=== design 1 ===
### Routed metal per tile, design 1

Scale bar: 50 um. The die is cut into 28 by 28 equal tiles; dark purple is low, yellow is high, scaled to the fullest tile. Values are wire area over tile area, all layers added.
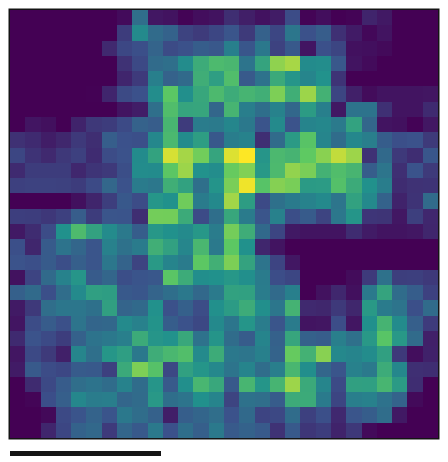
### Placement view, design 1

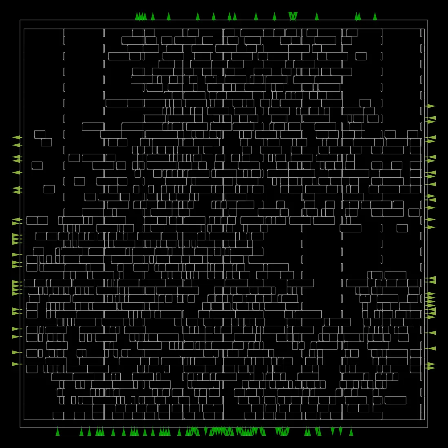
$ cat src/rtl/mem_ctrl.sv
// Byte-serial memory controller: turns byte/half/word load and store
// requests into a sequence of single-byte RAM accesses. Loads are assembled
// little-endian and extended. Stores drive one byte per cycle.
module mem_ctrl #(
    parameter int LEN        = 32,
    parameter int ADDR_WIDTH = 17
) (
    input  logic                  clk_in,
    input  logic                  rst_in,
    input  logic                  rdy_in,
    input  logic                  req_valid,
    output logic                  req_ready,
    input  logic                  req_pc_flag,
    input  logic                  req_we,
    input  logic [1:0]            req_size,
    input  logic                  req_signed,
    input  logic [ADDR_WIDTH-1:0] req_addr,
    input  logic [LEN-1:0]        req_wdata,
    output logic                  resp_valid,
    output logic                  resp_pc_flag,
    output logic [LEN-1:0]        resp_data,
    output logic [ADDR_WIDTH-1:0] mem_a,
    output logic [7:0]            mem_dout,
    output logic                  mem_wr,
    input  logic [7:0]            mem_din
);

    typedef enum logic [1:0] {
        IDLE  = 2'd0,
        READ  = 2'd1,
        WRITE = 2'd2
    } state_t;

    localparam logic [ADDR_WIDTH-1:0] ADDR_ONE = {{(ADDR_WIDTH-1){1'b0}}, 1'b1};

    state_t                state_q,     state_d;
    logic [2:0]            step_q,      step_d;
    logic [2:0]            nBytes_q,    nBytes_d;
    logic                  sext_q,      sext_d;
    logic                  pcFlag_q,    pcFlag_d;
    logic [LEN-1:0]        wdata_q,     wdata_d;
    logic [LEN-1:0]        capBuf_q,    capBuf_d;
    logic [ADDR_WIDTH-1:0] memA_q,      memA_d;
    logic [7:0]            memDout_q,   memDout_d;
    logic                  memWr_q,     memWr_d;
    logic                  respValid_q, respValid_d;
    logic                  respPc_q,    respPc_d;
    logic [LEN-1:0]        respData_q,  respData_d;

    // The RAM keeps sampling the held address while stalled, so the byte that
    // was in flight on the first stalled edge is parked here until resume.
    logic [7:0]            pend_q;
    logic                  pendVld_q;

    logic [7:0]            inByte;
    logic [2:0]            stepNext;
    logic [2:0]            stepPrev;
    logic [1:0]            capIdx;
    logic [1:0]            wrIdx;
    logic [LEN-1:0]        ext;

    // Next-state and datapath update for one active (non-stalled) edge.
    always_comb begin
        state_d     = state_q;
        step_d      = step_q;
        nBytes_d    = nBytes_q;
        sext_d      = sext_q;
        pcFlag_d    = pcFlag_q;
        wdata_d     = wdata_q;
        capBuf_d    = capBuf_q;
        memA_d      = memA_q;
        memDout_d   = memDout_q;
        memWr_d     = memWr_q;
        respValid_d = 1'b0;
        respPc_d    = respPc_q;
        respData_d  = respData_q;
        inByte      = pendVld_q ? pend_q : mem_din;
        stepNext    = step_q + 3'd1;
        stepPrev    = step_q - 3'd1;
        capIdx      = stepPrev[1:0];
        wrIdx       = stepNext[1:0];
        ext         = '0;

        case (state_q)
            IDLE: begin
                if (req_valid) begin
                    pcFlag_d = req_pc_flag;
                    sext_d   = req_signed;
                    wdata_d  = req_wdata;
                    capBuf_d = '0;
                    step_d   = 3'd0;
                    memA_d   = req_addr;
                    if (req_pc_flag || req_size[1]) begin
                        nBytes_d = 3'd4;
                    end else if (req_size[0]) begin
                        nBytes_d = 3'd2;
                    end else begin
                        nBytes_d = 3'd1;
                    end
                    if (req_we) begin
                        state_d   = WRITE;
                        memDout_d = req_wdata[7:0];
                        memWr_d   = 1'b1;
                    end else begin
                        state_d   = READ;
                        memDout_d = 8'd0;
                        memWr_d   = 1'b0;
                    end
                end
            end

            READ: begin
                if (step_q != 3'd0) begin
                    capBuf_d[{capIdx, 3'b000} +: 8] = inByte;
                end
                if (step_q == nBytes_q) begin
                    case (nBytes_q)
                        3'd1: ext = sext_q ? {{(LEN-8){capBuf_d[7]}}, capBuf_d[7:0]}
                                           : {{(LEN-8){1'b0}}, capBuf_d[7:0]};
                        3'd2: ext = sext_q ? {{(LEN-16){capBuf_d[15]}}, capBuf_d[15:0]}
                                           : {{(LEN-16){1'b0}}, capBuf_d[15:0]};
                        default: ext = capBuf_d;
                    endcase
                    respValid_d = 1'b1;
                    respData_d  = ext;
                    respPc_d    = pcFlag_q;
                    state_d     = IDLE;
                    step_d      = 3'd0;
                end else begin
                    step_d = stepNext;
                    if (stepNext < nBytes_q) begin
                        memA_d = memA_q + ADDR_ONE;
                    end
                end
            end

            WRITE: begin
                if (stepNext == nBytes_q) begin
                    memWr_d     = 1'b0;
                    memDout_d   = 8'd0;
                    respValid_d = 1'b1;
                    respData_d  = '0;
                    respPc_d    = pcFlag_q;
                    state_d     = IDLE;
                    step_d      = 3'd0;
                end else begin
                    step_d    = stepNext;
                    memA_d    = memA_q + ADDR_ONE;
                    memDout_d = wdata_q[{wrIdx, 3'b000} +: 8];
                end
            end

            default: begin
                state_d = IDLE;
                memWr_d = 1'b0;
            end
        endcase
    end

    // State registers: reset wins, stall holds everything except the parked byte.
    always_ff @(posedge clk_in) begin
        if (rst_in) begin
            state_q     <= IDLE;
            step_q      <= 3'd0;
            nBytes_q    <= 3'd0;
            sext_q      <= 1'b0;
            pcFlag_q    <= 1'b0;
            wdata_q     <= '0;
            capBuf_q    <= '0;
            memA_q      <= '0;
            memDout_q   <= 8'd0;
            memWr_q     <= 1'b0;
            respValid_q <= 1'b0;
            respPc_q    <= 1'b0;
            respData_q  <= '0;
            pend_q      <= 8'd0;
            pendVld_q   <= 1'b0;
        end else if (rdy_in) begin
            state_q     <= state_d;
            step_q      <= step_d;
            nBytes_q    <= nBytes_d;
            sext_q      <= sext_d;
            pcFlag_q    <= pcFlag_d;
            wdata_q     <= wdata_d;
            capBuf_q    <= capBuf_d;
            memA_q      <= memA_d;
            memDout_q   <= memDout_d;
            memWr_q     <= memWr_d;
            respValid_q <= respValid_d;
            respPc_q    <= respPc_d;
            respData_q  <= respData_d;
            pendVld_q   <= 1'b0;
        end else if (state_q == READ && !pendVld_q) begin
            pend_q    <= mem_din;
            pendVld_q <= 1'b1;
        end
    end

    assign req_ready    = (state_q == IDLE);
    assign resp_valid   = respValid_q;
    assign resp_pc_flag = respPc_q;
    assign resp_data    = respData_q;
    assign mem_a        = memA_q;
    assign mem_dout     = memDout_q;
    assign mem_wr       = memWr_q & rdy_in;

endmodule
$ cat config.mk
export PLATFORM = sky130hd
export DESIGN_NAME = mem_ctrl
export DESIGN_NICKNAME = d
export VERILOG_FILES = /design/src/rtl/mem_ctrl.sv
export SDC_FILE = /design/constraint.sdc
export NUM_CORES = 1
export LEC_CHECK = 0
export ABC_AREA = 0
export CAP_MARGIN = 5
export CORE_UTILIZATION = 35
export CTS_CLUSTER_DIAMETER = 30
export DETAILED_ROUTE_END_ITERATION = 7
export SETUP_SLACK_MARGIN = 0.3
export SLEW_MARGIN = 20
export SYNTH_ARGS = -nofsm -noshare
export SYNTH_HDL_FRONTEND = slang
export SYNTH_SLANG_ARGS = --single-unit
$ cat constraint.sdc
create_clock -name clk_in -period 2.9 [get_ports clk_in]
set_input_delay 0.29 -clock clk_in [delete_from_list [all_inputs] [get_ports clk_in]]
set_output_delay 0.29 -clock clk_in [all_outputs]
set_load 0.01 [all_outputs]
==> reports/results.tsv <==
metric	value	unit
run status	complete, no violations	
Int Power	3.61	mW
H-tree Lvls	4	
cts hold-fix bufs	0	
sw power	1.21	mW
fmax	0.408	GHz
CP max FO	22	
Post-Synth AOI/OAI Area	25.2	%
Final #Nets	944	
Bufs and invs on worst path	2	
highest-power group	the clock network	
CP max stage delay	450	ps
die footprint	20100	um^2
Clk network pwr share	44.8	%
Power Sequential	2.08	mW
Seq pwr share	43.1	%
Synth Warn #	0	
clk buf depth	2	
XORs/XNORs by Area	0.494	%
die height	142	um
Num CTS Buffers	17	
main flop type after synthesis	dfxtp_1	
Avg Cell Area, Syn	9.10	um^2
top post-synthesis cells by area	dfxtp_1, nand2_1, a21oi_1	
vias in the first global route	5618	
CP Class	register to register	
met1 WL	9.35	mm
Post-Synth Simple-Gate Area	18.4	%
Hold Path Class	input port to register	
most instantiated cells after synthesis	dfxtp_1, nand2_1, a21oi_1	
Final setup violation count	0	
most numerous cell on the critical path	a31oi_1	
met3 WL	822	um
PwrDens	538	nW/um^2
Root Driver	clkbuf_16	
met1 Resource Use GR	27.4	%
post-cts sizing count	1	
fin. max-slew vios	0	
CTS Sinks	143	
## Picture notes: 'Routed metal per tile' of design 1
nearly empty tiles = 15%
emptiest ninth of the die = north-west
tiles over half the peak = 20%
fullest tile = 0.48
Total Wirelength: 18.8 mm
wire length per cell: 16.5 um
vias post-DR: 6,017

## Picture notes: 'Placement view' of design 1
layout sequential cell count: 143
final core utilization: 47.3%
sequential share of cell area: 31.9%
Rows: 50

[metrics by stage]
stage               instance area (um^2)  hold WS (ps)  util (%)  worst slack (ps)  std cells
finish                              8970           297      47.3               450       1137
global route                        8970           327      47.3               276       1137
CTS                                 8940           290      47.2               346       1137
detailed placement                  8320           447      43.9               311       1103
global placement                    8320           441      43.9               346       1103
floorplan                           6850           426         -               370        752
[worst paths after layout]
check,start,to,slack (ps),depth (start not counted)
max reg2reg,step_q[0],mem_a[16],450,9
max,step_q[0],mem_a[16],450,9
min reg2reg,wdata_q[30],wdata_q[30],450,2
min,rst_in,resp_pc_flag,300,2
[state kept, by name, indices dropped and copies added (netlist names)]
register      count
capBuf_q         32
memWr_q           1
mem_a            17
mem_dout          8
nBytes_q          3
pcFlag_q          1
pendVld_q         1
pend_q            8
resp_data        32
resp_pc_flag      1
resp_valid        1
sext_q            1
state_q           2
step_q            3
wdata_q          32
[cell type report]
type	instances	area (um^2)
repair buffers	148	1440
inverters	17	63.8
clock inverters	8	78.8
flip-flops and latches	143	2870
fillers	1842	9990
clock buffers	24	512
multi-input cells	537	3680
well taps	260	325

=== design 2 ===
### Routed metal per tile, design 2

Scale bar: 20 um. The die is cut into 11 by 20 equal tiles; dark purple is low, yellow is high, scaled to the fullest tile. Values are wire area over tile area, all layers added.
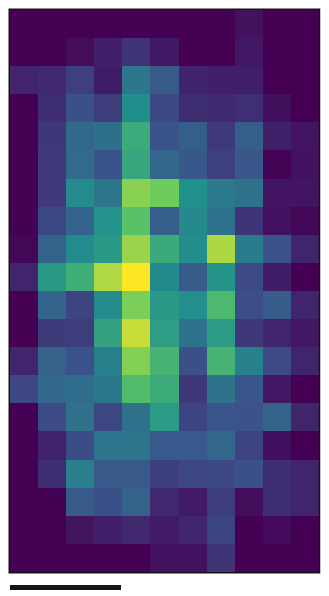
### Routed clock nets over the placement, design 2

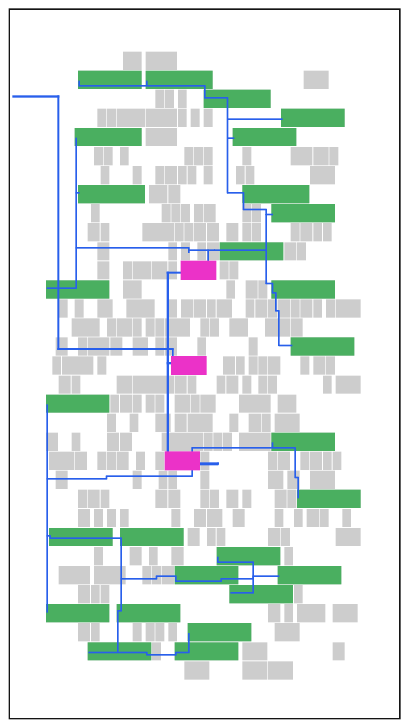
### Placement view, design 2

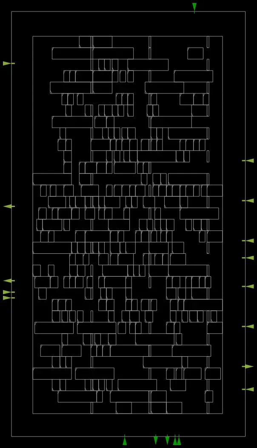
**config.mk**
```make
export PLATFORM = sky130hd
export DESIGN_NAME = node_tx
export DESIGN_NICKNAME = d
export VERILOG_FILES = /design/src/rtl/node_tx.sv
export SDC_FILE = /design/constraint.sdc
export NUM_CORES = 1
export LEC_CHECK = 0
export ABC_AREA = 1
export ABC_CLOCK_PERIOD_IN_PS = 2500
export CORE_ASPECT_RATIO = 2
export CORE_MARGIN = 5
export CORE_UTILIZATION = 43
export DETAILED_ROUTE_END_ITERATION = 16
export GPL_TIMING_DRIVEN = 0
export PLACE_DENSITY = 0.62
export SYNTH_ARGS = -nofsm -noshare
export SYNTH_HDL_FRONTEND = slang
export SYNTH_SLANG_ARGS = --single-unit
```
**constraint.sdc**
```tcl
create_clock -name CLK -period 2.5 [get_ports CLK]
set_clock_uncertainty 0.2 [all_clocks]
set_input_delay 0.75 -clock CLK [delete_from_list [all_inputs] [get_ports CLK]]
set_output_delay 0.75 -clock CLK [all_outputs]
set_load 0.05 [all_outputs]
```
**src/rtl/node_tx.sv**
```systemverilog
// Bus transmitter node: arbitrates for the daisy-chained bus, shifts bytes out MSB first,
// sends the end-of-message pattern, checks the downstream acknowledge and waits for bus idle.
module node_tx #(
  parameter int unsigned ARB_CYCLES  = 8,
  parameter int unsigned IDLE_CYCLES = 4
) (
  input  logic       CLK,
  input  logic       RESET,
  input  logic       DIN,
  output logic       DOUT,
  input  logic       TX_REQ,
  input  logic [7:0] TX_DATA,
  input  logic       TX_VALID,
  input  logic       TX_LAST,
  output logic       TX_ACK,
  output logic       TX_DONE,
  output logic       TX_FAIL,
  output logic       BUSY
);

  localparam int unsigned ARB_W  = (ARB_CYCLES  > 1) ? $clog2(ARB_CYCLES)  : 1;
  localparam int unsigned IDLE_W = (IDLE_CYCLES > 1) ? $clog2(IDLE_CYCLES) : 1;
  localparam int unsigned BIT_W  = 3;
  localparam int unsigned PAT_W  = 2;

  // End-of-message pattern indexed by the pattern counter: 0,1,1,0
  localparam logic [3:0] EOM_PATTERN = 4'b0110;
  localparam logic [2:0] ACK_GOOD    = 3'b011;

  typedef enum logic [2:0] {
    S_IDLE      = 3'd0,
    S_ARB       = 3'd1,
    S_DATA      = 3'd2,
    S_EOM       = 3'd3,
    S_ACK       = 3'd4,
    S_WAIT_IDLE = 3'd5
  } state_t;

  state_t             state;
  logic [ARB_W-1:0]   arb_cnt;
  logic [BIT_W-1:0]   bit_cnt;
  logic [PAT_W-1:0]   pat_cnt;
  logic [IDLE_W-1:0]  idle_cnt;
  logic [7:0]         shift_q;
  logic               last_q;
  logic [1:0]         ack_hist;

  // Control FSM with registered handshake pulses
  always_ff @(posedge CLK or negedge RESET) begin
    if (!RESET) begin
      state    <= S_IDLE;
      arb_cnt  <= '0;
      bit_cnt  <= '0;
      pat_cnt  <= '0;
      idle_cnt <= '0;
      shift_q  <= '0;
      last_q   <= 1'b0;
      ack_hist <= '0;
      TX_ACK   <= 1'b0;
      TX_DONE  <= 1'b0;
      TX_FAIL  <= 1'b0;
    end else begin
      TX_ACK  <= 1'b0;
      TX_DONE <= 1'b0;
      TX_FAIL <= 1'b0;

      case (state)
        S_IDLE: begin
          // A request while the bus is busy upstream (DIN low) is not honoured
          if (TX_REQ && DIN) begin
            state   <= S_ARB;
            arb_cnt <= ARB_W'(ARB_CYCLES - 1);
          end
        end

        S_ARB: begin
          if (arb_cnt != '0) begin
            arb_cnt <= arb_cnt - 1'b1;
          end else if (!DIN) begin
            TX_FAIL  <= 1'b1;
            idle_cnt <= '0;
            state    <= S_WAIT_IDLE;
          end else if (TX_VALID) begin
            shift_q <= TX_DATA;
            last_q  <= TX_LAST;
            bit_cnt <= BIT_W'(7);
            TX_ACK  <= 1'b1;
            state   <= S_DATA;
          end else begin
            TX_FAIL <= 1'b1;
            pat_cnt <= '0;
            state   <= S_EOM;
          end
        end

        S_DATA: begin
          if (bit_cnt != '0) begin
            bit_cnt <= bit_cnt - 1'b1;
          end else if (last_q) begin
            pat_cnt <= '0;
            state   <= S_EOM;
          end else if (TX_VALID) begin
            shift_q <= TX_DATA;
            last_q  <= TX_LAST;
            bit_cnt <= BIT_W'(7);
            TX_ACK  <= 1'b1;
          end else begin
            TX_FAIL <= 1'b1;
            pat_cnt <= '0;
            state   <= S_EOM;
          end
        end

        S_EOM: begin
          if (pat_cnt == PAT_W'(3)) begin
            pat_cnt <= '0;
            state   <= S_ACK;
          end else begin
            pat_cnt <= pat_cnt + 1'b1;
          end
        end

        S_ACK: begin
          // The pattern counter doubles as the acknowledge sample counter
          ack_hist <= {ack_hist[0], DIN};
          if (pat_cnt == PAT_W'(2)) begin
            if ({ack_hist, DIN} == ACK_GOOD) begin
              TX_DONE <= 1'b1;
            end else begin
              TX_FAIL <= 1'b1;
            end
            pat_cnt  <= '0;
            idle_cnt <= '0;
            state    <= S_WAIT_IDLE;
          end else begin
            pat_cnt <= pat_cnt + 1'b1;
          end
        end

        S_WAIT_IDLE: begin
          if (!DIN) begin
            idle_cnt <= '0;
          end else if (idle_cnt == IDLE_W'(IDLE_CYCLES - 1)) begin
            idle_cnt <= '0;
            state    <= S_IDLE;
          end else begin
            idle_cnt <= idle_cnt + 1'b1;
          end
        end

        default: state <= S_IDLE;
      endcase
    end
  end

  // Bus output: forward upstream data unless this node owns the bus
  always_comb begin
    DOUT = DIN;
    case (state)
      S_ARB:   DOUT = 1'b0;
      S_DATA:  DOUT = shift_q[bit_cnt];
      S_EOM:   DOUT = EOM_PATTERN[pat_cnt];
      default: DOUT = DIN;
    endcase
  end

  assign BUSY = (state != S_IDLE);

endmodule

```
==> reports/results.tsv <==
metric	value	unit
run status	complete, no violations	
floorplan utilization	44.1	%
multi-input combinational cell count	190	
most frequent cells in the layout	nand2_1, nand3_1, inv_1, dfrtp_1, nor2_1	
first-pass GRT wire length	7.30	mm
Synth flops	27	
H-tree Lvls	1	
DIE WIDTH	55.6	um
worst slew pin tran	630	ps
Hold Path Class	input port to async pin	
most numerous cell on the critical path	nand3_2	
Comb area	958	um^2
comb area leader	simple AND/OR/NAND/NOR gates	
initial antenna violation count	0	
startpoint types	register	
crit end category	output pin	
final instance area	2100	um^2
Cells after DPL	325	
## Picture notes: 'Routed metal per tile' of design 2
mean over tiles = 0.12
densest ninth of the die = center
nearly empty tiles = 22%
emptiest ninth of the die = north-east
tiles over half the peak = 13%
fullest tile = 0.52
wire length per cell: 12.7 um
total track usage: 16.4%
Total Wirelength: 4.21 mm

## Picture notes: 'Routed clock nets over the placement' of design 2
green -> flip-flops  # count 27
blue -> clock wires  # length 410 um
magenta -> cells driving clock nets  # count 3
routed clock nets = 4

## Picture notes: 'Placement view' of design 2
layout sequential cell count: 27
Rows: 33
core area: 4050 um^2
final core utilization: 51.9%
non-filler cells, final: 332

==> power groups by stage <==
stage,logic (mW),clock network [mW],registers (mW)
floorplan,1.02,0,0.733
global placement,1.31,0,0.764
detailed placement,1.32,0,0.765
CTS,1.31,0.268,0.760
global route,1.57,0.273,0.784
finish,1.35,0.257,0.766
==> final timing paths <==
kind	depth (start not counted)	from	end	slack [ps]
max	5	state[1]	DOUT	80
min	1	RESET	shift_q[2]	270
max reg2reg	9	bit_cnt[1]	state[2]	520
min reg2reg	1	idle_cnt[0]	idle_cnt[0]	280
max in group asynchronous	1	RESET	state[1]	1370
min in group CLK	1	idle_cnt[0]	idle_cnt[0]	280
==> logic make-up (layout without fill, tap and decap cells) <==
group | count (synthesis) | in the layout
simple gates | 156 | 156
buf+inv | 39 | 63
compound gates | 25 | 25
flops | 27 | 27
fa+ha+maj | 9 | 9
==> what timing repair did <==
item	CTS	global route
setup buffers	0	3
endpoints found under the setup margin	2	2
resized	14	9
pin swaps	0	1
==> layer usage <==
layer	GRT usage, %	wire (um)
met1	15.6	1510
met2	32.7	2380
met3	2.18	138
met4	9.18	193
met5	0	0

=== design 3 ===
[src/rtl/disp_scan_ctrl.sv]
`default_nettype none
// ============================================================================
// Module   : disp_scan_ctrl
// Purpose  : Display controller for the ALU result path. Accepts an 8-bit
//            unsigned result and a 4-bit letter code over valid/ready. The
//            result is converted to three BCD digits with an iterative
//            shift-add-3 (double dabble) sequencer. The digits are committed
//            atomically to a display buffer. The four 7-segment anodes are
//            time-multiplexed at a rate of DIV clocks per digit slot.
// Ports    : Clk        - system clock, rising edge
//            Reset      - asynchronous, active-low reset
//            in_valid   - in_data/in_letter valid
//            in_ready   - block can accept a value (IDLE only)
//            in_data    - unsigned result, 0..255
//            in_letter  - code shown on the fourth digit
//            letter_en  - 1 = show letter digit, 0 = blank it (live)
//            blank_lz   - 1 = blank leading zeros of hundreds/tens (live)
//            busy       - conversion in progress (CONV or COMMIT)
//            AN         - anode enables, active-low
//            digit      - decoder code for the enabled slot
// Revision : 1.0 - initial release
// ============================================================================
module disp_scan_ctrl #(
    parameter int DIV = 50000
) (
    input  logic       Clk,
    input  logic       Reset,
    input  logic       in_valid,
    output logic       in_ready,
    input  logic [7:0] in_data,
    input  logic [3:0] in_letter,
    input  logic       letter_en,
    input  logic       blank_lz,
    output logic       busy,
    output logic [3:0] AN,
    output logic [3:0] digit
);

    // ------------------------------------------------------------------------
    // Constants
    // ------------------------------------------------------------------------
    localparam logic [1:0] c_ST_IDLE   = 2'd0;
    localparam logic [1:0] c_ST_CONV   = 2'd1;
    localparam logic [1:0] c_ST_COMMIT = 2'd2;

    localparam int              c_PW        = (DIV > 1) ? $clog2(DIV) : 1;
    localparam logic [c_PW-1:0] c_PRESC_MAX = c_PW'(DIV - 1);

    // ------------------------------------------------------------------------
    // Conversion state
    // ------------------------------------------------------------------------
    logic [1:0]  r_state;
    logic [1:0]  w_state_nxt;
    logic [2:0]  r_cnt;
    logic [7:0]  r_shift;
    logic [11:0] r_bcd;
    logic [11:0] w_bcd_adj;
    logic [3:0]  r_letter_hold;

    // Display buffer, only ever written in COMMIT
    logic [3:0]  r_ones;
    logic [3:0]  r_tens;
    logic [3:0]  r_hund;
    logic [3:0]  r_letter;

    // Scan state
    logic [c_PW-1:0] r_presc;
    logic [1:0]      r_sel;
    logic            w_tick;

    // ------------------------------------------------------------------------
    // FSM: state register
    // ------------------------------------------------------------------------
    always_ff @(posedge Clk or negedge Reset) begin
        if (!Reset) begin
            r_state <= c_ST_IDLE;
        end else begin
            r_state <= w_state_nxt;
        end
    end

    // ------------------------------------------------------------------------
    // FSM: next state and handshake outputs
    // ------------------------------------------------------------------------
    always_comb begin
        w_state_nxt = r_state;
        in_ready    = 1'b0;
        case (r_state)
            c_ST_IDLE: begin
                in_ready = 1'b1;
                if (in_valid) begin
                    w_state_nxt = c_ST_CONV;
                end
            end
            c_ST_CONV: begin
                // cnt==7 is the eighth and final shift
                if (r_cnt == 3'd7) begin
                    w_state_nxt = c_ST_COMMIT;
                end
            end
            c_ST_COMMIT: begin
                w_state_nxt = c_ST_IDLE;
            end
            default: begin
                w_state_nxt = c_ST_IDLE;
            end
        endcase
    end

    assign busy = ~in_ready;

    // ------------------------------------------------------------------------
    // Double-dabble correction: each BCD nibble >= 5 gets +3 before the shift
    // so that it carries correctly into the next decade.
    // ------------------------------------------------------------------------
    generate
        for (genvar gi = 0; gi < 3; gi++) begin : g_dd_adj
            assign w_bcd_adj[4*gi +: 4] = (r_bcd[4*gi +: 4] >= 4'd5) ?
                                          (r_bcd[4*gi +: 4] + 4'd3) :
                                          r_bcd[4*gi +: 4];
        end
    endgenerate

    // ------------------------------------------------------------------------
    // Conversion datapath and display buffer
    // ------------------------------------------------------------------------
    always_ff @(posedge Clk or negedge Reset) begin
        if (!Reset) begin
            r_cnt         <= 3'd0;
            r_shift       <= 8'd0;
            r_bcd         <= 12'd0;
            r_letter_hold <= 4'd0;
            r_ones        <= 4'd0;
            r_tens        <= 4'd0;
            r_hund        <= 4'd0;
            r_letter      <= 4'd0;
        end else begin
            case (r_state)
                c_ST_IDLE: begin
                    if (in_valid) begin
                        r_shift       <= in_data;
                        r_letter_hold <= in_letter;
                        r_bcd         <= 12'd0;
                        r_cnt         <= 3'd0;
                    end
                end
                c_ST_CONV: begin
                    {r_bcd, r_shift} <= {w_bcd_adj, r_shift} << 1;
                    r_cnt            <= r_cnt + 3'd1;
                end
                c_ST_COMMIT: begin
                    r_ones   <= r_bcd[3:0];
                    r_tens   <= r_bcd[7:4];
                    r_hund   <= r_bcd[11:8];
                    r_letter <= r_letter_hold;
                end
                default: begin
                    r_cnt <= 3'd0;
                end
            endcase
        end
    end

    // ------------------------------------------------------------------------
    // Refresh prescaler and slot select; independent of the conversion FSM
    // ------------------------------------------------------------------------
    assign w_tick = (r_presc == c_PRESC_MAX);

    always_ff @(posedge Clk or negedge Reset) begin
        if (!Reset) begin
            r_presc <= '0;
            r_sel   <= 2'd0;
        end else begin
            if (w_tick) begin
                r_presc <= '0;
                r_sel   <= r_sel + 2'd1;
            end else begin
                r_presc <= r_presc + 1'b1;
            end
        end
    end

    // ------------------------------------------------------------------------
    // Slot mapping with live blanking; a blanked slot is AN=1111, digit=0
    // ------------------------------------------------------------------------
    always_comb begin
        AN    = 4'b1111;
        digit = 4'd0;
        case (r_sel)
            2'd0: begin
                AN    = 4'b1110;
                digit = r_ones;
            end
            2'd1: begin
                if (!(blank_lz && (r_hund == 4'd0) && (r_tens == 4'd0))) begin
                    AN    = 4'b1101;
                    digit = r_tens;
                end
            end
            2'd2: begin
                if (!(blank_lz && (r_hund == 4'd0))) begin
                    AN    = 4'b1011;
                    digit = r_hund;
                end
            end
            default: begin
                if (letter_en) begin
                    AN    = 4'b0111;
                    digit = r_letter;
                end
            end
        endcase
    end

endmodule
`default_nettype wire

[config.mk]
export PLATFORM = sky130hd
export DESIGN_NAME = disp_scan_ctrl
export DESIGN_NICKNAME = d
export VERILOG_FILES = /design/src/rtl/disp_scan_ctrl.sv
export SDC_FILE = /design/constraint.sdc
export NUM_CORES = 1
export LEC_CHECK = 0
export ABC_AREA = 0
export CORE_MARGIN = 4
export CORE_UTILIZATION = 35
export DETAILED_ROUTE_END_ITERATION = 16
export DONT_BUFFER_PORTS = 1
export SYNTH_ARGS = -nofsm -noshare
export SYNTH_HDL_FRONTEND = slang
export SYNTH_SLANG_ARGS = --single-unit
[constraint.sdc]
create_clock -name Clk -period 2.1 [get_ports Clk]
set_input_delay 0.42 -clock Clk [delete_from_list [all_inputs] [get_ports Clk]]
set_output_delay 0.42 -clock Clk [all_outputs]
set_load 0.1 [all_outputs]
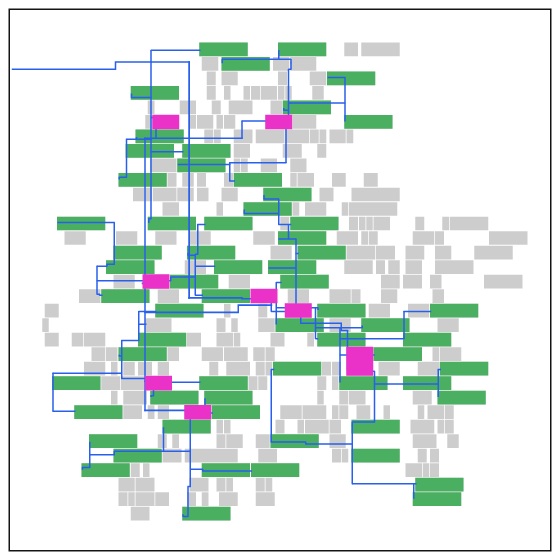
*Routed clock nets over the placement, design 3*
green -> flip-flops  # count 63
magenta -> cells driving clock nets  # count 9
blue -> clock wires  # length 795 um
routed clock nets = 10

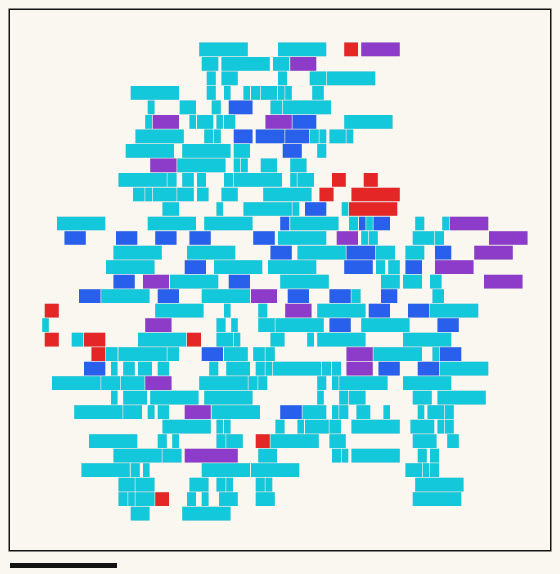
*Sizing map, design 3*
Scale bar: 20 um.
blue -> drive 2  # cells 38, share 13%, most used mux2_2
red -> drive 3 to 4  # cells 13, share 4.4%, most used buf_4
purple -> drive 6 and up  # cells 20, share 6.8%, most used clkbuf_8
cyan -> drive 1 or less  # cells 223, share 76%, most used dfrtp_1
Syn-to-layout area delta: 18.1%
final instance area: 3590 um^2
setup ws final: -48.9 ps
Repair and plain buffers: 19

worst paths after layout:
path	startpoint	endpoint	slack [ps]
max	r_sel[1]	digit[0]	-50
min	in_data[0]	r_shift[0]	240
max reg2reg	r_bcd[0]	r_bcd[2]	420
min reg2reg	r_shift[4]	r_shift[4]	480
max in group asynchronous	Reset	r_ones[0]	1200
min in group asynchronous	Reset	r_shift[7]	640
through the flow:
stage | hold WS (ps) | setup WS [ps] | power [mW]
after floorplan | 124 | -509 | 2.98
after global placement | 127 | 269 | 3.35
after detailed placement | 127 | 208 | 3.40
after CTS | 222 | -53.6 | 4.37
after global routing | 220 | -169 | 4.63
final | 237 | -48.9 | 4.30
cell type report:
class	instances	area [um^2]
fillers	800	4750
well taps	105	131
repair buffers	19	244
inverters	14	52.6
multi-input cells	185	1420
clock inverters	1	5.00
flip-flops and latches	63	1580
clock buffers	12	165
repair_timing:
action,CTS,global route
hold buffers,2,0
endpoints found under the setup margin,5,5
hold endpoints to repair,63,0
resized,8,0
cloned,0,0
pin swaps,8,6
buffers inserted,2,0
==> reports/results.tsv <==
metric	value	unit
number of flip-flops in the largest register	16	
clock slew at reported path FFs	60	ps
floorplan utilization	36.5	%
Post-DP HPWL	4.07	mm
GPL Wtd Cong	0.776	
Total Wirelength	5.76	mm
clk buf depth	2	
ANT cells	0	
initial antenna violation count	0	
run status	finished with violations	
worst vdd ir	652	uV
wire length per cell	14.4	um
Final setup violation count	2	
setup ws final	-48.9	ps
die footprint	10200	um^2
Bufs and invs on worst path	2	
Top cell excl fill/tap	dfrtp_1	
CP max stage delay	400	ps
top layer in use	met4	
CP max stage cell	dfrtp_1	
Final #Nets	322	
minimum clock period	2150	ps
TritonRoute pass-1 iters	4	
GR peak layer	met2	
main flop type after synthesis	dfrtp_1	
failing checks	negative setup slack	
final core utilization	43.1	%
XORs/XNORs by Area	5.76	%

=== design 4 ===
### Routed clock nets over the placement, design 4

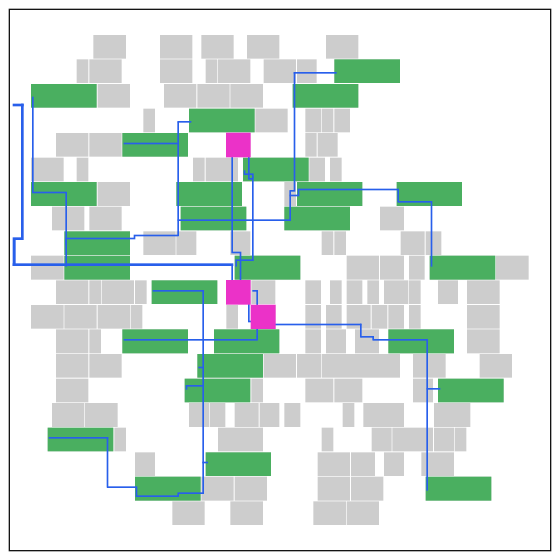
### src/rtl/noc_proc_if.sv
// rtl/noc_proc_if.sv - processor-side NoC interface: valid/ready streams <-> bundled-data 4-phase req/ack
module noc_proc_if #(
    parameter int PAYLOAD     = 4,
    parameter int X_BITS      = 1,
    parameter int Y_BITS      = 1,
    parameter int SRC_X       = 0,
    parameter int SRC_Y       = 0,
    parameter int SYNC_STAGES = 2,
    parameter int CNT_W       = 8,
    localparam int PKT        = X_BITS + Y_BITS + PAYLOAD
) (
    input  logic               clk,
    input  logic               rst,
    input  logic               tx_valid,
    output logic               tx_ready,
    input  logic [X_BITS-1:0]  tx_dst_x,
    input  logic [Y_BITS-1:0]  tx_dst_y,
    input  logic [PAYLOAD-1:0] tx_payload,
    output logic               noc_req_o,
    output logic [PKT-1:0]     noc_data_o,
    input  logic               noc_ack_i,
    input  logic               noc_req_i,
    input  logic [PKT-1:0]     noc_data_i,
    output logic               noc_ack_o,
    output logic               rx_valid,
    input  logic               rx_ready,
    output logic [PAYLOAD-1:0] rx_payload,
    output logic [CNT_W-1:0]   rx_misroute
);

    localparam logic [X_BITS-1:0] SX = X_BITS'(SRC_X);
    localparam logic [Y_BITS-1:0] SY = Y_BITS'(SRC_Y);

    typedef enum logic [1:0] {TX_IDLE, TX_SETUP, TX_REQ, TX_RTZ} tx_state_e;
    typedef enum logic {RX_IDLE, RX_ACK} rx_state_e;

    tx_state_e             tx_state_q, tx_state_d;
    rx_state_e             rx_state_q, rx_state_d;
    logic                  tx_ready_q, tx_ready_d;
    logic [PKT-1:0]        tx_data_q, tx_data_d;
    logic [SYNC_STAGES-1:0] ack_sync_q, ack_sync_d;
    logic [SYNC_STAGES-1:0] req_sync_q, req_sync_d;
    logic                  rx_valid_q, rx_valid_d;
    logic [PAYLOAD-1:0]    rx_payload_q, rx_payload_d;
    logic [CNT_W-1:0]      mis_q, mis_d;
    logic                  ack_sync, req_sync, dst_match;

    assign ack_sync  = ack_sync_q[SYNC_STAGES-1];
    assign req_sync  = req_sync_q[SYNC_STAGES-1];
    assign dst_match = (noc_data_i[PKT-1 -: X_BITS] == SX) &&
                       (noc_data_i[PAYLOAD +: Y_BITS] == SY);

    always_comb begin
        ack_sync_d = {ack_sync_q[SYNC_STAGES-2:0], noc_ack_i};
        req_sync_d = {req_sync_q[SYNC_STAGES-2:0], noc_req_i};
    end

    // TX: tx_ready is registered so it stays low through the reset cycle
    always_comb begin
        tx_state_d = tx_state_q;
        tx_data_d  = tx_data_q;
        case (tx_state_q)
            TX_IDLE: begin
                if (tx_valid && tx_ready_q) begin
                    tx_data_d  = {tx_dst_x, tx_dst_y, tx_payload};
                    tx_state_d = TX_SETUP;
                end
            end
            TX_SETUP: tx_state_d = TX_REQ;
            TX_REQ:   if (ack_sync)  tx_state_d = TX_RTZ;
            TX_RTZ:   if (!ack_sync) tx_state_d = TX_IDLE;
            default:  tx_state_d = TX_IDLE;
        endcase
        tx_ready_d = (tx_state_d == TX_IDLE);
    end

    // RX: capture only when the output register is free or drains this cycle
    always_comb begin
        rx_state_d   = rx_state_q;
        rx_valid_d   = rx_valid_q && !rx_ready;
        rx_payload_d = rx_payload_q;
        mis_d        = mis_q;
        case (rx_state_q)
            RX_IDLE: begin
                if (req_sync && (!rx_valid_q || rx_ready)) begin
                    rx_state_d = RX_ACK;
                    if (dst_match) begin
                        rx_valid_d   = 1'b1;
                        rx_payload_d = noc_data_i[PAYLOAD-1:0];
                    end else if (mis_q != {CNT_W{1'b1}}) begin
                        mis_d = mis_q + CNT_W'(1);
                    end
                end
            end
            RX_ACK:  if (!req_sync) rx_state_d = RX_IDLE;
            default: rx_state_d = RX_IDLE;
        endcase
    end

    always_ff @(posedge clk) begin
        if (rst) begin
            tx_state_q   <= TX_IDLE;
            rx_state_q   <= RX_IDLE;
            tx_ready_q   <= 1'b0;
            tx_data_q    <= '0;
            ack_sync_q   <= '0;
            req_sync_q   <= '0;
            rx_valid_q   <= 1'b0;
            rx_payload_q <= '0;
            mis_q        <= '0;
        end else begin
            tx_state_q   <= tx_state_d;
            rx_state_q   <= rx_state_d;
            tx_ready_q   <= tx_ready_d;
            tx_data_q    <= tx_data_d;
            ack_sync_q   <= ack_sync_d;
            req_sync_q   <= req_sync_d;
            rx_valid_q   <= rx_valid_d;
            rx_payload_q <= rx_payload_d;
            mis_q        <= mis_d;
        end
    end

    assign tx_ready    = tx_ready_q;
    assign noc_req_o   = (tx_state_q == TX_REQ);
    assign noc_data_o  = tx_data_q;
    assign noc_ack_o   = (rx_state_q == RX_ACK);
    assign rx_valid    = rx_valid_q;
    assign rx_payload  = rx_payload_q;
    assign rx_misroute = mis_q;

endmodule

### config.mk
export PLATFORM = sky130hd
export DESIGN_NAME = noc_proc_if
export DESIGN_NICKNAME = d
export VERILOG_FILES = /design/src/rtl/noc_proc_if.sv
export SDC_FILE = /design/constraint.sdc
export NUM_CORES = 1
export LEC_CHECK = 0
export CAP_MARGIN = 20
export CORE_MARGIN = 2
export CORE_UTILIZATION = 35
export CTS_BUF_LIST = sky130_fd_sc_hd__clkbuf_4 sky130_fd_sc_hd__clkbuf_8 sky130_fd_sc_hd__clkbuf_16
export CTS_CLUSTER_DIAMETER = 30
export CTS_CLUSTER_SIZE = 16
export DETAILED_ROUTE_END_ITERATION = 8
export PLACE_DENSITY = 0.65
export SYNTH_ARGS = -nofsm -noshare
export SYNTH_HDL_FRONTEND = slang
export SYNTH_SLANG_ARGS = --single-unit
export TNS_END_PERCENT = 10
### constraint.sdc
create_clock -name clk -period 3.5 [get_ports clk]
set_input_delay 0.35 -clock clk [delete_from_list [all_inputs] [get_ports clk]]
set_output_delay 0.35 -clock clk [all_outputs]
set_load 0.02 [all_outputs]
==> reports/results.tsv <==
metric	value	unit
run status	complete, no violations	
post-synthesis sequential area ratio	49.5	%
wire length per cell	11.7	um
first-pass GRT wire length	3.62	mm
clk pwr	0.136	mW
met2 usage	21.3	%
Slew headroom	72.3	%
initial antenna violation count	0	
tool warnings	26	
Fin Setup TNS	0	ps
clk buf depth	2	
Switching Fraction	24.4	%
ratio of cells with drive above 1 in the final layout	5.96	%
ANT cells	0	
ys async rst share	0	%
Max-Cap Viols	0	
cts hold-fix bufs	0	
vias post-DR	907	
sw power	0.130	mW
GPL Wtd Cong	0.741	
die footprint	3580	um^2
Post-Synth Simple-Gate Area	25.2	%
adder share	1.15	%
Post-synth EDFFs	0	
fin crit share	52.1	%
Syn-to-layout area delta	40.8	%
Avg Cell Area, Syn	9.74	um^2
Seq pwr share	60.6	%
WP data required	3150	ps
crit end category	output pin	
WL met2	1.01	mm
IO Pins	40	
Cells after DPL	180	
area leader, netlist	dfxtp_1	
top layer in use	met4	
## Picture notes: 'Routed clock nets over the placement' of design 4
magenta -> cells driving clock nets  # count 3
green -> flip-flops  # count 27
blue -> clock wires  # length 313 um
flops lie = spread over the die
routed clock nets = 4

## layout make-up
class | instances | area [um^2]
Sequential cell | 27 | 541
Multi-Input combinational cell | 80 | 527
Clock buffer | 3 | 22.5
Clock inverter | 1 | 7.51
Fill cell | 293 | 1470
Tap cell | 33 | 41.3
Timing Repair Buffer | 40 | 398
## path summary, 6_finish.rpt
check,startpoint,to,cells after the start
max,tx_state_q[1],noc_req_o,2
max reg2reg,rx_misroute[0],rx_misroute[0],5
min,ack_sync_q[0],ack_sync_q[1],1
min reg2reg,ack_sync_q[0],ack_sync_q[1],1
## stage by stage
step / hold WS, ps / area, um^2 / util (%)
2_1_floorplan: 414 / 1090 / -
3_3_place_gp: 422 / 1510 / 50.2
3_5_place_dp: 429 / 1510 / 50.2
4_1_cts: 461 / 1540 / 51.2
5_1_grt: 477 / 1540 / 51.2
6_report: 457 / 1540 / 51.2
## flip-flops by register name (all words and copies together), names as in the netlist
register     count
rx_valid         1
ack_sync_q       2
req_sync_q       2
tx_state_q       2
rx_misroute      8
rx_payload       4
tx_ready         1
noc_data_o       6
noc_ack_o        1

=== design 5 ===
**src/rtl/evo_test_pkg.sv**
```systemverilog
// Shared types and constants for the evolved-circuit sampler harness.
// Provides the FSM state encoding, default parameters and the vector-count helper.
package evo_test_pkg;

   typedef enum logic [1:0] {
      IDLE   = 2'd0,
      SETTLE = 2'd1,
      SAMPLE = 2'd2,
      DONE   = 2'd3
   } state_e;

   localparam int DEF_IN_WIDTH      = 4;
   localparam int DEF_SETTLE_CYCLES = 16;
   localparam int DEF_SAMPLE_CYCLES = 32;
   localparam int DEF_SYNC_STAGES   = 2;
   localparam int DEF_CNT_WIDTH     = 16;

   function automatic int vec_count(input int in_width);
      return 1 << in_width;
   endfunction

endpackage

```
**src/rtl/bit_synchronizer.sv**
```systemverilog
// Multi-flop synchronizer bringing an asynchronous bit into the clk domain.
// Ports: clk, rst_n (async, active-low), d_i (async input), q_o (synchronized).
module bit_synchronizer #(
   parameter int STAGES = 2
) (
   input  logic clk,
   input  logic rst_n,
   input  logic d_i,
   output logic q_o
);

   logic [STAGES-1:0] sync_q;

   always_ff @(posedge clk or negedge rst_n) begin
      if (!rst_n) begin
         sync_q <= '0;
      end else begin
         sync_q[0] <= d_i;
         for (int i = 1; i < STAGES; i++) begin
            sync_q[i] <= sync_q[i-1];
         end
      end
   end

   assign q_o = sync_q[STAGES-1];

endmodule

```
**src/rtl/evolved_circuit_sampler.sv**
```systemverilog
// Sweeps every input vector onto an evolved circuit, settles, then samples its output.
// Ports: clk, rst_n, start -> busy/done; dut_in/dut_out to the circuit;
// truth_table, unstable_mask, toggle_count hold the results of the last sweep.
module evolved_circuit_sampler
   import evo_test_pkg::*;
#(
   parameter int IN_WIDTH      = DEF_IN_WIDTH,
   parameter int SETTLE_CYCLES = DEF_SETTLE_CYCLES,
   parameter int SAMPLE_CYCLES = DEF_SAMPLE_CYCLES,
   parameter int SYNC_STAGES   = DEF_SYNC_STAGES,
   parameter int CNT_WIDTH     = DEF_CNT_WIDTH
) (
   input  logic                           clk,
   input  logic                           rst_n,
   input  logic                           start,
   output logic [IN_WIDTH-1:0]            dut_in,
   input  logic                           dut_out,
   output logic                           busy,
   output logic                           done,
   output logic [vec_count(IN_WIDTH)-1:0] truth_table,
   output logic [vec_count(IN_WIDTH)-1:0] unstable_mask,
   output logic [CNT_WIDTH-1:0]           toggle_count
);

   localparam int NVEC   = vec_count(IN_WIDTH);
   localparam int PH_MAX = (SETTLE_CYCLES > SAMPLE_CYCLES) ?
                           SETTLE_CYCLES : SAMPLE_CYCLES;
   localparam int PH_W   = (PH_MAX > 2) ? $clog2(PH_MAX) : 1;

   localparam logic [PH_W-1:0] SETTLE_LAST = PH_W'(SETTLE_CYCLES - 1);
   localparam logic [PH_W-1:0] SAMPLE_LAST = PH_W'(SAMPLE_CYCLES - 1);

   state_e                state_q, state_d;
   logic [IN_WIDTH-1:0]   vec_q, vec_d;
   logic [PH_W-1:0]       cnt_q, cnt_d;
   logic                  ref_q, ref_d;
   logic                  prev_q, prev_d;
   logic [NVEC-1:0]       tt_q, tt_d;
   logic [NVEC-1:0]       um_q, um_d;
   logic [CNT_WIDTH-1:0]  tc_q, tc_d;
   logic                  s;

   bit_synchronizer #(
      .STAGES (SYNC_STAGES)
   ) u_sync (
      .clk   (clk),
      .rst_n (rst_n),
      .d_i   (dut_out),
      .q_o   (s)
   );

   always_comb begin
      state_d = state_q;
      vec_d   = vec_q;
      cnt_d   = cnt_q;
      ref_d   = ref_q;
      prev_d  = prev_q;
      tt_d    = tt_q;
      um_d    = um_q;
      tc_d    = tc_q;
      unique case (state_q)
         IDLE: begin
            if (start) begin
               state_d = SETTLE;
               vec_d   = '0;
               cnt_d   = '0;
               tt_d    = '0;
               um_d    = '0;
               tc_d    = '0;
            end
         end
         SETTLE: begin
            if (cnt_q == SETTLE_LAST) begin
               cnt_d   = '0;
               state_d = SAMPLE;
            end else begin
               cnt_d = cnt_q + 1'b1;
            end
         end
         SAMPLE: begin
            // First sample is both the stability reference and the
            // starting point for transition counting.
            if (cnt_q == '0) begin
               ref_d  = s;
               prev_d = s;
            end else begin
               if (s != ref_q) begin
                  um_d[vec_q] = 1'b1;
               end
               if ((s != prev_q) && (tc_q != '1)) begin
                  tc_d = tc_q + 1'b1;
               end
               prev_d = s;
            end
            if (cnt_q == SAMPLE_LAST) begin
               tt_d[vec_q] = s;
               cnt_d       = '0;
               if (vec_q == '1) begin
                  state_d = DONE;
               end else begin
                  vec_d   = vec_q + 1'b1;
                  state_d = SETTLE;
               end
            end else begin
               cnt_d = cnt_q + 1'b1;
            end
         end
         DONE: begin
            state_d = IDLE;
         end
         default: begin
            state_d = IDLE;
         end
      endcase
   end

   always_ff @(posedge clk or negedge rst_n) begin
      if (!rst_n) begin
         state_q <= IDLE;
         vec_q   <= '0;
         cnt_q   <= '0;
         ref_q   <= 1'b0;
         prev_q  <= 1'b0;
         tt_q    <= '0;
         um_q    <= '0;
         tc_q    <= '0;
      end else begin
         state_q <= state_d;
         vec_q   <= vec_d;
         cnt_q   <= cnt_d;
         ref_q   <= ref_d;
         prev_q  <= prev_d;
         tt_q    <= tt_d;
         um_q    <= um_d;
         tc_q    <= tc_d;
      end
   end

   assign dut_in        = vec_q;
   assign busy          = (state_q == SETTLE) || (state_q == SAMPLE);
   assign done          = (state_q == DONE);
   assign truth_table   = tt_q;
   assign unstable_mask = um_q;
   assign toggle_count  = tc_q;

endmodule

```
**config.mk**
```make
export PLATFORM = sky130hd
export DESIGN_NAME = evolved_circuit_sampler
export DESIGN_NICKNAME = d
export VERILOG_FILES = /design/src/rtl/evo_test_pkg.sv /design/src/rtl/bit_synchronizer.sv /design/src/rtl/evolved_circuit_sampler.sv
export SDC_FILE = /design/constraint.sdc
export NUM_CORES = 1
export LEC_CHECK = 0
export CORE_MARGIN = 4
export CORE_UTILIZATION = 43
export CTS_CLUSTER_SIZE = 14
export DETAILED_ROUTE_END_ITERATION = 10
export HOLD_SLACK_MARGIN = 0.02
export PLACE_DENSITY = 0.68
export SYNTH_ARGS = -nofsm -noshare
export SYNTH_HDL_FRONTEND = slang
export SYNTH_SLANG_ARGS = --single-unit
```
**constraint.sdc**
```tcl
create_clock -name clk -period 2.6 [get_ports clk]
set_clock_uncertainty 0.05 [all_clocks]
set_input_delay 0.52 -clock clk [delete_from_list [all_inputs] [get_ports clk]]
set_output_delay 0.52 -clock clk [all_outputs]
set_load 0.1 [all_outputs]
```
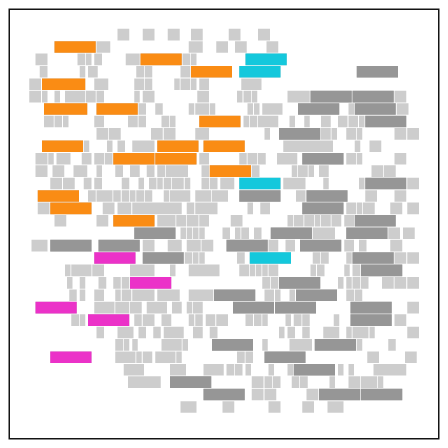
*Register map, names as in the netlist, design 5*
Other sequential cells in the stronger gray, the rest of the logic in the fainter gray.
orange -> toggle_count  # placed flops 16
magenta -> cnt_q  # placed flops 5
cyan -> dut_in  # placed flops 4

==> reports/results.tsv <==
metric	value	unit
run status	complete, no violations	
number of routed nets with antenna violations	0	
Area leader share	49.8	%
multi-input combinational cell count	247	
ys async rst share	100	%
tool warnings	35	
Post-DP HPWL	5.34	mm
FF+latch area	1580	um^2
largest cell class by area	sequential cells	
vias post-DR	2696	
Post-Synth Simple-Gate Area	23.1	%
fin crit share	86.4	%
H-tree Lvls	3	
Comb area	1470	um^2
WP data required	2750	ps
power share of the combinational group	52.5	%
area leader, netlist	dfrtp_1	
clock network area share	5.19	%
Total Wirelength	7.56	mm
n_taps	99	
DRT iter0 DRCs	96	
clk buf depth	2	
Max-Cap Viols	0	
most numerous cell on the critical path	inv_1	
post-synth net total	355	
worst vdd ir	648	uV
Syn-to-layout area delta	25.0	%
CP max stage delay	540	ps
DIE WIDTH	93.8	um
die footprint	8800	um^2
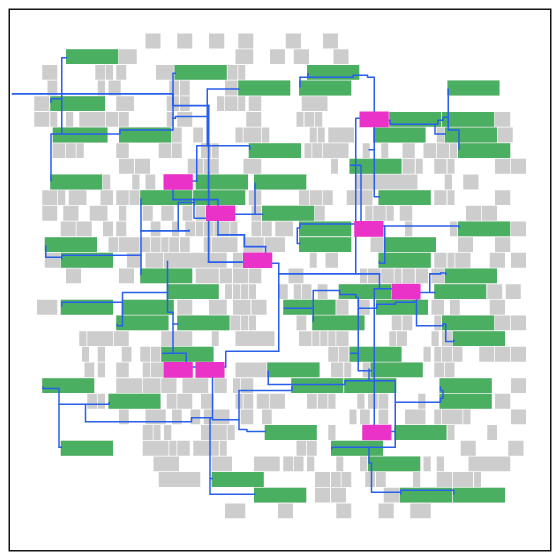
*Routed clock nets over the placement, design 5*
blue -> clock wires  # length 827 um
green -> flip-flops  # count 63
magenta -> cells driving clock nets  # count 9
routed clock nets = 10
flops lie = spread over the die
Latency at later pin: 330 ps
clk pwr: 0.907 mW
Clk network pwr share: 19.4%

-- power by group through the flow --
| stage | sequential, mW | combinational, mW | clock, mW |
|---|---|---|---|
| after floorplan | 2.06 | 1.09 | 0 |
| after global placement | 1.32 | 2.43 | 0 |
| after detailed placement | 1.33 | 2.46 | 0 |
| after CTS | 1.31 | 2.47 | 0.923 |
| after global routing | 1.34 | 2.63 | 0.970 |
| final | 1.31 | 2.45 | 0.907 |
-- layer usage --
layer | track usage, % | part of all wire [%] | up-vias
met1 | 25.1 | 47 | 1293
met3 | 3.37 | 5.7 | 2
met2 | 28.3 | 47 | 78
met4 | 6.14 | 0.36 | 0
met5 | 0 | 0 | -
li1 | - | - | 1323
-- stage by stage --
stage / setup WS (ps) / area, um^2 / util, % / power, mW
after floorplan: 71.5 / 3170 / - / 3.15
after global placement: 256 / 3750 / 52.0 / 3.75
after detailed placement: 234 / 3750 / 52.0 / 3.79
after CTS: 343 / 3950 / 54.8 / 4.71
after global routing: 160 / 3950 / 54.8 / 4.94
final: 354 / 3950 / 54.8 / 4.67
-- worst register-to-register path: stages (launching register included) --
cell and delay [ps]:
dfrtp_1 430, inv_1 100, ha_1 300, inv_1 90
or4_1 540, o211ai_2 280, buf_4 220, o221ai_1 110

=== design 6 ===
<file path="config.mk">
export PLATFORM = sky130hd
export DESIGN_NAME = lrf_fuse_sequencer
export DESIGN_NICKNAME = d
export VERILOG_FILES = /design/src/rtl/lrf_fuse_sequencer.sv
export SDC_FILE = /design/constraint.sdc
export NUM_CORES = 1
export LEC_CHECK = 0
export CAP_MARGIN = 20
export CORE_AREA = 2 2 107 109
export DETAILED_ROUTE_END_ITERATION = 7
export DIE_AREA = 0 0 109 111
export GPL_TIMING_DRIVEN = 0
export PLACE_DENSITY = 0.75
export SLEW_MARGIN = 20
export SYNTH_ARGS = -nofsm -noshare
export SYNTH_HDL_FRONTEND = slang
export SYNTH_SLANG_ARGS = --single-unit
</file>
<file path="constraint.sdc">
create_clock -name s_axis_aclk -period 2.5 [get_ports s_axis_aclk]
set_clock_uncertainty 0.2 [all_clocks]
set_input_delay 0.375 -clock s_axis_aclk [delete_from_list [all_inputs] [get_ports s_axis_aclk]]
set_output_delay 0.375 -clock s_axis_aclk [all_outputs]
set_load 0.02 [all_outputs]
</file>
<file path="src/rtl/lrf_fuse_sequencer.sv">
// rtl/lrf_fuse_sequencer.sv - frame-level job sequencer in front of the LRF fusion core
//
// Purpose: passes one job of N_FUSE_COUNT input frames straight through to the
// fusion core, regenerates tlast from a beat count, tags beats with a frame
// index, then waits for one fused output frame before pulsing done.
//
// Ports:
//   s_axis_aclk, s_axis_aresetn  clock, synchronous active-low reset
//   start, abort                 job control (abort has priority)
//   busy, done                   state != IDLE; one-cycle completion pulse
//   err_early, err_late          sticky upstream tlast framing errors
//   err_out                      sticky core output tlast framing error
//   s_axis_*                     upstream stream (tlast checked, not forwarded)
//   m_axis_*, m_frame_idx        stream to the core, zero-latency in RUN
//   cout_tvalid/tready/tlast     core output handshake, monitored only
module lrf_fuse_sequencer #(
  parameter int PIXELS_PER_BEAT = 16,
  parameter int IMAGE_DIM       = 512,
  parameter int N_FUSE_COUNT    = 4,
  parameter int DATA_WIDTH      = 8 * PIXELS_PER_BEAT
) (
  input  logic                            s_axis_aclk,
  input  logic                            s_axis_aresetn,
  input  logic                            start,
  input  logic                            abort,
  output logic                            busy,
  output logic                            done,
  output logic                            err_early,
  output logic                            err_late,
  output logic                            err_out,
  input  logic [DATA_WIDTH-1:0]           s_axis_tdata,
  input  logic                            s_axis_tvalid,
  output logic                            s_axis_tready,
  input  logic                            s_axis_tlast,
  output logic [DATA_WIDTH-1:0]           m_axis_tdata,
  output logic                            m_axis_tvalid,
  input  logic                            m_axis_tready,
  output logic                            m_axis_tlast,
  output logic [$clog2(N_FUSE_COUNT)-1:0] m_frame_idx,
  input  logic                            cout_tvalid,
  input  logic                            cout_tready,
  input  logic                            cout_tlast
);

  localparam int BPF = IMAGE_DIM * IMAGE_DIM / PIXELS_PER_BEAT;
  localparam int CW  = $clog2(BPF);
  localparam int FW  = $clog2(N_FUSE_COUNT);
  localparam logic [CW-1:0] LAST_BEAT  = CW'(BPF - 1);
  localparam logic [FW-1:0] LAST_FRAME = FW'(N_FUSE_COUNT - 1);

  typedef enum logic [1:0] {IDLE, RUN, DRAIN, DONE} state_t;

  state_t        state;
  logic [CW-1:0] in_cnt;
  logic [CW-1:0] out_cnt;
  logic [FW-1:0] frame_idx;
  logic          out_done;

  logic run;
  logic mon;
  logic in_last;
  logic ihs;
  logic ohs;
  logic out_complete;
  logic in_final;

  assign run     = (state == RUN);
  assign mon     = (state == RUN) || (state == DRAIN);
  assign in_last = (in_cnt == LAST_BEAT);

  // Zero-latency pass-through while RUN; everything is closed off otherwise.
  assign s_axis_tready = run & m_axis_tready;
  assign m_axis_tvalid = run & s_axis_tvalid;
  assign m_axis_tdata  = s_axis_tdata;
  assign m_axis_tlast  = run & in_last;
  assign m_frame_idx   = frame_idx;

  assign ihs = s_axis_tvalid & s_axis_tready;
  // Output beats only count while monitoring and until the fused frame is complete.
  assign ohs          = mon & cout_tvalid & cout_tready & ~out_done;
  assign out_complete = ohs & (out_cnt == LAST_BEAT);
  assign in_final     = ihs & in_last & (frame_idx == LAST_FRAME);

  always_ff @(posedge s_axis_aclk) begin
    if (!s_axis_aresetn) begin
      state     <= IDLE;
      busy      <= 1'b0;
      done      <= 1'b0;
      in_cnt    <= '0;
      out_cnt   <= '0;
      frame_idx <= '0;
      out_done  <= 1'b0;
      err_early <= 1'b0;
      err_late  <= 1'b0;
      err_out   <= 1'b0;
    end else if (abort) begin
      // Error flags survive an abort so software can still inspect them.
      state     <= IDLE;
      busy      <= 1'b0;
      done      <= 1'b0;
      in_cnt    <= '0;
      out_cnt   <= '0;
      frame_idx <= '0;
      out_done  <= 1'b0;
    end else begin
      done <= 1'b0;
      case (state)
        IDLE: begin
          if (start) begin
            state     <= RUN;
            busy      <= 1'b1;
            in_cnt    <= '0;
            out_cnt   <= '0;
            frame_idx <= '0;
            out_done  <= 1'b0;
            err_early <= 1'b0;
            err_late  <= 1'b0;
            err_out   <= 1'b0;
          end
        end
        RUN: begin
          if (ihs) begin
            if (s_axis_tlast && !in_last) err_early <= 1'b1;
            if (!s_axis_tlast && in_last) err_late <= 1'b1;
            // Framing follows the beat count regardless of upstream tlast.
            if (in_last) begin
              in_cnt    <= '0;
              frame_idx <= frame_idx + 1'b1;
            end else begin
              in_cnt <= in_cnt + 1'b1;
            end
            if (in_final) begin
              // Skip DRAIN when the fused frame already finished (or finishes now).
              if (out_done || out_complete) begin
                state <= DONE;
                done  <= 1'b1;
              end else begin
                state <= DRAIN;
              end
            end
          end
        end
        DRAIN: begin
          if (out_done || out_complete) begin
            state <= DONE;
            done  <= 1'b1;
          end
        end
        DONE: begin
          state <= IDLE;
          busy  <= 1'b0;
        end
        default: begin
          state <= IDLE;
          busy  <= 1'b0;
        end
      endcase

      if (ohs) begin
        if (cout_tlast != (out_cnt == LAST_BEAT)) err_out <= 1'b1;
        // Hold out_cnt on the final beat; out_done then masks further beats.
        if (out_cnt == LAST_BEAT) out_done <= 1'b1;
        else                      out_cnt  <= out_cnt + 1'b1;
      end
    end
  end

endmodule

</file>
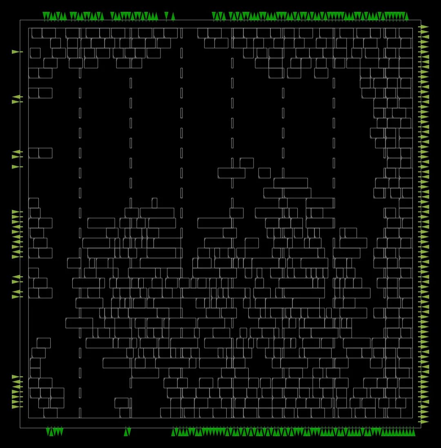
*Placement view, design 6*
non-filler cells, final: 664
layout sequential cell count: 38
core area: 11,100 um^2

==> reports/results.tsv <==
metric	value	unit
clk pwr	0.854	mW
highest-power group	the clock network	
die height	111	um
run status	complete, no violations	
ys cells	362	
worst hold margin	275	ps
Final #Nets	665	
CP max stage cell	dfxtp_1	
Fin Setup TNS	0	ps
yosys stat area	2960	um^2
clock slew at reported path FFs	60	ps
minimum clock period	2340	ps
cts hold-fix bufs	0	
startpoint types	register	
synth unique cells	48	
Avg Cell Area, Syn	8.17	um^2
floorplan utilization	26.7	%
fin crit share	93.5	%
Post-Synth Simple-Gate Area	21.4	%
Total Wirelength	8.35	mm
power share of the combinational group	30.0	%
Post-DP HPWL	6.85	mm
vias post-DR	2885	
Int Power	1.56	mW
Lkg Pwr	2.02	nW
Slew headroom	61.7	%
met1 Resource Use GR	13.4	%
CTS tree	built	
fillers	1066	
Root Driver	clkbuf_16	
cell family with most CP delay	simple AND/OR/NAND/NOR gates	
met3 WL	772	um
first-pass GRT wire length	12.7	mm
Switching Fraction	25.6	%
critical path arrival	1760	ps
Cells after DPL	652	
post-synthesis sequential area ratio	25.7	%
Syn-to-layout area delta	64.4	%
crit end category	output pin	
Final Hold Vio Count	0	
worst slew pin tran	574	ps
Avg Vias per Cell	4.34	
CP max FO	6	
Yosys cell counts, types with 6 or more instances:
cell	count	area, um^2
buf_4	129	968
dfxtp_1	38	761
nor2_1	35	131
nand2_1	23	86.3
nand3_1	12	60.1
xor2_1	11	96.3
xnor2_1	10	87.6
a21oi_1	9	45.0
nand4_1	8	50.1
ha_1	7	87.6
nor3_1	7	35.0
o21ai_0	6	30.0
sequential cells by signal, indices dropped and copies added, names as in the netlist:
register / flops
state: 2
in_cnt: 14
out_done: 1
err_late: 1
err_early: 1
out_cnt: 14
err_out: 1
m_frame_idx: 2
done: 1
busy: 1
worst paths after layout:
kind / start / to / slack (ps) / cells past startpoint
setup / recovery: in_cnt[2] / m_axis_tlast / 160 / 4
setup reg to reg: state[0] / in_cnt[13] / 200 / 8
hold / removal: err_early / err_early / 270 / 2
hold reg to reg: err_early / err_early / 270 / 2
area by class of cell:
type                            count  share of cell area (%)
Buffer                            133                    20.3
Sequential cell                    38                    15.6
Tap cell                          143                    3.68
Multi-Input combinational cell    185                    24.9
Timing Repair Buffer              152                    31.0
Clock buffer                        6                    2.86
Inverter                            5                   0.386
Clock inverter                      2                    1.23

=== design 7 ===
### Register map, names as in the netlist, design 7

Other sequential cells in the stronger gray, the rest of the logic in the fainter gray.
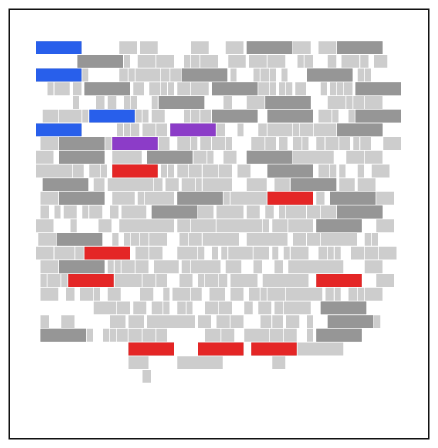
--- src/rtl/seq_divider_pkg.sv ---
// Shared constants and FSM state encoding for the sequential divider.
package seq_divider_pkg;

  localparam int DIV_WIDTH = 8;

  localparam logic [1:0] ST_IDLE = 2'd0;
  localparam logic [1:0] ST_RUN  = 2'd1;
  localparam logic [1:0] ST_DONE = 2'd2;

  typedef enum logic [1:0] {
    IDLE = ST_IDLE,
    RUN  = ST_RUN,
    DONE = ST_DONE
  } state_e;

endpackage

--- src/rtl/seq_divider_div_step.sv ---
// One restoring-division iteration, purely combinational (zero latency, no flow control).
// Trial subtract is P + ~D + 1; carry out clear means borrow, so P is restored.
module div_step
  import seq_divider_pkg::*;
#(
  parameter int WIDTH = DIV_WIDTH
) (
  input  logic [WIDTH:0]   p_shifted,
  input  logic [WIDTH-1:0] divisor,
  output logic [WIDTH:0]   p_next,
  output logic             q_bit,
  output logic             borrow
);

  logic [WIDTH+1:0] sum;

  assign sum    = {1'b0, p_shifted} + {1'b0, ~{1'b0, divisor}} + {{(WIDTH+1){1'b0}}, 1'b1};
  assign borrow = ~sum[WIDTH+1];
  assign q_bit  = sum[WIDTH+1];
  assign p_next = borrow ? p_shifted : sum[WIDTH:0];

endmodule

--- src/rtl/seq_divider.sv ---
// Unsigned restoring divider, one quotient bit per clock; done WIDTH+1 cycles after accept (1 for divide-by-zero).
// start is only taken in IDLE/DONE; while busy it is ignored, nothing is queued.
module seq_divider
  import seq_divider_pkg::*;
#(
  parameter int WIDTH = DIV_WIDTH
) (
  input  logic             clk,
  input  logic             rst_n,
  input  logic             start,
  input  logic [WIDTH-1:0] dividend,
  input  logic [WIDTH-1:0] divisor,
  output logic             busy,
  output logic             done,
  output logic [WIDTH-1:0] quotient,
  output logic [WIDTH-1:0] remainder,
  output logic             div0
);

  localparam int CW = $clog2(WIDTH + 1);

  state_e           state;
  logic [WIDTH:0]   p;
  logic [WIDTH-1:0] q;
  logic [WIDTH-1:0] dsr;
  logic [CW-1:0]    cnt;

  logic [WIDTH:0]   p_shifted;
  logic [WIDTH:0]   p_next;
  logic [WIDTH-1:0] q_next;
  logic             q_bit;
  logic             borrow;
  logic             last_iter;

  assign busy      = (state == RUN);
  assign done      = (state == DONE);
  assign p_shifted = {p[WIDTH-1:0], q[WIDTH-1]};
  assign q_next    = {q[WIDTH-2:0], q_bit};
  assign last_iter = (cnt == CW'(WIDTH - 1));

  div_step #(.WIDTH(WIDTH)) u_step (
    .p_shifted (p_shifted),
    .divisor   (dsr),
    .p_next    (p_next),
    .q_bit     (q_bit),
    .borrow    (borrow)
  );

  always_ff @(posedge clk or negedge rst_n) begin
    if (!rst_n) begin
      state     <= IDLE;
      p         <= '0;
      q         <= '0;
      dsr       <= '0;
      cnt       <= '0;
      quotient  <= '0;
      remainder <= '0;
      div0      <= 1'b0;
    end else begin
      case (state)
        IDLE, DONE: begin
          if (start) begin
            dsr <= divisor;
            p   <= '0;
            q   <= dividend;
            cnt <= '0;
            // Divide-by-zero skips the iterations and completes immediately.
            if (divisor == '0) begin
              quotient  <= '1;
              remainder <= dividend;
              div0      <= 1'b1;
              state     <= DONE;
            end else begin
              state <= RUN;
            end
          end else begin
            state <= IDLE;
          end
        end
        RUN: begin
          p   <= p_next;
          q   <= q_next;
          cnt <= cnt + 1'b1;
          if (last_iter) begin
            quotient  <= q_next;
            remainder <= p_next[WIDTH-1:0];
            div0      <= 1'b0;
            state     <= DONE;
          end
        end
        default: state <= IDLE;
      endcase
    end
  end

  // Partial remainder stays below the divisor, so its top bit is clear between iterations.
  a_p_msb_clear: assert property (@(posedge clk) disable iff (!rst_n)
    (state == RUN) |-> (!p[WIDTH] && (q_bit == !borrow)));

endmodule

--- config.mk ---
export PLATFORM = sky130hd
export DESIGN_NAME = seq_divider
export DESIGN_NICKNAME = d
export VERILOG_FILES = /design/src/rtl/seq_divider_pkg.sv /design/src/rtl/seq_divider_div_step.sv /design/src/rtl/seq_divider.sv
export SDC_FILE = /design/constraint.sdc
export NUM_CORES = 1
export LEC_CHECK = 0
export ABC_CLOCK_PERIOD_IN_PS = 1970
export CAP_MARGIN = 20
export CORE_AREA = 5 5 78 80
export CTS_CLUSTER_SIZE = 24
export DETAILED_ROUTE_END_ITERATION = 16
export DIE_AREA = 0 0 83 85
export GPL_ROUTABILITY_DRIVEN = 1
export HOLD_SLACK_MARGIN = 0.15
export PLACE_DENSITY = 0.75
export SKIP_CTS_REPAIR_TIMING = 1
export SYNTH_ARGS = -nofsm -noshare
export SYNTH_HDL_FRONTEND = slang
export SYNTH_SLANG_ARGS = --single-unit
--- constraint.sdc ---
create_clock -name clk -period 1.97 [get_ports clk]
set_input_delay 0.197 -clock clk [delete_from_list [all_inputs] [get_ports clk]]
set_output_delay 0.197 -clock clk [all_outputs]
set_load 0.05 [all_outputs]
==> reports/results.tsv <==
metric	value	unit
clock slew at reported path FFs	80	ps
met3 usage	3.69	%
Final setup violation count	13	
worst slew pin tran	600	ps
grt ovf	0	
CP max FO	6	
CP max stage delay	400	ps
ratio of cells with drive above 1 in the final layout	26.7	%
met1 Resource Use GR	25.3	%
Post-Synth Simple-Gate Area	19.7	%
worst path cell trace	ha_1 > and3_4 > a221oi_4 > o21a_1 > buf_12 > mux2_4 > o211ai_2	
final core utilization	67.3	%
Avg Vias per Cell	5.36	
fin. max-slew vios	0	
post-synthesis sequential area ratio	46.8	%
top post-synthesis cells by area	dfrtp_1, nand2_1, ha_1	
Final #Nets	376	
Slew headroom	60.0	%
RSZ-0062 raised after global routing	true	
run status	finished with violations	
fmax	0.466	GHz
Post-Synth AOI/OAI Area	19.3	%
Root Driver	clkbuf_8	
Place WS	-262	ps
CTS tree	built	
WL met2	3.51	mm
ANT cells	0	
non-filler cells, final	420	
cell family with most CP delay	AND-OR/OR-AND gates	
ys async rst share	100	%
fin crit share	109	%
setup ws final	-175	ps
failing checks	negative setup slack	
top layer in use	met4	
Syn-to-layout area delta	43.0	%
Rows	27	
CP Class	register to register	
floorplan utilization	47.0	%
worst reg-to-reg setup slack	-170	ps
## Picture notes: 'Register map, names as in the netlist' of design 7
purple -> state  # placed flops 2
blue -> cnt  # placed flops 4, where north-west
red -> p  # placed flops 8
not colored = 33

## cell usage after synthesis, types with 2 or more instances
master	n
mux2i_1	3
inv_1	13
o21ai_1	2
nor2b_1	3
a22o_1	2
nand3_1	11
clkbuf_1	9
and3_1	2
buf_6	4
a21oi_1	9
nand2b_1	8
a21o_1	4
nand2_1	46
nand4_1	2
xor2_1	3
o21ai_0	19
dfrtp_1	47
o211ai_1	3
nor2_1	25
a31oi_1	11
a41oi_2	2
ha_1	9
## sequential cells by signal, summed over array words and instances, names as in the netlist
signal     flops
cnt            4
p              8
state          2
remainder      8
quotient       8
dsr            8
div0           1
q              8
## stage by stage
step / cell area [um^2] / hold slack (ps)
after floorplan: 2520 / -98.6
after global placement: 3230 / 325
after detailed placement: 3230 / 321
after CTS: 3370 / -13.9
after global routing: 3590 / 503
final: 3590 / 486
## layout make-up
class	instances	area, um^2
Fill cell	427	1750
Multi-Input combinational cell	192	1340
Sequential cell	47	1180
Timing Repair Buffer	88	802
Tap cell	72	90.1
Clock buffer	6	72.6
Clock inverter	2	60.1
Inverter	13	48.8

=== design 8 ===
File: src/rtl/reorder_buffer_pkg.sv
// -----------------------------------------------------------------------------
// reorder_buffer_pkg
// Shared definitions for the reorder buffer: instruction word layout, physical
// register tag, the {rd, T} packet exchanged with the map tables, the default
// buffer depth (`ROB_SZ) and the architectural zero register (`ZERO_REG).
// Ports: none (package).
// -----------------------------------------------------------------------------
`ifndef ROB_SZ
`define ROB_SZ 8
`endif
`ifndef ZERO_REG
`define ZERO_REG 5'd0
`endif

package reorder_buffer_pkg;

    localparam int         ROB_SZ_DEF = `ROB_SZ;
    localparam logic [4:0] ZERO_REG   = `ZERO_REG;
    localparam int         PREG_W     = 6;

    // R-type view of the instruction; only rd is consumed by the buffer
    typedef struct packed {
        logic [6:0] funct7;
        logic [4:0] rs2;
        logic [4:0] rs1;
        logic [2:0] funct3;
        logic [4:0] rd;
        logic [6:0] opcode;
    } r_type_t;

    typedef union packed {
        logic [31:0] raw;
        r_type_t     r;
    } INST;

    typedef struct packed {
        logic [PREG_W-1:0] reg_num;
    } PREG;

    typedef struct packed {
        logic [4:0] rd;
        PREG        T;
    } ROB_PACKET;

endpackage

File: src/rtl/reorder_buffer.sv
// -----------------------------------------------------------------------------
// reorder_buffer
// Circular in-order retirement buffer. Dispatch writes {rd, T} at the tail,
// completion marks entries done, the head retires when complete (or completing
// in the same cycle). Optional squash support is compiled in with the macro
// ROB_UNDO_EN; without it undo/undo_index are present but ignored.
//
// Ports:
//   clock            in   rising-edge clock
//   reset            in   synchronous reset, active low
//   inst             in   dispatched instruction (destination in inst.r.rd)
//   write            in   dispatch request
//   finish           in   entry finish_index has completed
//   finish_index     in   index of the completed entry
//   free_reg         in   physical register allocated to the dispatch
//   undo             in   squash request
//   undo_index       in   youngest surviving entry after the squash
//   stall            out  combinational: buffer holds ROB_SZ entries
//   used_free_reg    out  free_reg consumed by the last accepted dispatch
//   update_free_list out  free_index valid
//   update_map_table out  rob_mt_packet valid
//   rob_mt_packet    out  {rd, T} of the last accepted dispatch
//   inst_index       out  entry index of the last accepted dispatch
//   update_arch_map  out  rob_am_packet valid
//   rob_am_packet    out  retired entry
//   free_index       out  T of the retired entry
//   full             out  previous-cycle write was rejected
// All outputs except stall are registered (one-cycle latency).
// -----------------------------------------------------------------------------
module reorder_buffer
    import reorder_buffer_pkg::*;
#(
    parameter  int ROB_SZ = ROB_SZ_DEF,
    localparam int IDX_W  = $clog2(ROB_SZ)
) (
    input  logic             clock,
    input  logic             reset,
    input  INST              inst,
    input  logic             write,
    input  logic             finish,
    input  logic [IDX_W-1:0] finish_index,
    input  logic [4:0]       free_reg,
    input  logic             undo,
    input  logic [IDX_W-1:0] undo_index,
    output logic             stall,
    output logic             used_free_reg,
    output logic             update_free_list,
    output logic             update_map_table,
    output ROB_PACKET        rob_mt_packet,
    output logic [IDX_W-1:0] inst_index,
    output logic             update_arch_map,
    output ROB_PACKET        rob_am_packet,
    output PREG              free_index,
    output logic             full
);

    localparam logic [IDX_W:0] FULL_CNT = (IDX_W+1)'(ROB_SZ);

    ROB_PACKET         entry_r [ROB_SZ];
    logic [ROB_SZ-1:0] valid_r;
    logic [ROB_SZ-1:0] complete_r;
    logic [IDX_W-1:0]  head_r;
    logic [IDX_W-1:0]  tail_r;
    logic [IDX_W:0]    count_r;

    logic              undo_s;
    logic              retire_s;
    logic              accept_s;
    logic              reject_s;
    logic              rd_is_reg_s;
    ROB_PACKET         dispatch_pkt_s;
    logic [IDX_W-1:0]  span_s;
    logic [ROB_SZ-1:0] keep_s;
    logic [IDX_W:0]    undo_count_s;
    logic [IDX_W-1:0]  head_nxt_s;
    logic [IDX_W-1:0]  tail_nxt_s;
    logic [IDX_W:0]    count_nxt_s;

    // Only rd is taken from the instruction word
    logic unused_inst_s;
    assign unused_inst_s = ^{inst.raw[31:12], inst.raw[6:0]};

`ifdef ROB_UNDO_EN
    assign undo_s = undo;
`else
    assign undo_s = 1'b0;
    logic unused_undo_s;
    assign unused_undo_s = undo;
`endif

    assign stall = (count_r == FULL_CNT);

    // Retire/accept decisions, squash mask and next pointer/count values
    always_comb begin
        retire_s       = 1'b0;
        accept_s       = 1'b0;
        reject_s       = 1'b0;
        rd_is_reg_s    = (inst.r.rd != ZERO_REG);
        dispatch_pkt_s = '{rd: inst.r.rd, T: '{reg_num: PREG_W'(free_reg)}};
        span_s         = undo_index - head_r;
        keep_s         = '0;
        undo_count_s   = (IDX_W+1)'(span_s) + (IDX_W+1)'(1);

        // A head entry completing this very cycle retires without waiting
        if (valid_r[head_r] && (complete_r[head_r] ||
            (finish && (finish_index == head_r)))) begin
            retire_s = 1'b1;
        end else begin
            retire_s = 1'b0;
        end

        // Squash wins over dispatch; the dropped write is not a rejection
        if (undo_s) begin
            accept_s = 1'b0;
            reject_s = 1'b0;
        end else if (write && ((count_r < FULL_CNT) || retire_s)) begin
            accept_s = 1'b1;
            reject_s = 1'b0;
        end else begin
            accept_s = 1'b0;
            reject_s = write;
        end

        // Entries whose age (distance from head) is within the surviving span
        for (int i = 0; i < ROB_SZ; i++) begin
            keep_s[i] = ((IDX_W'(i) - head_r) <= span_s);
        end

        if (retire_s) begin
            head_nxt_s   = head_r + IDX_W'(1);
            undo_count_s = undo_count_s - (IDX_W+1)'(1);
        end else begin
            head_nxt_s   = head_r;
        end

        if (undo_s) begin
            tail_nxt_s  = undo_index + IDX_W'(1);
            count_nxt_s = undo_count_s;
        end else begin
            tail_nxt_s  = accept_s ? (tail_r + IDX_W'(1)) : tail_r;
            count_nxt_s = count_r + (IDX_W+1)'(accept_s) - (IDX_W+1)'(retire_s);
        end
    end

    // Buffer storage and pointers; later assignments take priority on overlap
    always_ff @(posedge clock) begin
        if (!reset) begin
            head_r     <= '0;
            tail_r     <= '0;
            count_r    <= '0;
            valid_r    <= '0;
            complete_r <= '0;
            for (int i = 0; i < ROB_SZ; i++) begin
                entry_r[i] <= '0;
            end
        end else begin
            if (finish) begin
                complete_r[finish_index] <= 1'b1;
            end
            if (undo_s) begin
                valid_r <= valid_r & keep_s;
            end
            if (retire_s) begin
                valid_r[head_r]    <= 1'b0;
                complete_r[head_r] <= 1'b0;
            end
            if (accept_s) begin
                entry_r[tail_r]    <= dispatch_pkt_s;
                valid_r[tail_r]    <= 1'b1;
                complete_r[tail_r] <= 1'b0;
            end
            head_r  <= head_nxt_s;
            tail_r  <= tail_nxt_s;
            count_r <= count_nxt_s;
        end
    end

    // Registered dispatch/retire/full reporting
    always_ff @(posedge clock) begin
        if (!reset) begin
            update_arch_map  <= 1'b0;
            update_free_list <= 1'b0;
            rob_am_packet    <= '0;
            free_index       <= '0;
            update_map_table <= 1'b0;
            used_free_reg    <= 1'b0;
            rob_mt_packet    <= '0;
            inst_index       <= '0;
            full             <= 1'b0;
        end else begin
            if (retire_s) begin
                update_arch_map  <= 1'b1;
                update_free_list <= 1'b1;
                rob_am_packet    <= entry_r[head_r];
                free_index       <= entry_r[head_r].T;
            end else begin
                update_arch_map  <= 1'b0;
                update_free_list <= 1'b0;
                rob_am_packet    <= '0;
                free_index       <= '0;
            end
            // Packet and index hold their last dispatch when nothing is accepted
            if (accept_s) begin
                inst_index       <= tail_r;
                rob_mt_packet    <= dispatch_pkt_s;
                update_map_table <= rd_is_reg_s;
                used_free_reg    <= rd_is_reg_s;
            end else begin
                update_map_table <= 1'b0;
                used_free_reg    <= 1'b0;
            end
            full <= reject_s;
        end
    end

endmodule

File: config.mk
export PLATFORM = sky130hd
export DESIGN_NAME = reorder_buffer
export DESIGN_NICKNAME = d
export VERILOG_FILES = /design/src/rtl/reorder_buffer_pkg.sv /design/src/rtl/reorder_buffer.sv
export SDC_FILE = /design/constraint.sdc
export NUM_CORES = 1
export LEC_CHECK = 0
export ABC_CLOCK_PERIOD_IN_PS = 2900
export CAP_MARGIN = 20
export CORE_ASPECT_RATIO = 2
export CORE_MARGIN = 5
export CORE_UTILIZATION = 40
export DETAILED_ROUTE_END_ITERATION = 6
export PLACE_DENSITY = 0.71
export SLEW_MARGIN = 20
export SYNTH_ARGS = -nofsm -noshare
export SYNTH_HDL_FRONTEND = slang
export SYNTH_SLANG_ARGS = --single-unit
File: constraint.sdc
create_clock -name clock -period 2.9 [get_ports clock]
set_input_delay 0.29 -clock clock [delete_from_list [all_inputs] [get_ports clock]]
set_output_delay 0.29 -clock clock [all_outputs]
set_load 0.05 [all_outputs]
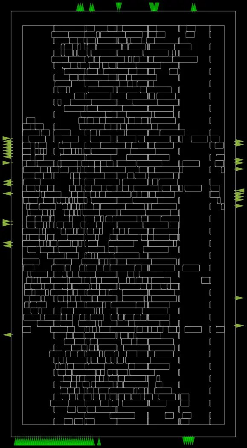
*Placement view, design 8*
non-filler cells, final: 775
final core utilization: 49.1%

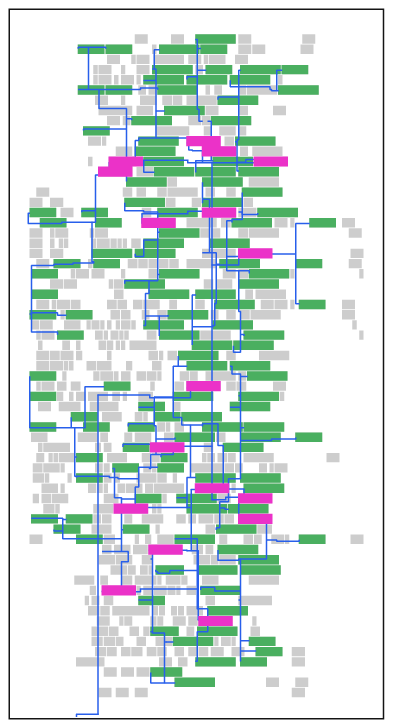
*Routed clock nets over the placement, design 8*
magenta -> cells driving clock nets  # count 17
green -> flip-flops  # count 132
blue -> clock wires  # length 1,680 um
routed clock nets = 18
Clock Skew: 7.21 ps
clk pwr: 2.21 mW

==> worst max-delay path: cells and delay by family, from the launching register on <==
kind | cells | cell delay [ps]
compound gates | 2 | 590
xor+xnor | 1 | 140
fa+ha+maj | 3 | 790
buf+inv | 4 | 330
flops | 1 | 390
simple gates | 3 | 360
==> cell usage in the layout, fill, tap and decap left out, drive strengths merged, types with 2 or more instances in the layout <==
cell type and n:
a22oi 2, clkinv 2, nor4 5, conb 3, a21o 8, nor2 29
xor2 2, nand3 4, mux2i 29, nand2 46, mux4 17, nand2b 7
mux2 7, xnor2 3, clkbuf 25, o21a 3, o22ai 11, and2 21
a31oi 6, buf 29, a211oi 3, nor2b 4, o41ai 2, inv 18
o21ai 5, a2111oi 5, a21oi 6, ha 7, nor3b 61, dfxtp 52
clkdlybuf4s50 50, edfxtp 80, nor3 8
==> layout make-up <==
type | instances | area [um^2] | share of cell area, %
flip-flops and latches | 132 | 3450 | 44.5
inverters | 14 | 52.6 | 0.678
repair buffers | 79 | 731 | 9.43
multi-input cells | 317 | 2640 | 34.1
clock buffers | 25 | 576 | 7.43
clock inverters | 7 | 48.8 | 0.630
well taps | 201 | 251 | 3.25
==> reports/results.tsv <==
metric	value	unit
CP max FO	10	
met3 WL	787	um
Final Hold Vio Count	0	
Final #Nets	617	
run status	complete, no violations	
post-synthesis sequential area ratio	54.0	%
Power Sequential	2.24	mW
Synth Instances	506	
TritonRoute pass-1 iters	4	
Num CTS Buffers	17	
number of flip-flops in the largest register	80	
final instance area	7750	um^2
Slew headroom	49.9	%
Clk network pwr share	38.7	%
Int Power	4.00	mW
hold wc startpoint	valid_r[0]	
Final setup violation count	0	
CP max stage delay	430	ps
critical path arrival	3020	ps
CP Launch Point	head_r[1]	
tool warnings	57	
crit end category	register	
fillers	1403	
top post-synthesis cells by area	edfxtp_1, dfxtp_1, mux4_2	
worst path cell trace	buf_4 > nand2_2 > o22ai_2 > o311a_4 > nor3_4 > inv_2 > ha_1 > inv_1 > ha_1 > inv_1 > fa_1 > xor2_1 > nor2_1	
Avg Vias per Cell	5.53	
Syn-to-layout area delta	21.5	%
total track usage	17.6	%
first-pass GRT wire length	24.9	mm
Post-Synth Simple-Gate Area	18.9	%
Rows	65	
worst reg-to-reg setup slack	180	ps
Post-DP HPWL	11.0	mm
Root Driver	clkbuf_16	
clk buf depth	2	
top layer in use	met4	

=== design 9 ===
## src/rtl/cdb_arbiter.sv

```systemverilog
// Common data bus arbiter: one holding buffer per functional unit, round-robin
// selection of up to N_WAY buffered results per cycle onto registered CDB slots.
`ifndef N_WAY
`define N_WAY 2
`endif
`ifndef CDB_BITS
`define CDB_BITS 6
`endif

module cdb_arbiter #(
   parameter int N_REQ  = 6,
   parameter int N_WAY  = `N_WAY,
   parameter int TAG_W  = `CDB_BITS,
   parameter int DATA_W = 64
) (
   input  logic                         clock,
   input  logic                         reset,
   input  logic [N_REQ-1:0]             fu_valid,
   input  logic [N_REQ-1:0][TAG_W-1:0]  fu_tag,
   input  logic [N_REQ-1:0][DATA_W-1:0] fu_value,
   output logic [N_REQ-1:0]             fu_ready,
   input  logic                         flush,
   output logic [N_WAY-1:0]             cdb_valid,
   output logic [N_WAY-1:0][TAG_W-1:0]  cdb_tag,
   output logic [N_WAY-1:0][DATA_W-1:0] cdb_value,
   output logic [$clog2(N_REQ):0]       pending_count
);

   localparam int PTR_W = (N_REQ > 1) ? $clog2(N_REQ) : 1;
   localparam int CNT_W = $clog2(N_REQ) + 1;

   logic [N_REQ-1:0]             buf_valid;
   logic [N_REQ-1:0][TAG_W-1:0]  buf_tag;
   logic [N_REQ-1:0][DATA_W-1:0] buf_value;
   logic [PTR_W-1:0]             rr_ptr;

   logic [N_REQ-1:0]             grant;
   logic [N_REQ-1:0]             load;
   logic [N_REQ-1:0]             valid_nxt;
   logic [N_WAY-1:0]             slot_valid;
   logic [N_WAY-1:0][TAG_W-1:0]  slot_tag;
   logic [N_WAY-1:0][DATA_W-1:0] slot_value;
   logic [PTR_W-1:0]             rr_nxt;
   logic [CNT_W-1:0]             count_nxt;
   logic [PTR_W-1:0]             idx;
   int unsigned                  n_used;
   int unsigned                  pos;
   int unsigned                  last_pos;

   // Scan from rr_ptr, filling slots in scan order until all ways are used.
   always_comb begin
      grant      = '0;
      slot_valid = '0;
      slot_tag   = '0;
      slot_value = '0;
      n_used     = 0;
      pos        = 0;
      idx        = '0;
      last_pos   = 32'(rr_ptr);
      for (int unsigned k = 0; k < N_REQ; k++) begin
         pos = 32'(rr_ptr) + k;
         if (pos >= N_REQ) pos = pos - N_REQ;
         idx = PTR_W'(pos);
         if (buf_valid[idx] && n_used < N_WAY) begin
            grant[idx] = 1'b1;
            for (int unsigned s = 0; s < N_WAY; s++) begin
               if (s == n_used) begin
                  slot_valid[s] = 1'b1;
                  slot_tag[s]   = buf_tag[idx];
                  slot_value[s] = buf_value[idx];
               end
            end
            last_pos = pos;
            n_used   = n_used + 1;
         end
      end
      rr_nxt = (last_pos + 1 >= N_REQ) ? '0 : PTR_W'(last_pos + 1);
   end

   // Ready depends only on registered state; a granted buffer may reload this cycle.
   assign fu_ready = ~buf_valid | grant;

   always_comb begin
      count_nxt = '0;
      for (int unsigned i = 0; i < N_REQ; i++) begin
         load[i]      = fu_valid[i] && fu_ready[i] && (fu_tag[i] != '0);
         valid_nxt[i] = load[i] || (buf_valid[i] && !grant[i]);
         count_nxt    = count_nxt + CNT_W'(valid_nxt[i]);
      end
   end

   always_ff @(posedge clock) begin
      if (reset) begin
         buf_valid     <= '0;
         buf_tag       <= '0;
         buf_value     <= '0;
         rr_ptr        <= '0;
         cdb_valid     <= '0;
         cdb_tag       <= '0;
         cdb_value     <= '0;
         pending_count <= '0;
      end else if (flush) begin
         buf_valid     <= '0;
         cdb_valid     <= '0;
         cdb_tag       <= '0;
         cdb_value     <= '0;
         pending_count <= '0;
      end else begin
         buf_valid <= valid_nxt;
         for (int unsigned i = 0; i < N_REQ; i++) begin
            if (load[i]) begin
               buf_tag[i]   <= fu_tag[i];
               buf_value[i] <= fu_value[i];
            end
         end
         cdb_valid     <= slot_valid;
         cdb_tag       <= slot_tag;
         cdb_value     <= slot_value;
         pending_count <= count_nxt;
         if (|grant) rr_ptr <= rr_nxt;
      end
   end

endmodule
```

## config.mk

```make
export PLATFORM = sky130hd
export DESIGN_NAME = cdb_arbiter
export DESIGN_NICKNAME = d
export VERILOG_FILES = /design/src/rtl/cdb_arbiter.sv
export SDC_FILE = /design/constraint.sdc
export NUM_CORES = 2
export LEC_CHECK = 0
export CORE_MARGIN = 3
export CORE_UTILIZATION = 38
export CTS_BUF_LIST = sky130_fd_sc_hd__clkbuf_4
export DETAILED_ROUTE_END_ITERATION = 8
export PLACE_DENSITY_LB_ADDON = 0.2
export SKIP_CTS_REPAIR_TIMING = 1
export SLEW_MARGIN = 20
export SYNTH_ARGS = -nofsm -noshare
export SYNTH_HDL_FRONTEND = slang
export SYNTH_SLANG_ARGS = --single-unit
export TNS_END_PERCENT = 100
```

## constraint.sdc

```tcl
create_clock -name clock -period 14.8 [get_ports clock]
set_input_delay 4.44 -clock clock [delete_from_list [all_inputs] [get_ports clock]]
set_output_delay 4.44 -clock clock [all_outputs]
set_load 0.1 [all_outputs]
```

==> reports/results.tsv <==
metric	value	unit
clock buffers	223	
adder share	1.25	%
floorplan utilization	38.4	%
Synth Warn #	0	
CP max stage delay	1170	ps
Synth flops	574	
worst vdd ir	67.3	uV
Root Driver	clkbuf_4	
CTS Sinks	574	
run status	complete, no violations	
yosys stat area	39900	um^2
ANT cells	12	
Synth Instances	5320	
grt ovf	0	
number of routed nets with antenna violations	0	
most numerous cell on the critical path	ha_1	
[power by group]
| part | switching [mW] | internal (mW) |
|---|---|---|
| Combinational | 0.575 | 0.351 |
| Sequential | 0.0589 | 1.62 |
| Clock | 0.719 | 0.745 |
[sequential cells by signal, indices dropped and copies added, names as in the netlist]
register and flops:
buf_value 384, cdb_value 128, buf_tag 36, cdb_tag 12
buf_valid 6, pending_count 3, rr_ptr 3, cdb_valid 2
[worst max-delay path, delay by kind of cell, from the launching register on]
family / cells / cell delay, ps
buffers and inverters: 5 / 2070
XOR/XNOR: 1 / 380
AND/OR/NAND/NOR: 4 / 980
AND-OR/OR-AND: 7 / 2350
flip-flops: 1 / 300
adder cells (fa/ha/maj): 6 / 2230
[through the flow]
step           setup slack, ps  instances  util (%)  cell area [um^2]
2_1_floorplan             3700       5320         -             39900
6_report                   896       7088      46.3             48100
4_1_cts                    827       7075      46.2             48000
3_3_place_gp              2170       6803      44.3             46100
5_1_grt                    246       7085      46.2             48100
3_5_place_dp              2100       6803      44.3             46100
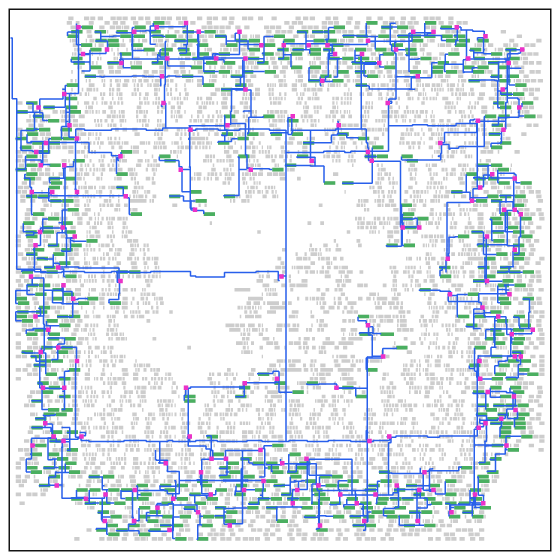
*Routed clock nets over the placement, design 9*
green -> flip-flops  # count 574
blue -> clock wires  # length 9,630 um
magenta -> cells driving clock nets  # count 160
routed clock nets = 161
flops lie = spread over the die
Latency at later pin: 1100 ps
clk pwr: 1.46 mW
Clk network pwr share: 36.0%
Clock Skew: 54.7 ps

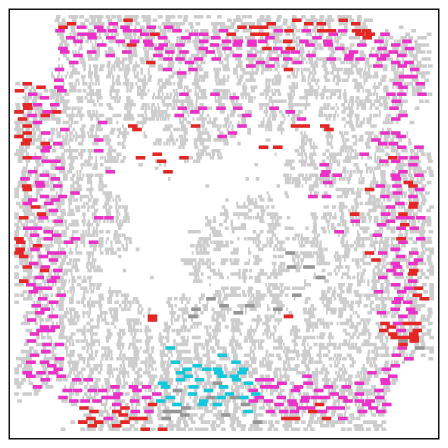
*Register map, names as in the netlist, design 9*
Other sequential cells in the stronger gray, the rest of the logic in the fainter gray.
cyan -> buf_tag  # placed flops 36, where south
red -> cdb_value  # placed flops 128, where spread over the die
magenta -> buf_value  # placed flops 384, where spread over the die
FF+latch area: 11,500 um^2
Power Sequential: 1.68 mW
sequential share of cell area: 23.9%
final core utilization: 46.3%


=== design 10 ===
### config.mk
export PLATFORM = sky130hd
export DESIGN_NAME = ee357_iter_shifter
export DESIGN_NICKNAME = d
export VERILOG_FILES = /design/src/rtl/ee357_iter_shifter_pkg.sv /design/src/rtl/ee357_iter_shifter_step.sv /design/src/rtl/ee357_iter_shifter.sv
export SDC_FILE = /design/constraint.sdc
export NUM_CORES = 1
export LEC_CHECK = 0
export ABC_CLOCK_PERIOD_IN_PS = 4050
export CAP_MARGIN = 20
export CORE_MARGIN = 2
export CORE_UTILIZATION = 25
export CTS_BUF_LIST = sky130_fd_sc_hd__clkbuf_16
export CTS_CLUSTER_DIAMETER = 40
export DETAILED_ROUTE_END_ITERATION = 10
export GPL_ROUTABILITY_DRIVEN = 0
export PLACE_DENSITY = 0.41
export SYNTH_ARGS = -nofsm -noshare
export SYNTH_HDL_FRONTEND = slang
export SYNTH_HIERARCHICAL = 1
export SYNTH_SLANG_ARGS = --single-unit
### constraint.sdc
create_clock -name clk -period 4.05 [get_ports clk]
set_input_delay 0.81 -clock clk [delete_from_list [all_inputs] [get_ports clk]]
set_output_delay 0.81 -clock clk [all_outputs]
set_load 0.02 [all_outputs]
### src/rtl/ee357_iter_shifter_pkg.sv
`default_nettype none
// ============================================================================
// Module      : ee357_iter_shifter_pkg
// Description : Shared definitions for the ee357 iterative shifter. Holds the
//               shift-mode encodings and the control FSM state type used by
//               the top level and the per-cycle shift stage.
// Ports       : none (package)
// Revision    : 1.0 - initial release
// ============================================================================
package ee357_iter_shifter_pkg;

  // Shift-mode encodings as presented on the mode port
  localparam logic [1:0] MODE_SLL = 2'd0;
  localparam logic [1:0] MODE_SRL = 2'd1;
  localparam logic [1:0] MODE_SRA = 2'd2;
  localparam logic [1:0] MODE_ROR = 2'd3;

  // Control FSM states
  typedef enum logic [1:0] {
    ST_IDLE  = 2'd0,
    ST_SHIFT = 2'd1,
    ST_DONE  = 2'd2
  } state_t;

endpackage
`default_nettype wire

### src/rtl/ee357_iter_shifter_step.sv
`default_nettype none
// ============================================================================
// Module      : ee357_iter_shifter_step
// Description : Combinational shift stage. Shifts acc by k bit positions
//               (k <= STEP) according to mode: SLL, SRL, SRA or ROR.
// Ports       : acc  in  WIDTH    value being shifted
//               mode in  2        shift mode (MODE_* encodings)
//               k    in  SHAMT_W  bit positions to shift this cycle
//               res  out WIDTH    shifted value
// Revision    : 1.0 - initial release
// ============================================================================
module ee357_iter_shifter_step
  import ee357_iter_shifter_pkg::*;
#(
  parameter int WIDTH   = 32,
  parameter int SHAMT_W = $clog2(WIDTH),
  parameter int STEP    = 1
) (
  input  logic [WIDTH-1:0]   acc,
  input  logic [1:0]         mode,
  input  logic [SHAMT_W-1:0] k,
  output logic [WIDTH-1:0]   res
);

  generate
    if (STEP == 1) begin : g_step_single
      // Single-bit stage: k is 0 or 1, so a plain 2:1 choice per mode.
      always_comb begin
        res = acc;
        if (k != '0) begin
          case (mode)
            MODE_SLL: res = {acc[WIDTH-2:0], 1'b0};
            MODE_SRL: res = {1'b0, acc[WIDTH-1:1]};
            MODE_SRA: res = {acc[WIDTH-1], acc[WIDTH-1:1]};
            default:  res = {acc[0], acc[WIDTH-1:1]};
          endcase
        end
      end
    end else begin : g_step_multi
      localparam logic [SHAMT_W:0] c_width = WIDTH[SHAMT_W:0];

      logic signed [WIDTH-1:0] w_sra;
      logic        [SHAMT_W:0] w_rot_amt;

      assign w_sra     = $signed(acc) >>> k;
      // Rotate right by k == (acc >> k) | (acc << (WIDTH-k)); k=0 makes the
      // left term vanish, leaving acc unchanged.
      assign w_rot_amt = c_width - {1'b0, k};

      always_comb begin
        res = acc;
        case (mode)
          MODE_SLL: res = acc << k;
          MODE_SRL: res = acc >> k;
          MODE_SRA: res = w_sra;
          default:  res = (acc >> k) | (acc << w_rot_amt);
        endcase
      end
    end
  endgenerate

endmodule
`default_nettype wire

### src/rtl/ee357_iter_shifter.sv
`default_nettype none
// ============================================================================
// Module      : ee357_iter_shifter
// Description : Multicycle shifter. Accepts an operand, shift amount and mode
//               under a start handshake, shifts STEP bits per clock and
//               pulses done for one cycle with the result on out.
// Ports       : clk   in  1        rising-edge clock
//               rst_n in  1        synchronous active-low reset
//               start in  1        request, accepted in IDLE or DONE only
//               mode  in  2        0=SLL 1=SRL 2=SRA 3=ROR, sampled on accept
//               shamt in  SHAMT_W  shift amount, sampled on accept
//               in    in  WIDTH    operand, sampled on accept
//               busy  out 1        high while shifting
//               done  out 1        one-cycle pulse, out valid
//               out   out WIDTH    result, held until the next result
// Revision    : 1.0 - initial release
// ============================================================================
module ee357_iter_shifter
  import ee357_iter_shifter_pkg::*;
#(
  parameter int WIDTH   = 32,
  parameter int SHAMT_W = $clog2(WIDTH),
  parameter int STEP    = 1
) (
  input  logic               clk,
  input  logic               rst_n,
  input  logic               start,
  input  logic [1:0]         mode,
  input  logic [SHAMT_W-1:0] shamt,
  input  logic [WIDTH-1:0]   in,
  output logic               busy,
  output logic               done,
  output logic [WIDTH-1:0]   out
);

  localparam logic [31:0] c_step = STEP;

  state_t             r_state;
  logic [WIDTH-1:0]   r_acc;
  logic [SHAMT_W-1:0] r_rem;
  logic [1:0]         r_mode;
  logic [WIDTH-1:0]   r_out;

  state_t             w_state_next;
  logic [WIDTH-1:0]   w_acc_next;
  logic [SHAMT_W-1:0] w_rem_next;
  logic [1:0]         w_mode_next;
  logic               w_load_out;
  logic [WIDTH-1:0]   w_out_next;
  logic               w_accept;
  logic [SHAMT_W-1:0] w_k;
  logic [WIDTH-1:0]   w_shifted;

  // k = min(STEP, rem). rem never exceeds WIDTH-1, so whenever STEP is
  // chosen it fits in SHAMT_W bits.
  always_comb begin
    w_k = r_rem;
    if (32'(r_rem) >= c_step) begin
      w_k = c_step[SHAMT_W-1:0];
    end
  end

  ee357_iter_shifter_step #(
    .WIDTH   (WIDTH),
    .SHAMT_W (SHAMT_W),
    .STEP    (STEP)
  ) u_step (
    .acc  (r_acc),
    .mode (r_mode),
    .k    (w_k),
    .res  (w_shifted)
  );

  assign w_accept = start && ((r_state == ST_IDLE) || (r_state == ST_DONE));

  // Next-state and datapath next values
  always_comb begin
    w_state_next = r_state;
    w_acc_next   = r_acc;
    w_rem_next   = r_rem;
    w_mode_next  = r_mode;
    w_load_out   = 1'b0;
    w_out_next   = r_acc;
    case (r_state)
      ST_IDLE, ST_DONE: begin
        w_state_next = ST_IDLE;
        if (w_accept) begin
          w_acc_next  = in;
          w_mode_next = mode;
          w_rem_next  = shamt;
          if (shamt != '0) begin
            w_state_next = ST_SHIFT;
          end else begin
            // Zero shift goes straight to DONE with the operand as result
            w_state_next = ST_DONE;
            w_load_out   = 1'b1;
            w_out_next   = in;
          end
        end
      end
      ST_SHIFT: begin
        // start is ignored here: nothing below looks at the request inputs
        w_acc_next = w_shifted;
        w_rem_next = r_rem - w_k;
        if (r_rem == w_k) begin
          w_state_next = ST_DONE;
          w_load_out   = 1'b1;
          w_out_next   = w_shifted;
        end
      end
      default: begin
        w_state_next = ST_IDLE;
      end
    endcase
  end

  always_ff @(posedge clk) begin
    if (!rst_n) begin
      r_state <= ST_IDLE;
      r_acc   <= '0;
      r_rem   <= '0;
      r_mode  <= MODE_SLL;
      r_out   <= '0;
    end else begin
      r_state <= w_state_next;
      r_acc   <= w_acc_next;
      r_rem   <= w_rem_next;
      r_mode  <= w_mode_next;
      if (w_load_out) begin
        r_out <= w_out_next;
      end
    end
  end

  // out is loaded on entry to DONE, so it is valid for the whole done pulse
  assign busy = (r_state == ST_SHIFT);
  assign done = (r_state == ST_DONE);
  assign out  = r_out;

endmodule
`default_nettype wire

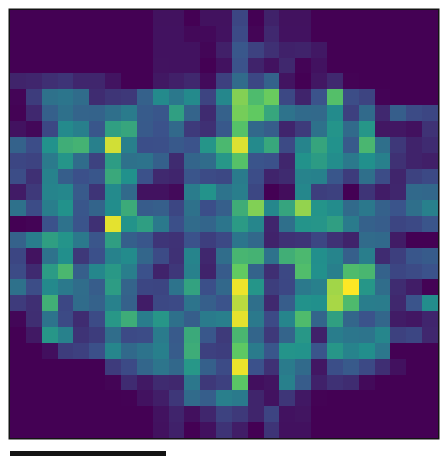
*Routed metal per tile, design 10*
Scale bar: 50 um. The die is cut into 27 by 27 equal tiles; dark purple is low, yellow is high, scaled to the fullest tile. Values are wire area over tile area, all layers added.
fullest tile = 0.52
mean over tiles = 0.12
tiles over half the peak = 12%

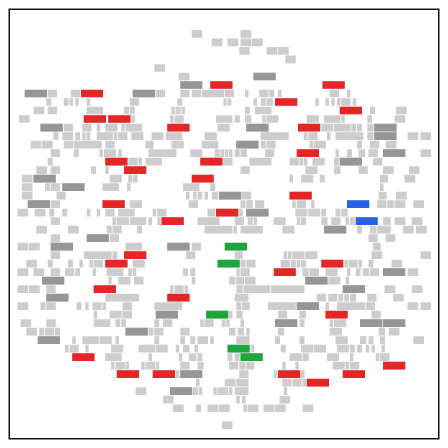
*Register map, names as in the netlist, design 10*
Other sequential cells in the stronger gray, the rest of the logic in the fainter gray.
blue -> r_state  # placed flops 2
red -> r_acc  # placed flops 32
green -> r_rem  # placed flops 5
not colored = 34

==> reports/results.tsv <==
metric	value	unit
Synth Instances	516	
Post-synth EDFFs	0	
Synth Warn #	6	
Clock Skew	7.25	ps
non-filler cells, final	785	
crit end category	register	
top post-synthesis cells by area	dfxtp_1, a311oi_1, nand3_1	
Hold Path End	out[3]	
synth unique cells	46	
WP depth	6	
number of routed nets with antenna violations	0	
met3 WL	788	um
Place WS	1160	ps
top-count cell post-synth	nand2_1	
WL met2	6.64	mm
run status	complete, no violations	
CP Class	register to register	
Final Hold Vio Count	0	
post-synthesis sequential area ratio	33.1	%
FF+latch area	1460	um^2
worst hold margin	507	ps
area leader, netlist	dfxtp_1	
setup ws final	1180	ps
final instance area	5620	um^2
Hold Path Class	register to register	
tool warnings	27	
ratio of cells with drive above 1 in the final layout	12.5	%
TritonRoute pass-1 iters	5	
CP Launch Point	r_rem[2]	
grt ovf	0	
PwrDens	414	nW/um^2
met1 Resource Use GR	21.2	%
critical path arrival	3050	ps
worst vdd ir	199	uV
worst reg2reg endpoint	out[22]	
CTS tree	built	
cell family with most CP delay	simple AND/OR/NAND/NOR gates	
Avg Vias per Cell	5.46	
CP max FO	19	
[logic make-up (layout without fill, tap and decap cells)]
logic type	count (synthesis)	after routing	synth area share, %
AND-OR/OR-AND	112	112	20.8
XOR/XNOR	1	1	0.199
adder cells (fa/ha/maj)	2	2	0.567
buffers and inverters	65	106	6.97
flip-flops	73	73	33.1
multiplexers	61	61	17.3
other	1	4	0.0850
AND/OR/NAND/NOR	201	201	21.0
[cell type report]
class	count	area share [%]
Clock buffer	9	4.01
Timing Repair Buffer	84	15.2
Tap cell	225	5.01
Clock inverter	7	1.54
Multi-Input combinational cell	381	47.8
Inverter	6	0.401
Sequential cell	73	26.0
[worst reg2reg max path: cells and delay by family (launching register included)]
family / cells / cell delay, ps
adder cells (fa/ha/maj): 1 / 160
AND/OR/NAND/NOR: 3 / 1360
flip-flops: 1 / 380
AND-OR/OR-AND: 2 / 810
[report_power, final]
part	switching (mW)	internal [mW]	leakage, nW
clock	0.327	0.534	0.156
combinational	0.351	0.268	1.15
sequential	0.0628	0.783	0.599
[flip-flops by register name, indices dropped and copies added (netlist names)]
signal   cells
r_state      2
out         32
r_mode       2
r_rem        5
r_acc       32

=== design 11 ===
===== config.mk =====
export PLATFORM = sky130hd
export DESIGN_NAME = cjump_rs
export DESIGN_NICKNAME = d
export VERILOG_FILES = /design/src/rtl/cjump_rs.sv
export SDC_FILE = /design/constraint.sdc
export NUM_CORES = 1
export LEC_CHECK = 0
export CORE_MARGIN = 4
export CORE_UTILIZATION = 38
export DETAILED_ROUTE_END_ITERATION = 7
export GPL_TIMING_DRIVEN = 0
export HOLD_SLACK_MARGIN = 0.06
export PLACE_DENSITY_LB_ADDON = 0.1
export SLEW_MARGIN = 20
export SYNTH_ARGS = -nofsm -noshare
export SYNTH_HDL_FRONTEND = slang
export SYNTH_SLANG_ARGS = --single-unit

===== constraint.sdc =====
create_clock -name clk -period 12.4 [get_ports clk]
set_clock_uncertainty 0.2 [all_clocks]
set_input_delay 2.48 -clock clk [delete_from_list [all_inputs] [get_ports clk]]
set_output_delay 2.48 -clock clk [all_outputs]
set_load 0.02 [all_outputs]

===== src/rtl/cjump_rs.sv =====
// Reservation station for the conditional-jump FU: collapsing queue of cjump ops that
// snoops the CDB for missing operands and issues the oldest fully-ready op when the FU is idle.
module cjump_rs #(
   parameter int unsigned DEPTH = 4
) (
   input  logic                           clk,
   input  logic                           rst,
   input  logic                           flush,
   input  logic                           dispatch_valid,
   output logic                           dispatch_ready,
   input  logic [7:0]                     d_operand,
   input  logic [1:0]                     d_src_rdy,
   input  logic [1:0][3:0]                d_src_tag,
   input  logic [1:0][7:0]                d_src_val,
   input  logic [7:0]                     d_wbs,
   input  logic [7:0]                     d_flags,
   input  logic [3:0]                     d_robid,
   input  logic                           cdb_valid,
   input  logic [3:0]                     cdb_id,
   input  logic [7:0]                     cdb_val,
   input  logic                           fu_busy,
   output logic                           issue_transmit,
   output logic [7:0]                     issue_operand,
   output logic [1:0][7:0]                issue_depvals,
   output logic [7:0]                     issue_wbs,
   output logic [7:0]                     issue_flags,
   output logic [3:0]                     issue_robid,
   output logic [$clog2(DEPTH+1)-1:0]     count
);

   localparam int unsigned CW = $clog2(DEPTH + 1);
   localparam int unsigned IW = (DEPTH > 1) ? $clog2(DEPTH) : 1;

   typedef struct packed {
      logic            valid;
      logic [7:0]      operand;
      logic [1:0]      rdy;
      logic [1:0][3:0] tag;
      logic [1:0][7:0] val;
      logic [7:0]      wbs;
      logic [7:0]      flags;
      logic [3:0]      robid;
   } ent_t;

   ent_t            ent_q [DEPTH];
   ent_t            ent_d [DEPTH];
   ent_t            snp   [DEPTH+1];
   ent_t            new_ent;
   ent_t            sel_ent;
   logic [CW-1:0]   count_q, count_d, widx;
   logic [IW-1:0]   sel;
   logic [DEPTH-1:0] elig;
   logic            fire_c, accept_c;
   logic            transmit_q;
   logic [7:0]      operand_q, wbs_q, flags_q;
   logic [1:0][7:0] depvals_q;
   logic [3:0]      robid_q;

   assign dispatch_ready = (count_q < CW'(DEPTH));

   // Issue select on registered state: lowest index wins.
   always_comb begin
      elig    = '0;
      sel     = '0;
      sel_ent = '0;
      for (int i = 0; i < DEPTH; i++) begin
         elig[i] = ent_q[i].valid & (&ent_q[i].rdy);
      end
      for (int i = DEPTH - 1; i >= 0; i--) begin
         if (elig[i]) begin
            sel     = IW'(i);
            sel_ent = ent_q[i];
         end
      end
      fire_c   = (|elig) && !fu_busy && !transmit_q && !flush;
      accept_c = dispatch_valid && dispatch_ready && !flush;
   end

   // Snoop, collapse on issue, then append the dispatched op behind the survivors.
   always_comb begin
      snp[DEPTH] = '0;
      for (int i = 0; i < DEPTH; i++) begin
         snp[i] = ent_q[i];
         for (int s = 0; s < 2; s++) begin
            if (snp[i].valid && !snp[i].rdy[s] && cdb_valid && (snp[i].tag[s] == cdb_id)) begin
               snp[i].rdy[s] = 1'b1;
               snp[i].val[s] = cdb_val;
            end
         end
      end

      new_ent         = '0;
      new_ent.valid   = 1'b1;
      new_ent.operand = d_operand;
      new_ent.rdy     = d_src_rdy;
      new_ent.tag     = d_src_tag;
      new_ent.val     = d_src_val;
      new_ent.wbs     = d_wbs;
      new_ent.flags   = d_flags;
      new_ent.robid   = d_robid;
      for (int s = 0; s < 2; s++) begin
         if (!d_src_rdy[s] && cdb_valid && (d_src_tag[s] == cdb_id)) begin
            new_ent.rdy[s] = 1'b1;
            new_ent.val[s] = cdb_val;
         end
      end

      widx = count_q - CW'(fire_c);
      for (int i = 0; i < DEPTH; i++) begin
         ent_d[i] = (fire_c && (IW'(i) >= sel)) ? snp[i+1] : snp[i];
         if (accept_c && (CW'(i) == widx)) ent_d[i] = new_ent;
         if (flush) ent_d[i] = '0;
      end

      count_d = flush ? '0 : (count_q + CW'(accept_c) - CW'(fire_c));
   end

   always_ff @(posedge clk or posedge rst) begin
      if (rst) begin
         ent_q      <= '{default: '0};
         count_q    <= '0;
         transmit_q <= 1'b0;
         operand_q  <= '0;
         depvals_q  <= '0;
         wbs_q      <= '0;
         flags_q    <= '0;
         robid_q    <= '0;
      end else begin
         ent_q      <= ent_d;
         count_q    <= count_d;
         transmit_q <= fire_c;
         if (fire_c) begin
            operand_q <= sel_ent.operand;
            depvals_q <= sel_ent.val;
            wbs_q     <= sel_ent.wbs;
            flags_q   <= sel_ent.flags;
            robid_q   <= sel_ent.robid;
         end
      end
   end

   assign issue_transmit = transmit_q;
   assign issue_operand  = operand_q;
   assign issue_depvals  = depvals_q;
   assign issue_wbs      = wbs_q;
   assign issue_flags    = flags_q;
   assign issue_robid    = robid_q;
   assign count          = count_q;

endmodule

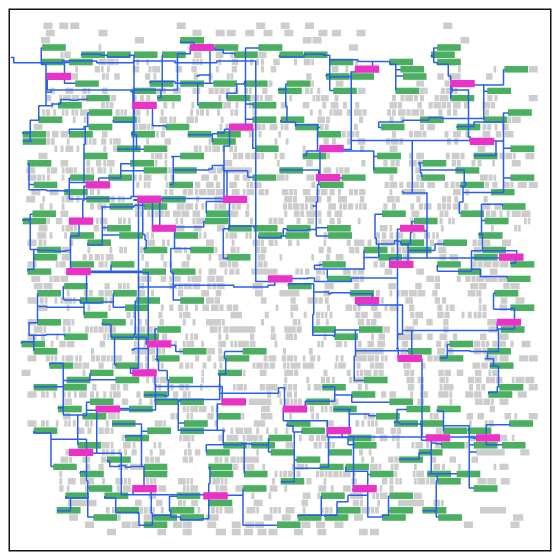
*Routed clock nets over the placement, design 11*
magenta -> cells driving clock nets  # count 34
green -> flip-flops  # count 268
blue -> clock wires  # length 4,310 um
routed clock nets = 35

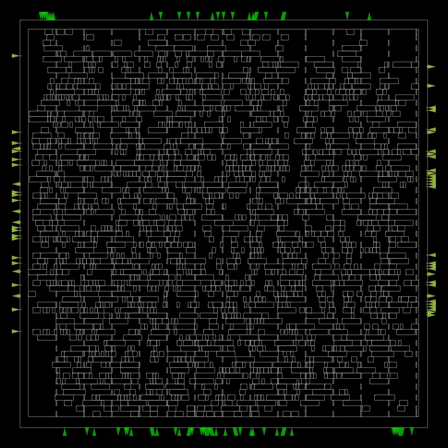
*Placement view, design 11*
non-filler cells, final: 2,325
fillers: 3,686
layout sequential cell count: 268
final core utilization: 46.6%

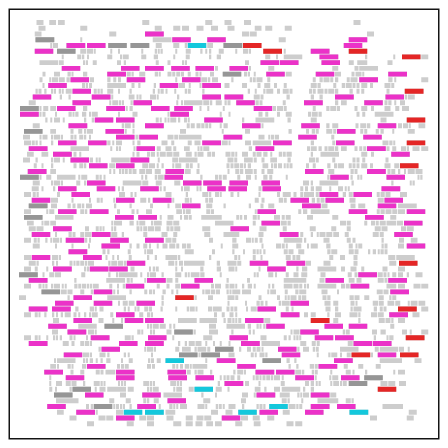
*Register map, names as in the netlist, design 11*
Other sequential cells in the stronger gray, the rest of the logic in the fainter gray.
magenta -> ent_q  # placed flops 220, where spread over the die
cyan -> issue_flags  # placed flops 8
red -> issue_depvals  # placed flops 16

==> reports/results.tsv <==
metric	value	unit
Final #Nets	1866	
worst path cell trace	clkdlybuf4s50_1 > buf_2 > nor3_2 > nand2_1 > clkbuf_1 > clkbuf_1 > inv_1 > ha_1 > ha_1 > or4b_1 > nor3b_2 > clkbuf_1 > o21ai_0	
met3 WL	5.04	mm
run status	complete, no violations	
critical path arrival	7830	ps
Area leader share	46.3	%
Top cell excl fill/tap	nand2_1	
PwrDens	135	nW/um^2
crit end category	register	
cts hold-fix bufs	0	
Synth flops	268	
Max-Cap Viols	0	
clock slew at reported path FFs	60	ps
top-count cell post-synth	nand2_1	
core area	37600	um^2
post-synthesis sequential area ratio	46.3	%
Seq pwr share	40.8	%
fin crit share	61.9	%
met3 usage	4.80	%
initial antenna violation count	0	
CTS Sinks	268	
comb area leader	AND-OR/OR-AND gates	
Avg Vias per Cell	6.28	
cell family with most CP delay	buffers and inverters	
Synth Warn #	0	
most numerous cell on the critical path	clkbuf_1	
yosys stat area	14500	um^2
number of routed nets with antenna violations	0	
Rows	71	
Synth Instances	1638	
met1 WL	26.3	mm
ys async rst share	100	%
TritonRoute pass-1 iters	5	
layout make-up:
type,count,share of cell area (%)
multi-input combinational,1212,40.5
sequential,268,38.3
timing repair buffer,115,6.77
clock buffer,49,5.94
tap,511,3.65
buffer,142,3.56
clock inverter,12,0.914
inverter,16,0.386
final timing paths:
| path | start | end | cells past startpoint |
|---|---|---|---|
| max | flush | ent_q[118] | 13 |
| min | issue_depvals[13] | issue_depvals[13] | 2 |
| max in group asynchronous | rst | ent_q[12] | 4 |
| min in group asynchronous | rst | issue_depvals[9] | 2 |
| max reg2reg | ent_q[154] | ent_q[118] | 12 |
| min reg2reg | issue_depvals[13] | issue_depvals[13] | 2 |
through the flow:
step	instances	instance area, um^2	setup TNS [ps]	worst slack, ps
after floorplan	1638	14500	0	2340
after global placement	2262	16200	-514260	-1950
after detailed placement	2264	16300	0	4310
after CTS	2325	17500	0	4830
after global routing	2325	17500	0	4620
final	2325	17500	0	4730
registers in the layout, indices dropped and copies added, names as in the netlist:
register,flops
ent_q,220
issue_wbs,8
issue_operand,8
issue_robid,4
count,3
issue_flags,8
issue_transmit,1
issue_depvals,16

=== design 12 ===
File: config.mk
export PLATFORM = sky130hd
export DESIGN_NAME = ccm_capture_compare
export DESIGN_NICKNAME = d
export VERILOG_FILES = /design/src/rtl/ccm_capture_compare.sv
export SDC_FILE = /design/constraint.sdc
export NUM_CORES = 1
export LEC_CHECK = 0
export CAP_MARGIN = 10
export CELL_PAD_IN_SITES_DETAIL_PLACEMENT = 2
export CELL_PAD_IN_SITES_GLOBAL_PLACEMENT = 2
export CORE_ASPECT_RATIO = 2
export CORE_UTILIZATION = 24
export DETAILED_ROUTE_END_ITERATION = 12
export PLACE_DENSITY = 0.85
export REMOVE_ABC_BUFFERS = 1
export SLEW_MARGIN = 5
export SYNTH_ARGS = -nofsm -noshare
export SYNTH_HDL_FRONTEND = slang
export SYNTH_SLANG_ARGS = --single-unit
File: constraint.sdc
create_clock -name TimerClock -period 5 [get_ports TimerClock]
set_clock_uncertainty 0.05 [all_clocks]
set_input_delay 0.75 -clock TimerClock [delete_from_list [all_inputs] [get_ports TimerClock]]
set_output_delay 0.75 -clock TimerClock [all_outputs]
set_load 0.005 [all_outputs]
File: src/rtl/ccm_capture_compare.sv
// TimerA capture/compare channel: captures TAR on selected input edges, or flags
// a match between TAR and CCRn, with overflow and software-clear handling.
module ccm_capture_compare #(
  parameter int WIDTH = 16
) (
  input  logic             TimerClock,
  input  logic             reset,
  input  logic [WIDTH-1:0] TAR,
  input  logic             CAP,
  input  logic [1:0]       CM,
  input  logic [1:0]       CCIS,
  input  logic             SCS,
  input  logic             CCIA,
  input  logic             CCIB,
  input  logic             wCCR,
  input  logic [WIDTH-1:0] CCRin,
  input  logic             clrCCIFG,
  input  logic             clrCOV,
  output logic [WIDTH-1:0] CCRn,
  output logic             EQUn,
  output logic             CCIFG,
  output logic             COV,
  output logic             SCCI,
  output logic             CCI
);

  logic s1;
  logic s2;
  logic prev;
  logic cur;
  logic rise;
  logic fall;
  logic cap_event;
  logic cmp_event;
  logic eq_prev;

  always_comb begin
    CCI = 1'b0;
    unique case (CCIS)
      2'd0: CCI = CCIA;
      2'd1: CCI = CCIB;
      2'd2: CCI = 1'b0;
      2'd3: CCI = 1'b1;
      default: CCI = 1'b0;
    endcase
  end

  // With SCS set the edge detector looks one stage further down the chain.
  assign cur  = SCS ? s2 : s1;
  assign rise = cur & ~prev;
  assign fall = ~cur & prev;

  always_comb begin
    cap_event = 1'b0;
    if (CAP) begin
      unique case (CM)
        2'd0: cap_event = 1'b0;
        2'd1: cap_event = rise;
        2'd2: cap_event = fall;
        2'd3: cap_event = rise | fall;
        default: cap_event = 1'b0;
      endcase
    end
  end

  assign EQUn      = ~CAP & (TAR == CCRn);
  assign cmp_event = ~CAP & EQUn & ~eq_prev;

  always_ff @(posedge TimerClock or posedge reset) begin
    if (reset) begin
      s1      <= 1'b0;
      s2      <= 1'b0;
      prev    <= 1'b0;
      eq_prev <= 1'b0;
    end else begin
      s1      <= CCI;
      s2      <= s1;
      prev    <= cur;
      eq_prev <= CAP ? 1'b0 : EQUn;
    end
  end

  // Hardware events win over software writes and clears on the same edge.
  always_ff @(posedge TimerClock or posedge reset) begin
    if (reset) begin
      CCRn  <= '0;
      CCIFG <= 1'b0;
      COV   <= 1'b0;
      SCCI  <= 1'b0;
    end else begin
      if (cap_event)
        CCRn <= TAR;
      else if (wCCR)
        CCRn <= CCRin;

      if (cap_event | cmp_event)
        CCIFG <= 1'b1;
      else if (clrCCIFG)
        CCIFG <= 1'b0;

      if (cap_event & CCIFG)
        COV <= 1'b1;
      else if (clrCOV)
        COV <= 1'b0;

      if (cmp_event)
        SCCI <= CCI;
    end
  end

endmodule

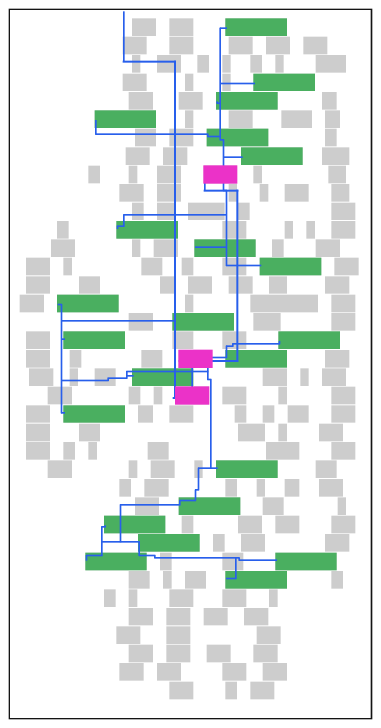
*Routed clock nets over the placement, design 12*
magenta -> cells driving clock nets  # count 3
blue -> clock wires  # length 361 um
green -> flip-flops  # count 23
routed clock nets = 4

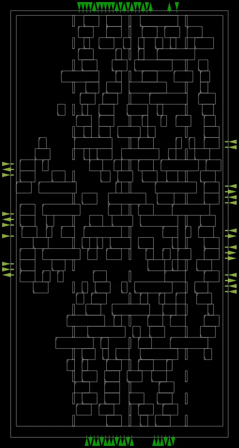
*Placement view, design 12*
core area: 5090 um^2
Rows: 37
sequential share of cell area: 28.4%

==> reports/results.tsv <==
metric	value	unit
run status	complete, no violations	
wire length per cell	16.4	um
r2r worst-path depth	5	
ANT cells	0	
vias post-DR	1179	
Hold Path End	s2	
WP depth	6	
worst vdd ir	137	uV
Synth Warn #	0	
fin crit share	73.5	%
grt ovf	0	
Num CTS Buffers	3	
most instantiated cells after synthesis	dfrtp_1, nand2_1, mux2i_1	
setup bufs post-CTS	0	
total track usage	16.2	%
Avg Vias per Cell	4.77	
DIE WIDTH	53.3	um
Area leader share	45.6	%
residual DRC count	0	
RSZ-0062 raised after global routing	false	
first-pass GRT wire length	6.53	mm
non-filler cells, final	247	
worst slew pin tran	1050	ps
Final #Nets	237	
GPL Wtd Cong	0.721	
Post-DP HPWL	3.24	mm
worst reg2reg endpoint	SCCI	
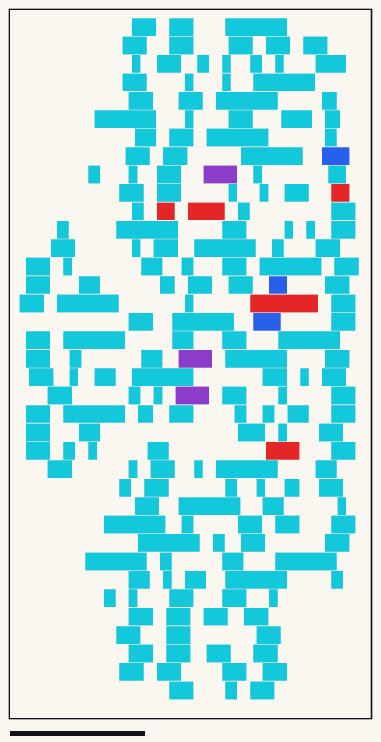
*Sizing map, design 12*
Scale bar: 20 um.
blue -> drive 2  # cells 3, share 1.6%
red -> drive 3 to 4  # cells 5, share 2.6%
cyan -> drive 1 or less  # cells 178, share 94%, most used clkdlybuf4s50_1
purple -> drive 6 and up  # cells 3, share 1.6%, most used clkbuf_8

==> where the power goes <==
part           internal [mW]  leakage (nW)  switching (mW)
clock                 0.0566        0.0217          0.0681
combinational          0.109         0.528          0.0646
sequential             0.212         0.281          0.0260
total                  0.378         0.831           0.159
==> logic make-up after synthesis <==
group / synth area share, %
AOI/OAI and AO/OA: 12.3
xor gates and xnor gates: 9.03
adders and majority gates: 1.98
buffers and inverters: 3.67
DFF: 45.6
muxes: 14.7
and+or+nand+nor: 12.7
==> per-stage QoR <==
step                setup WS [ps]  hold slack, ps  utilization, %  cell area (um^2)
global placement             1350             310            38.8              1980
global route                 1260             362            39.8              2020
detailed placement           1310             332            38.8              1980
floorplan                    2050             303               -              1240
finish                       1320             346            39.8              2020
CTS                          1310             349            39.8              2020
==> sequential cells by signal (all words and copies together), names as in the netlist <==
name / cells
eq_prev: 1
SCCI: 1
s1: 1
COV: 1
s2: 1
prev: 1
CCIFG: 1
CCRn: 16
==> routing by layer <==
metal,GRT usage [%],part of all wire [%],routed length (um)
met4,8.27,2.7,110
met3,1.32,3.6,147
met5,0,0,0
met2,30.5,60,2430
met1,16.0,34,1380


==> gallery <==
Routed clock nets over the placement.
shot_01.png
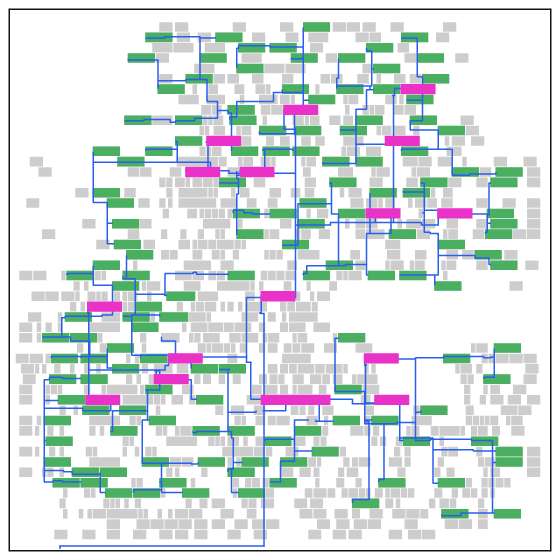
shot_02.png
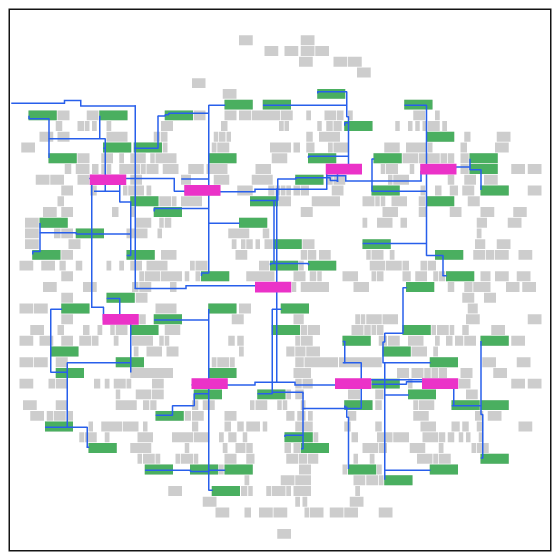
shot_03.png
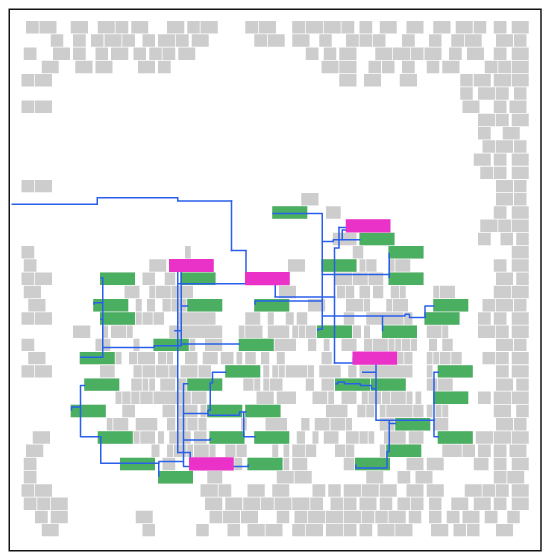
shot_04.png
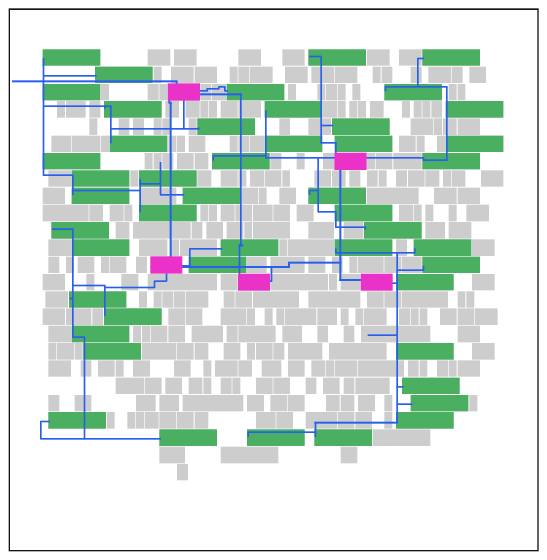
shot_02.png comes from design 10.
shot_01.png comes from design 1.
shot_04.png comes from design 7.
shot_03.png comes from design 6.


==> gallery <==
Routed metal per tile.
Plate I
Scale bar: 20 um. The die is cut into 17 by 17 equal tiles; dark purple is low, yellow is high, scaled to the fullest tile. Values are wire area over tile area, all layers added.
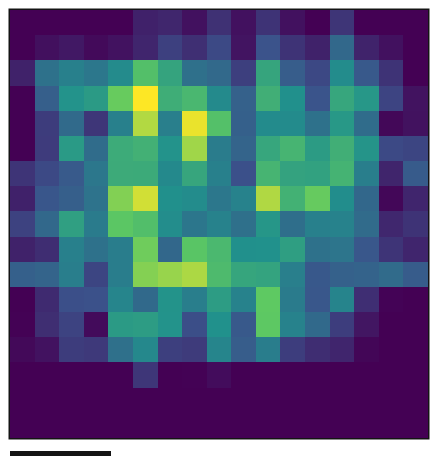
Plate II
Scale bar: 20 um. The die is cut into 19 by 19 equal tiles; dark purple is low, yellow is high, scaled to the fullest tile. Values are wire area over tile area, all layers added.
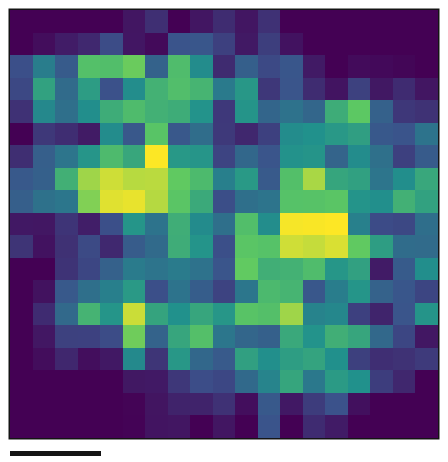
Plate III
Scale bar: 20 um. The die is cut into 20 by 20 equal tiles; dark purple is low, yellow is high, scaled to the fullest tile. Values are wire area over tile area, all layers added.
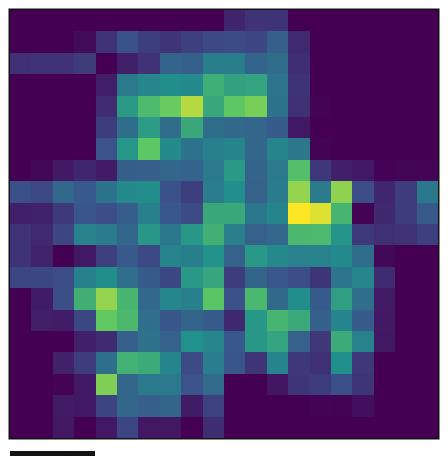
Plate IV
Scale bar: 100 um. The die is cut into 33 by 33 equal tiles; dark purple is low, yellow is high, scaled to the fullest tile. Values are wire area over tile area, all layers added.
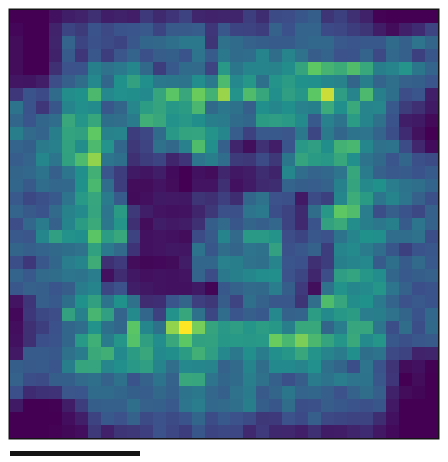
Plate V
Scale bar: 50 um. The die is cut into 20 by 20 equal tiles; dark purple is low, yellow is high, scaled to the fullest tile. Values are wire area over tile area, all layers added.
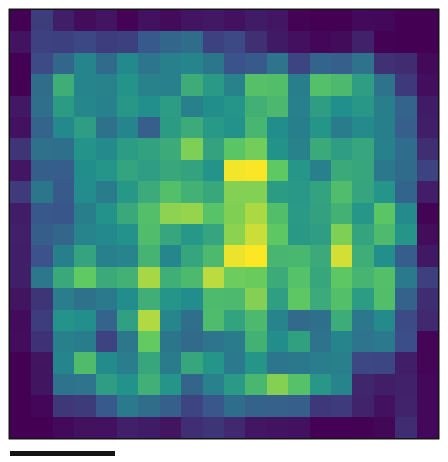
Plate VI
Scale bar: 20 um. The die is cut into 22 by 22 equal tiles; dark purple is low, yellow is high, scaled to the fullest tile. Values are wire area over tile area, all layers added.
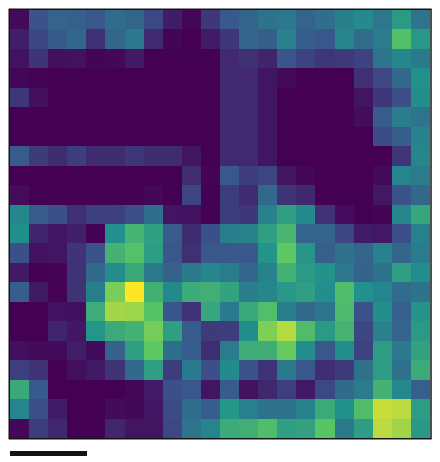
Plate V -> design 11
Plate IV -> design 9
Plate I -> design 7
Plate VI -> design 6
Plate II -> design 5
Plate III -> design 3

Key to Plate V:
mean over tiles = 0.25
nearly empty tiles = 6.5%
fullest tile = 0.64
densest ninth of the die = center
tiles over half the peak = 38%

Power and IR drop assume default switching activity.
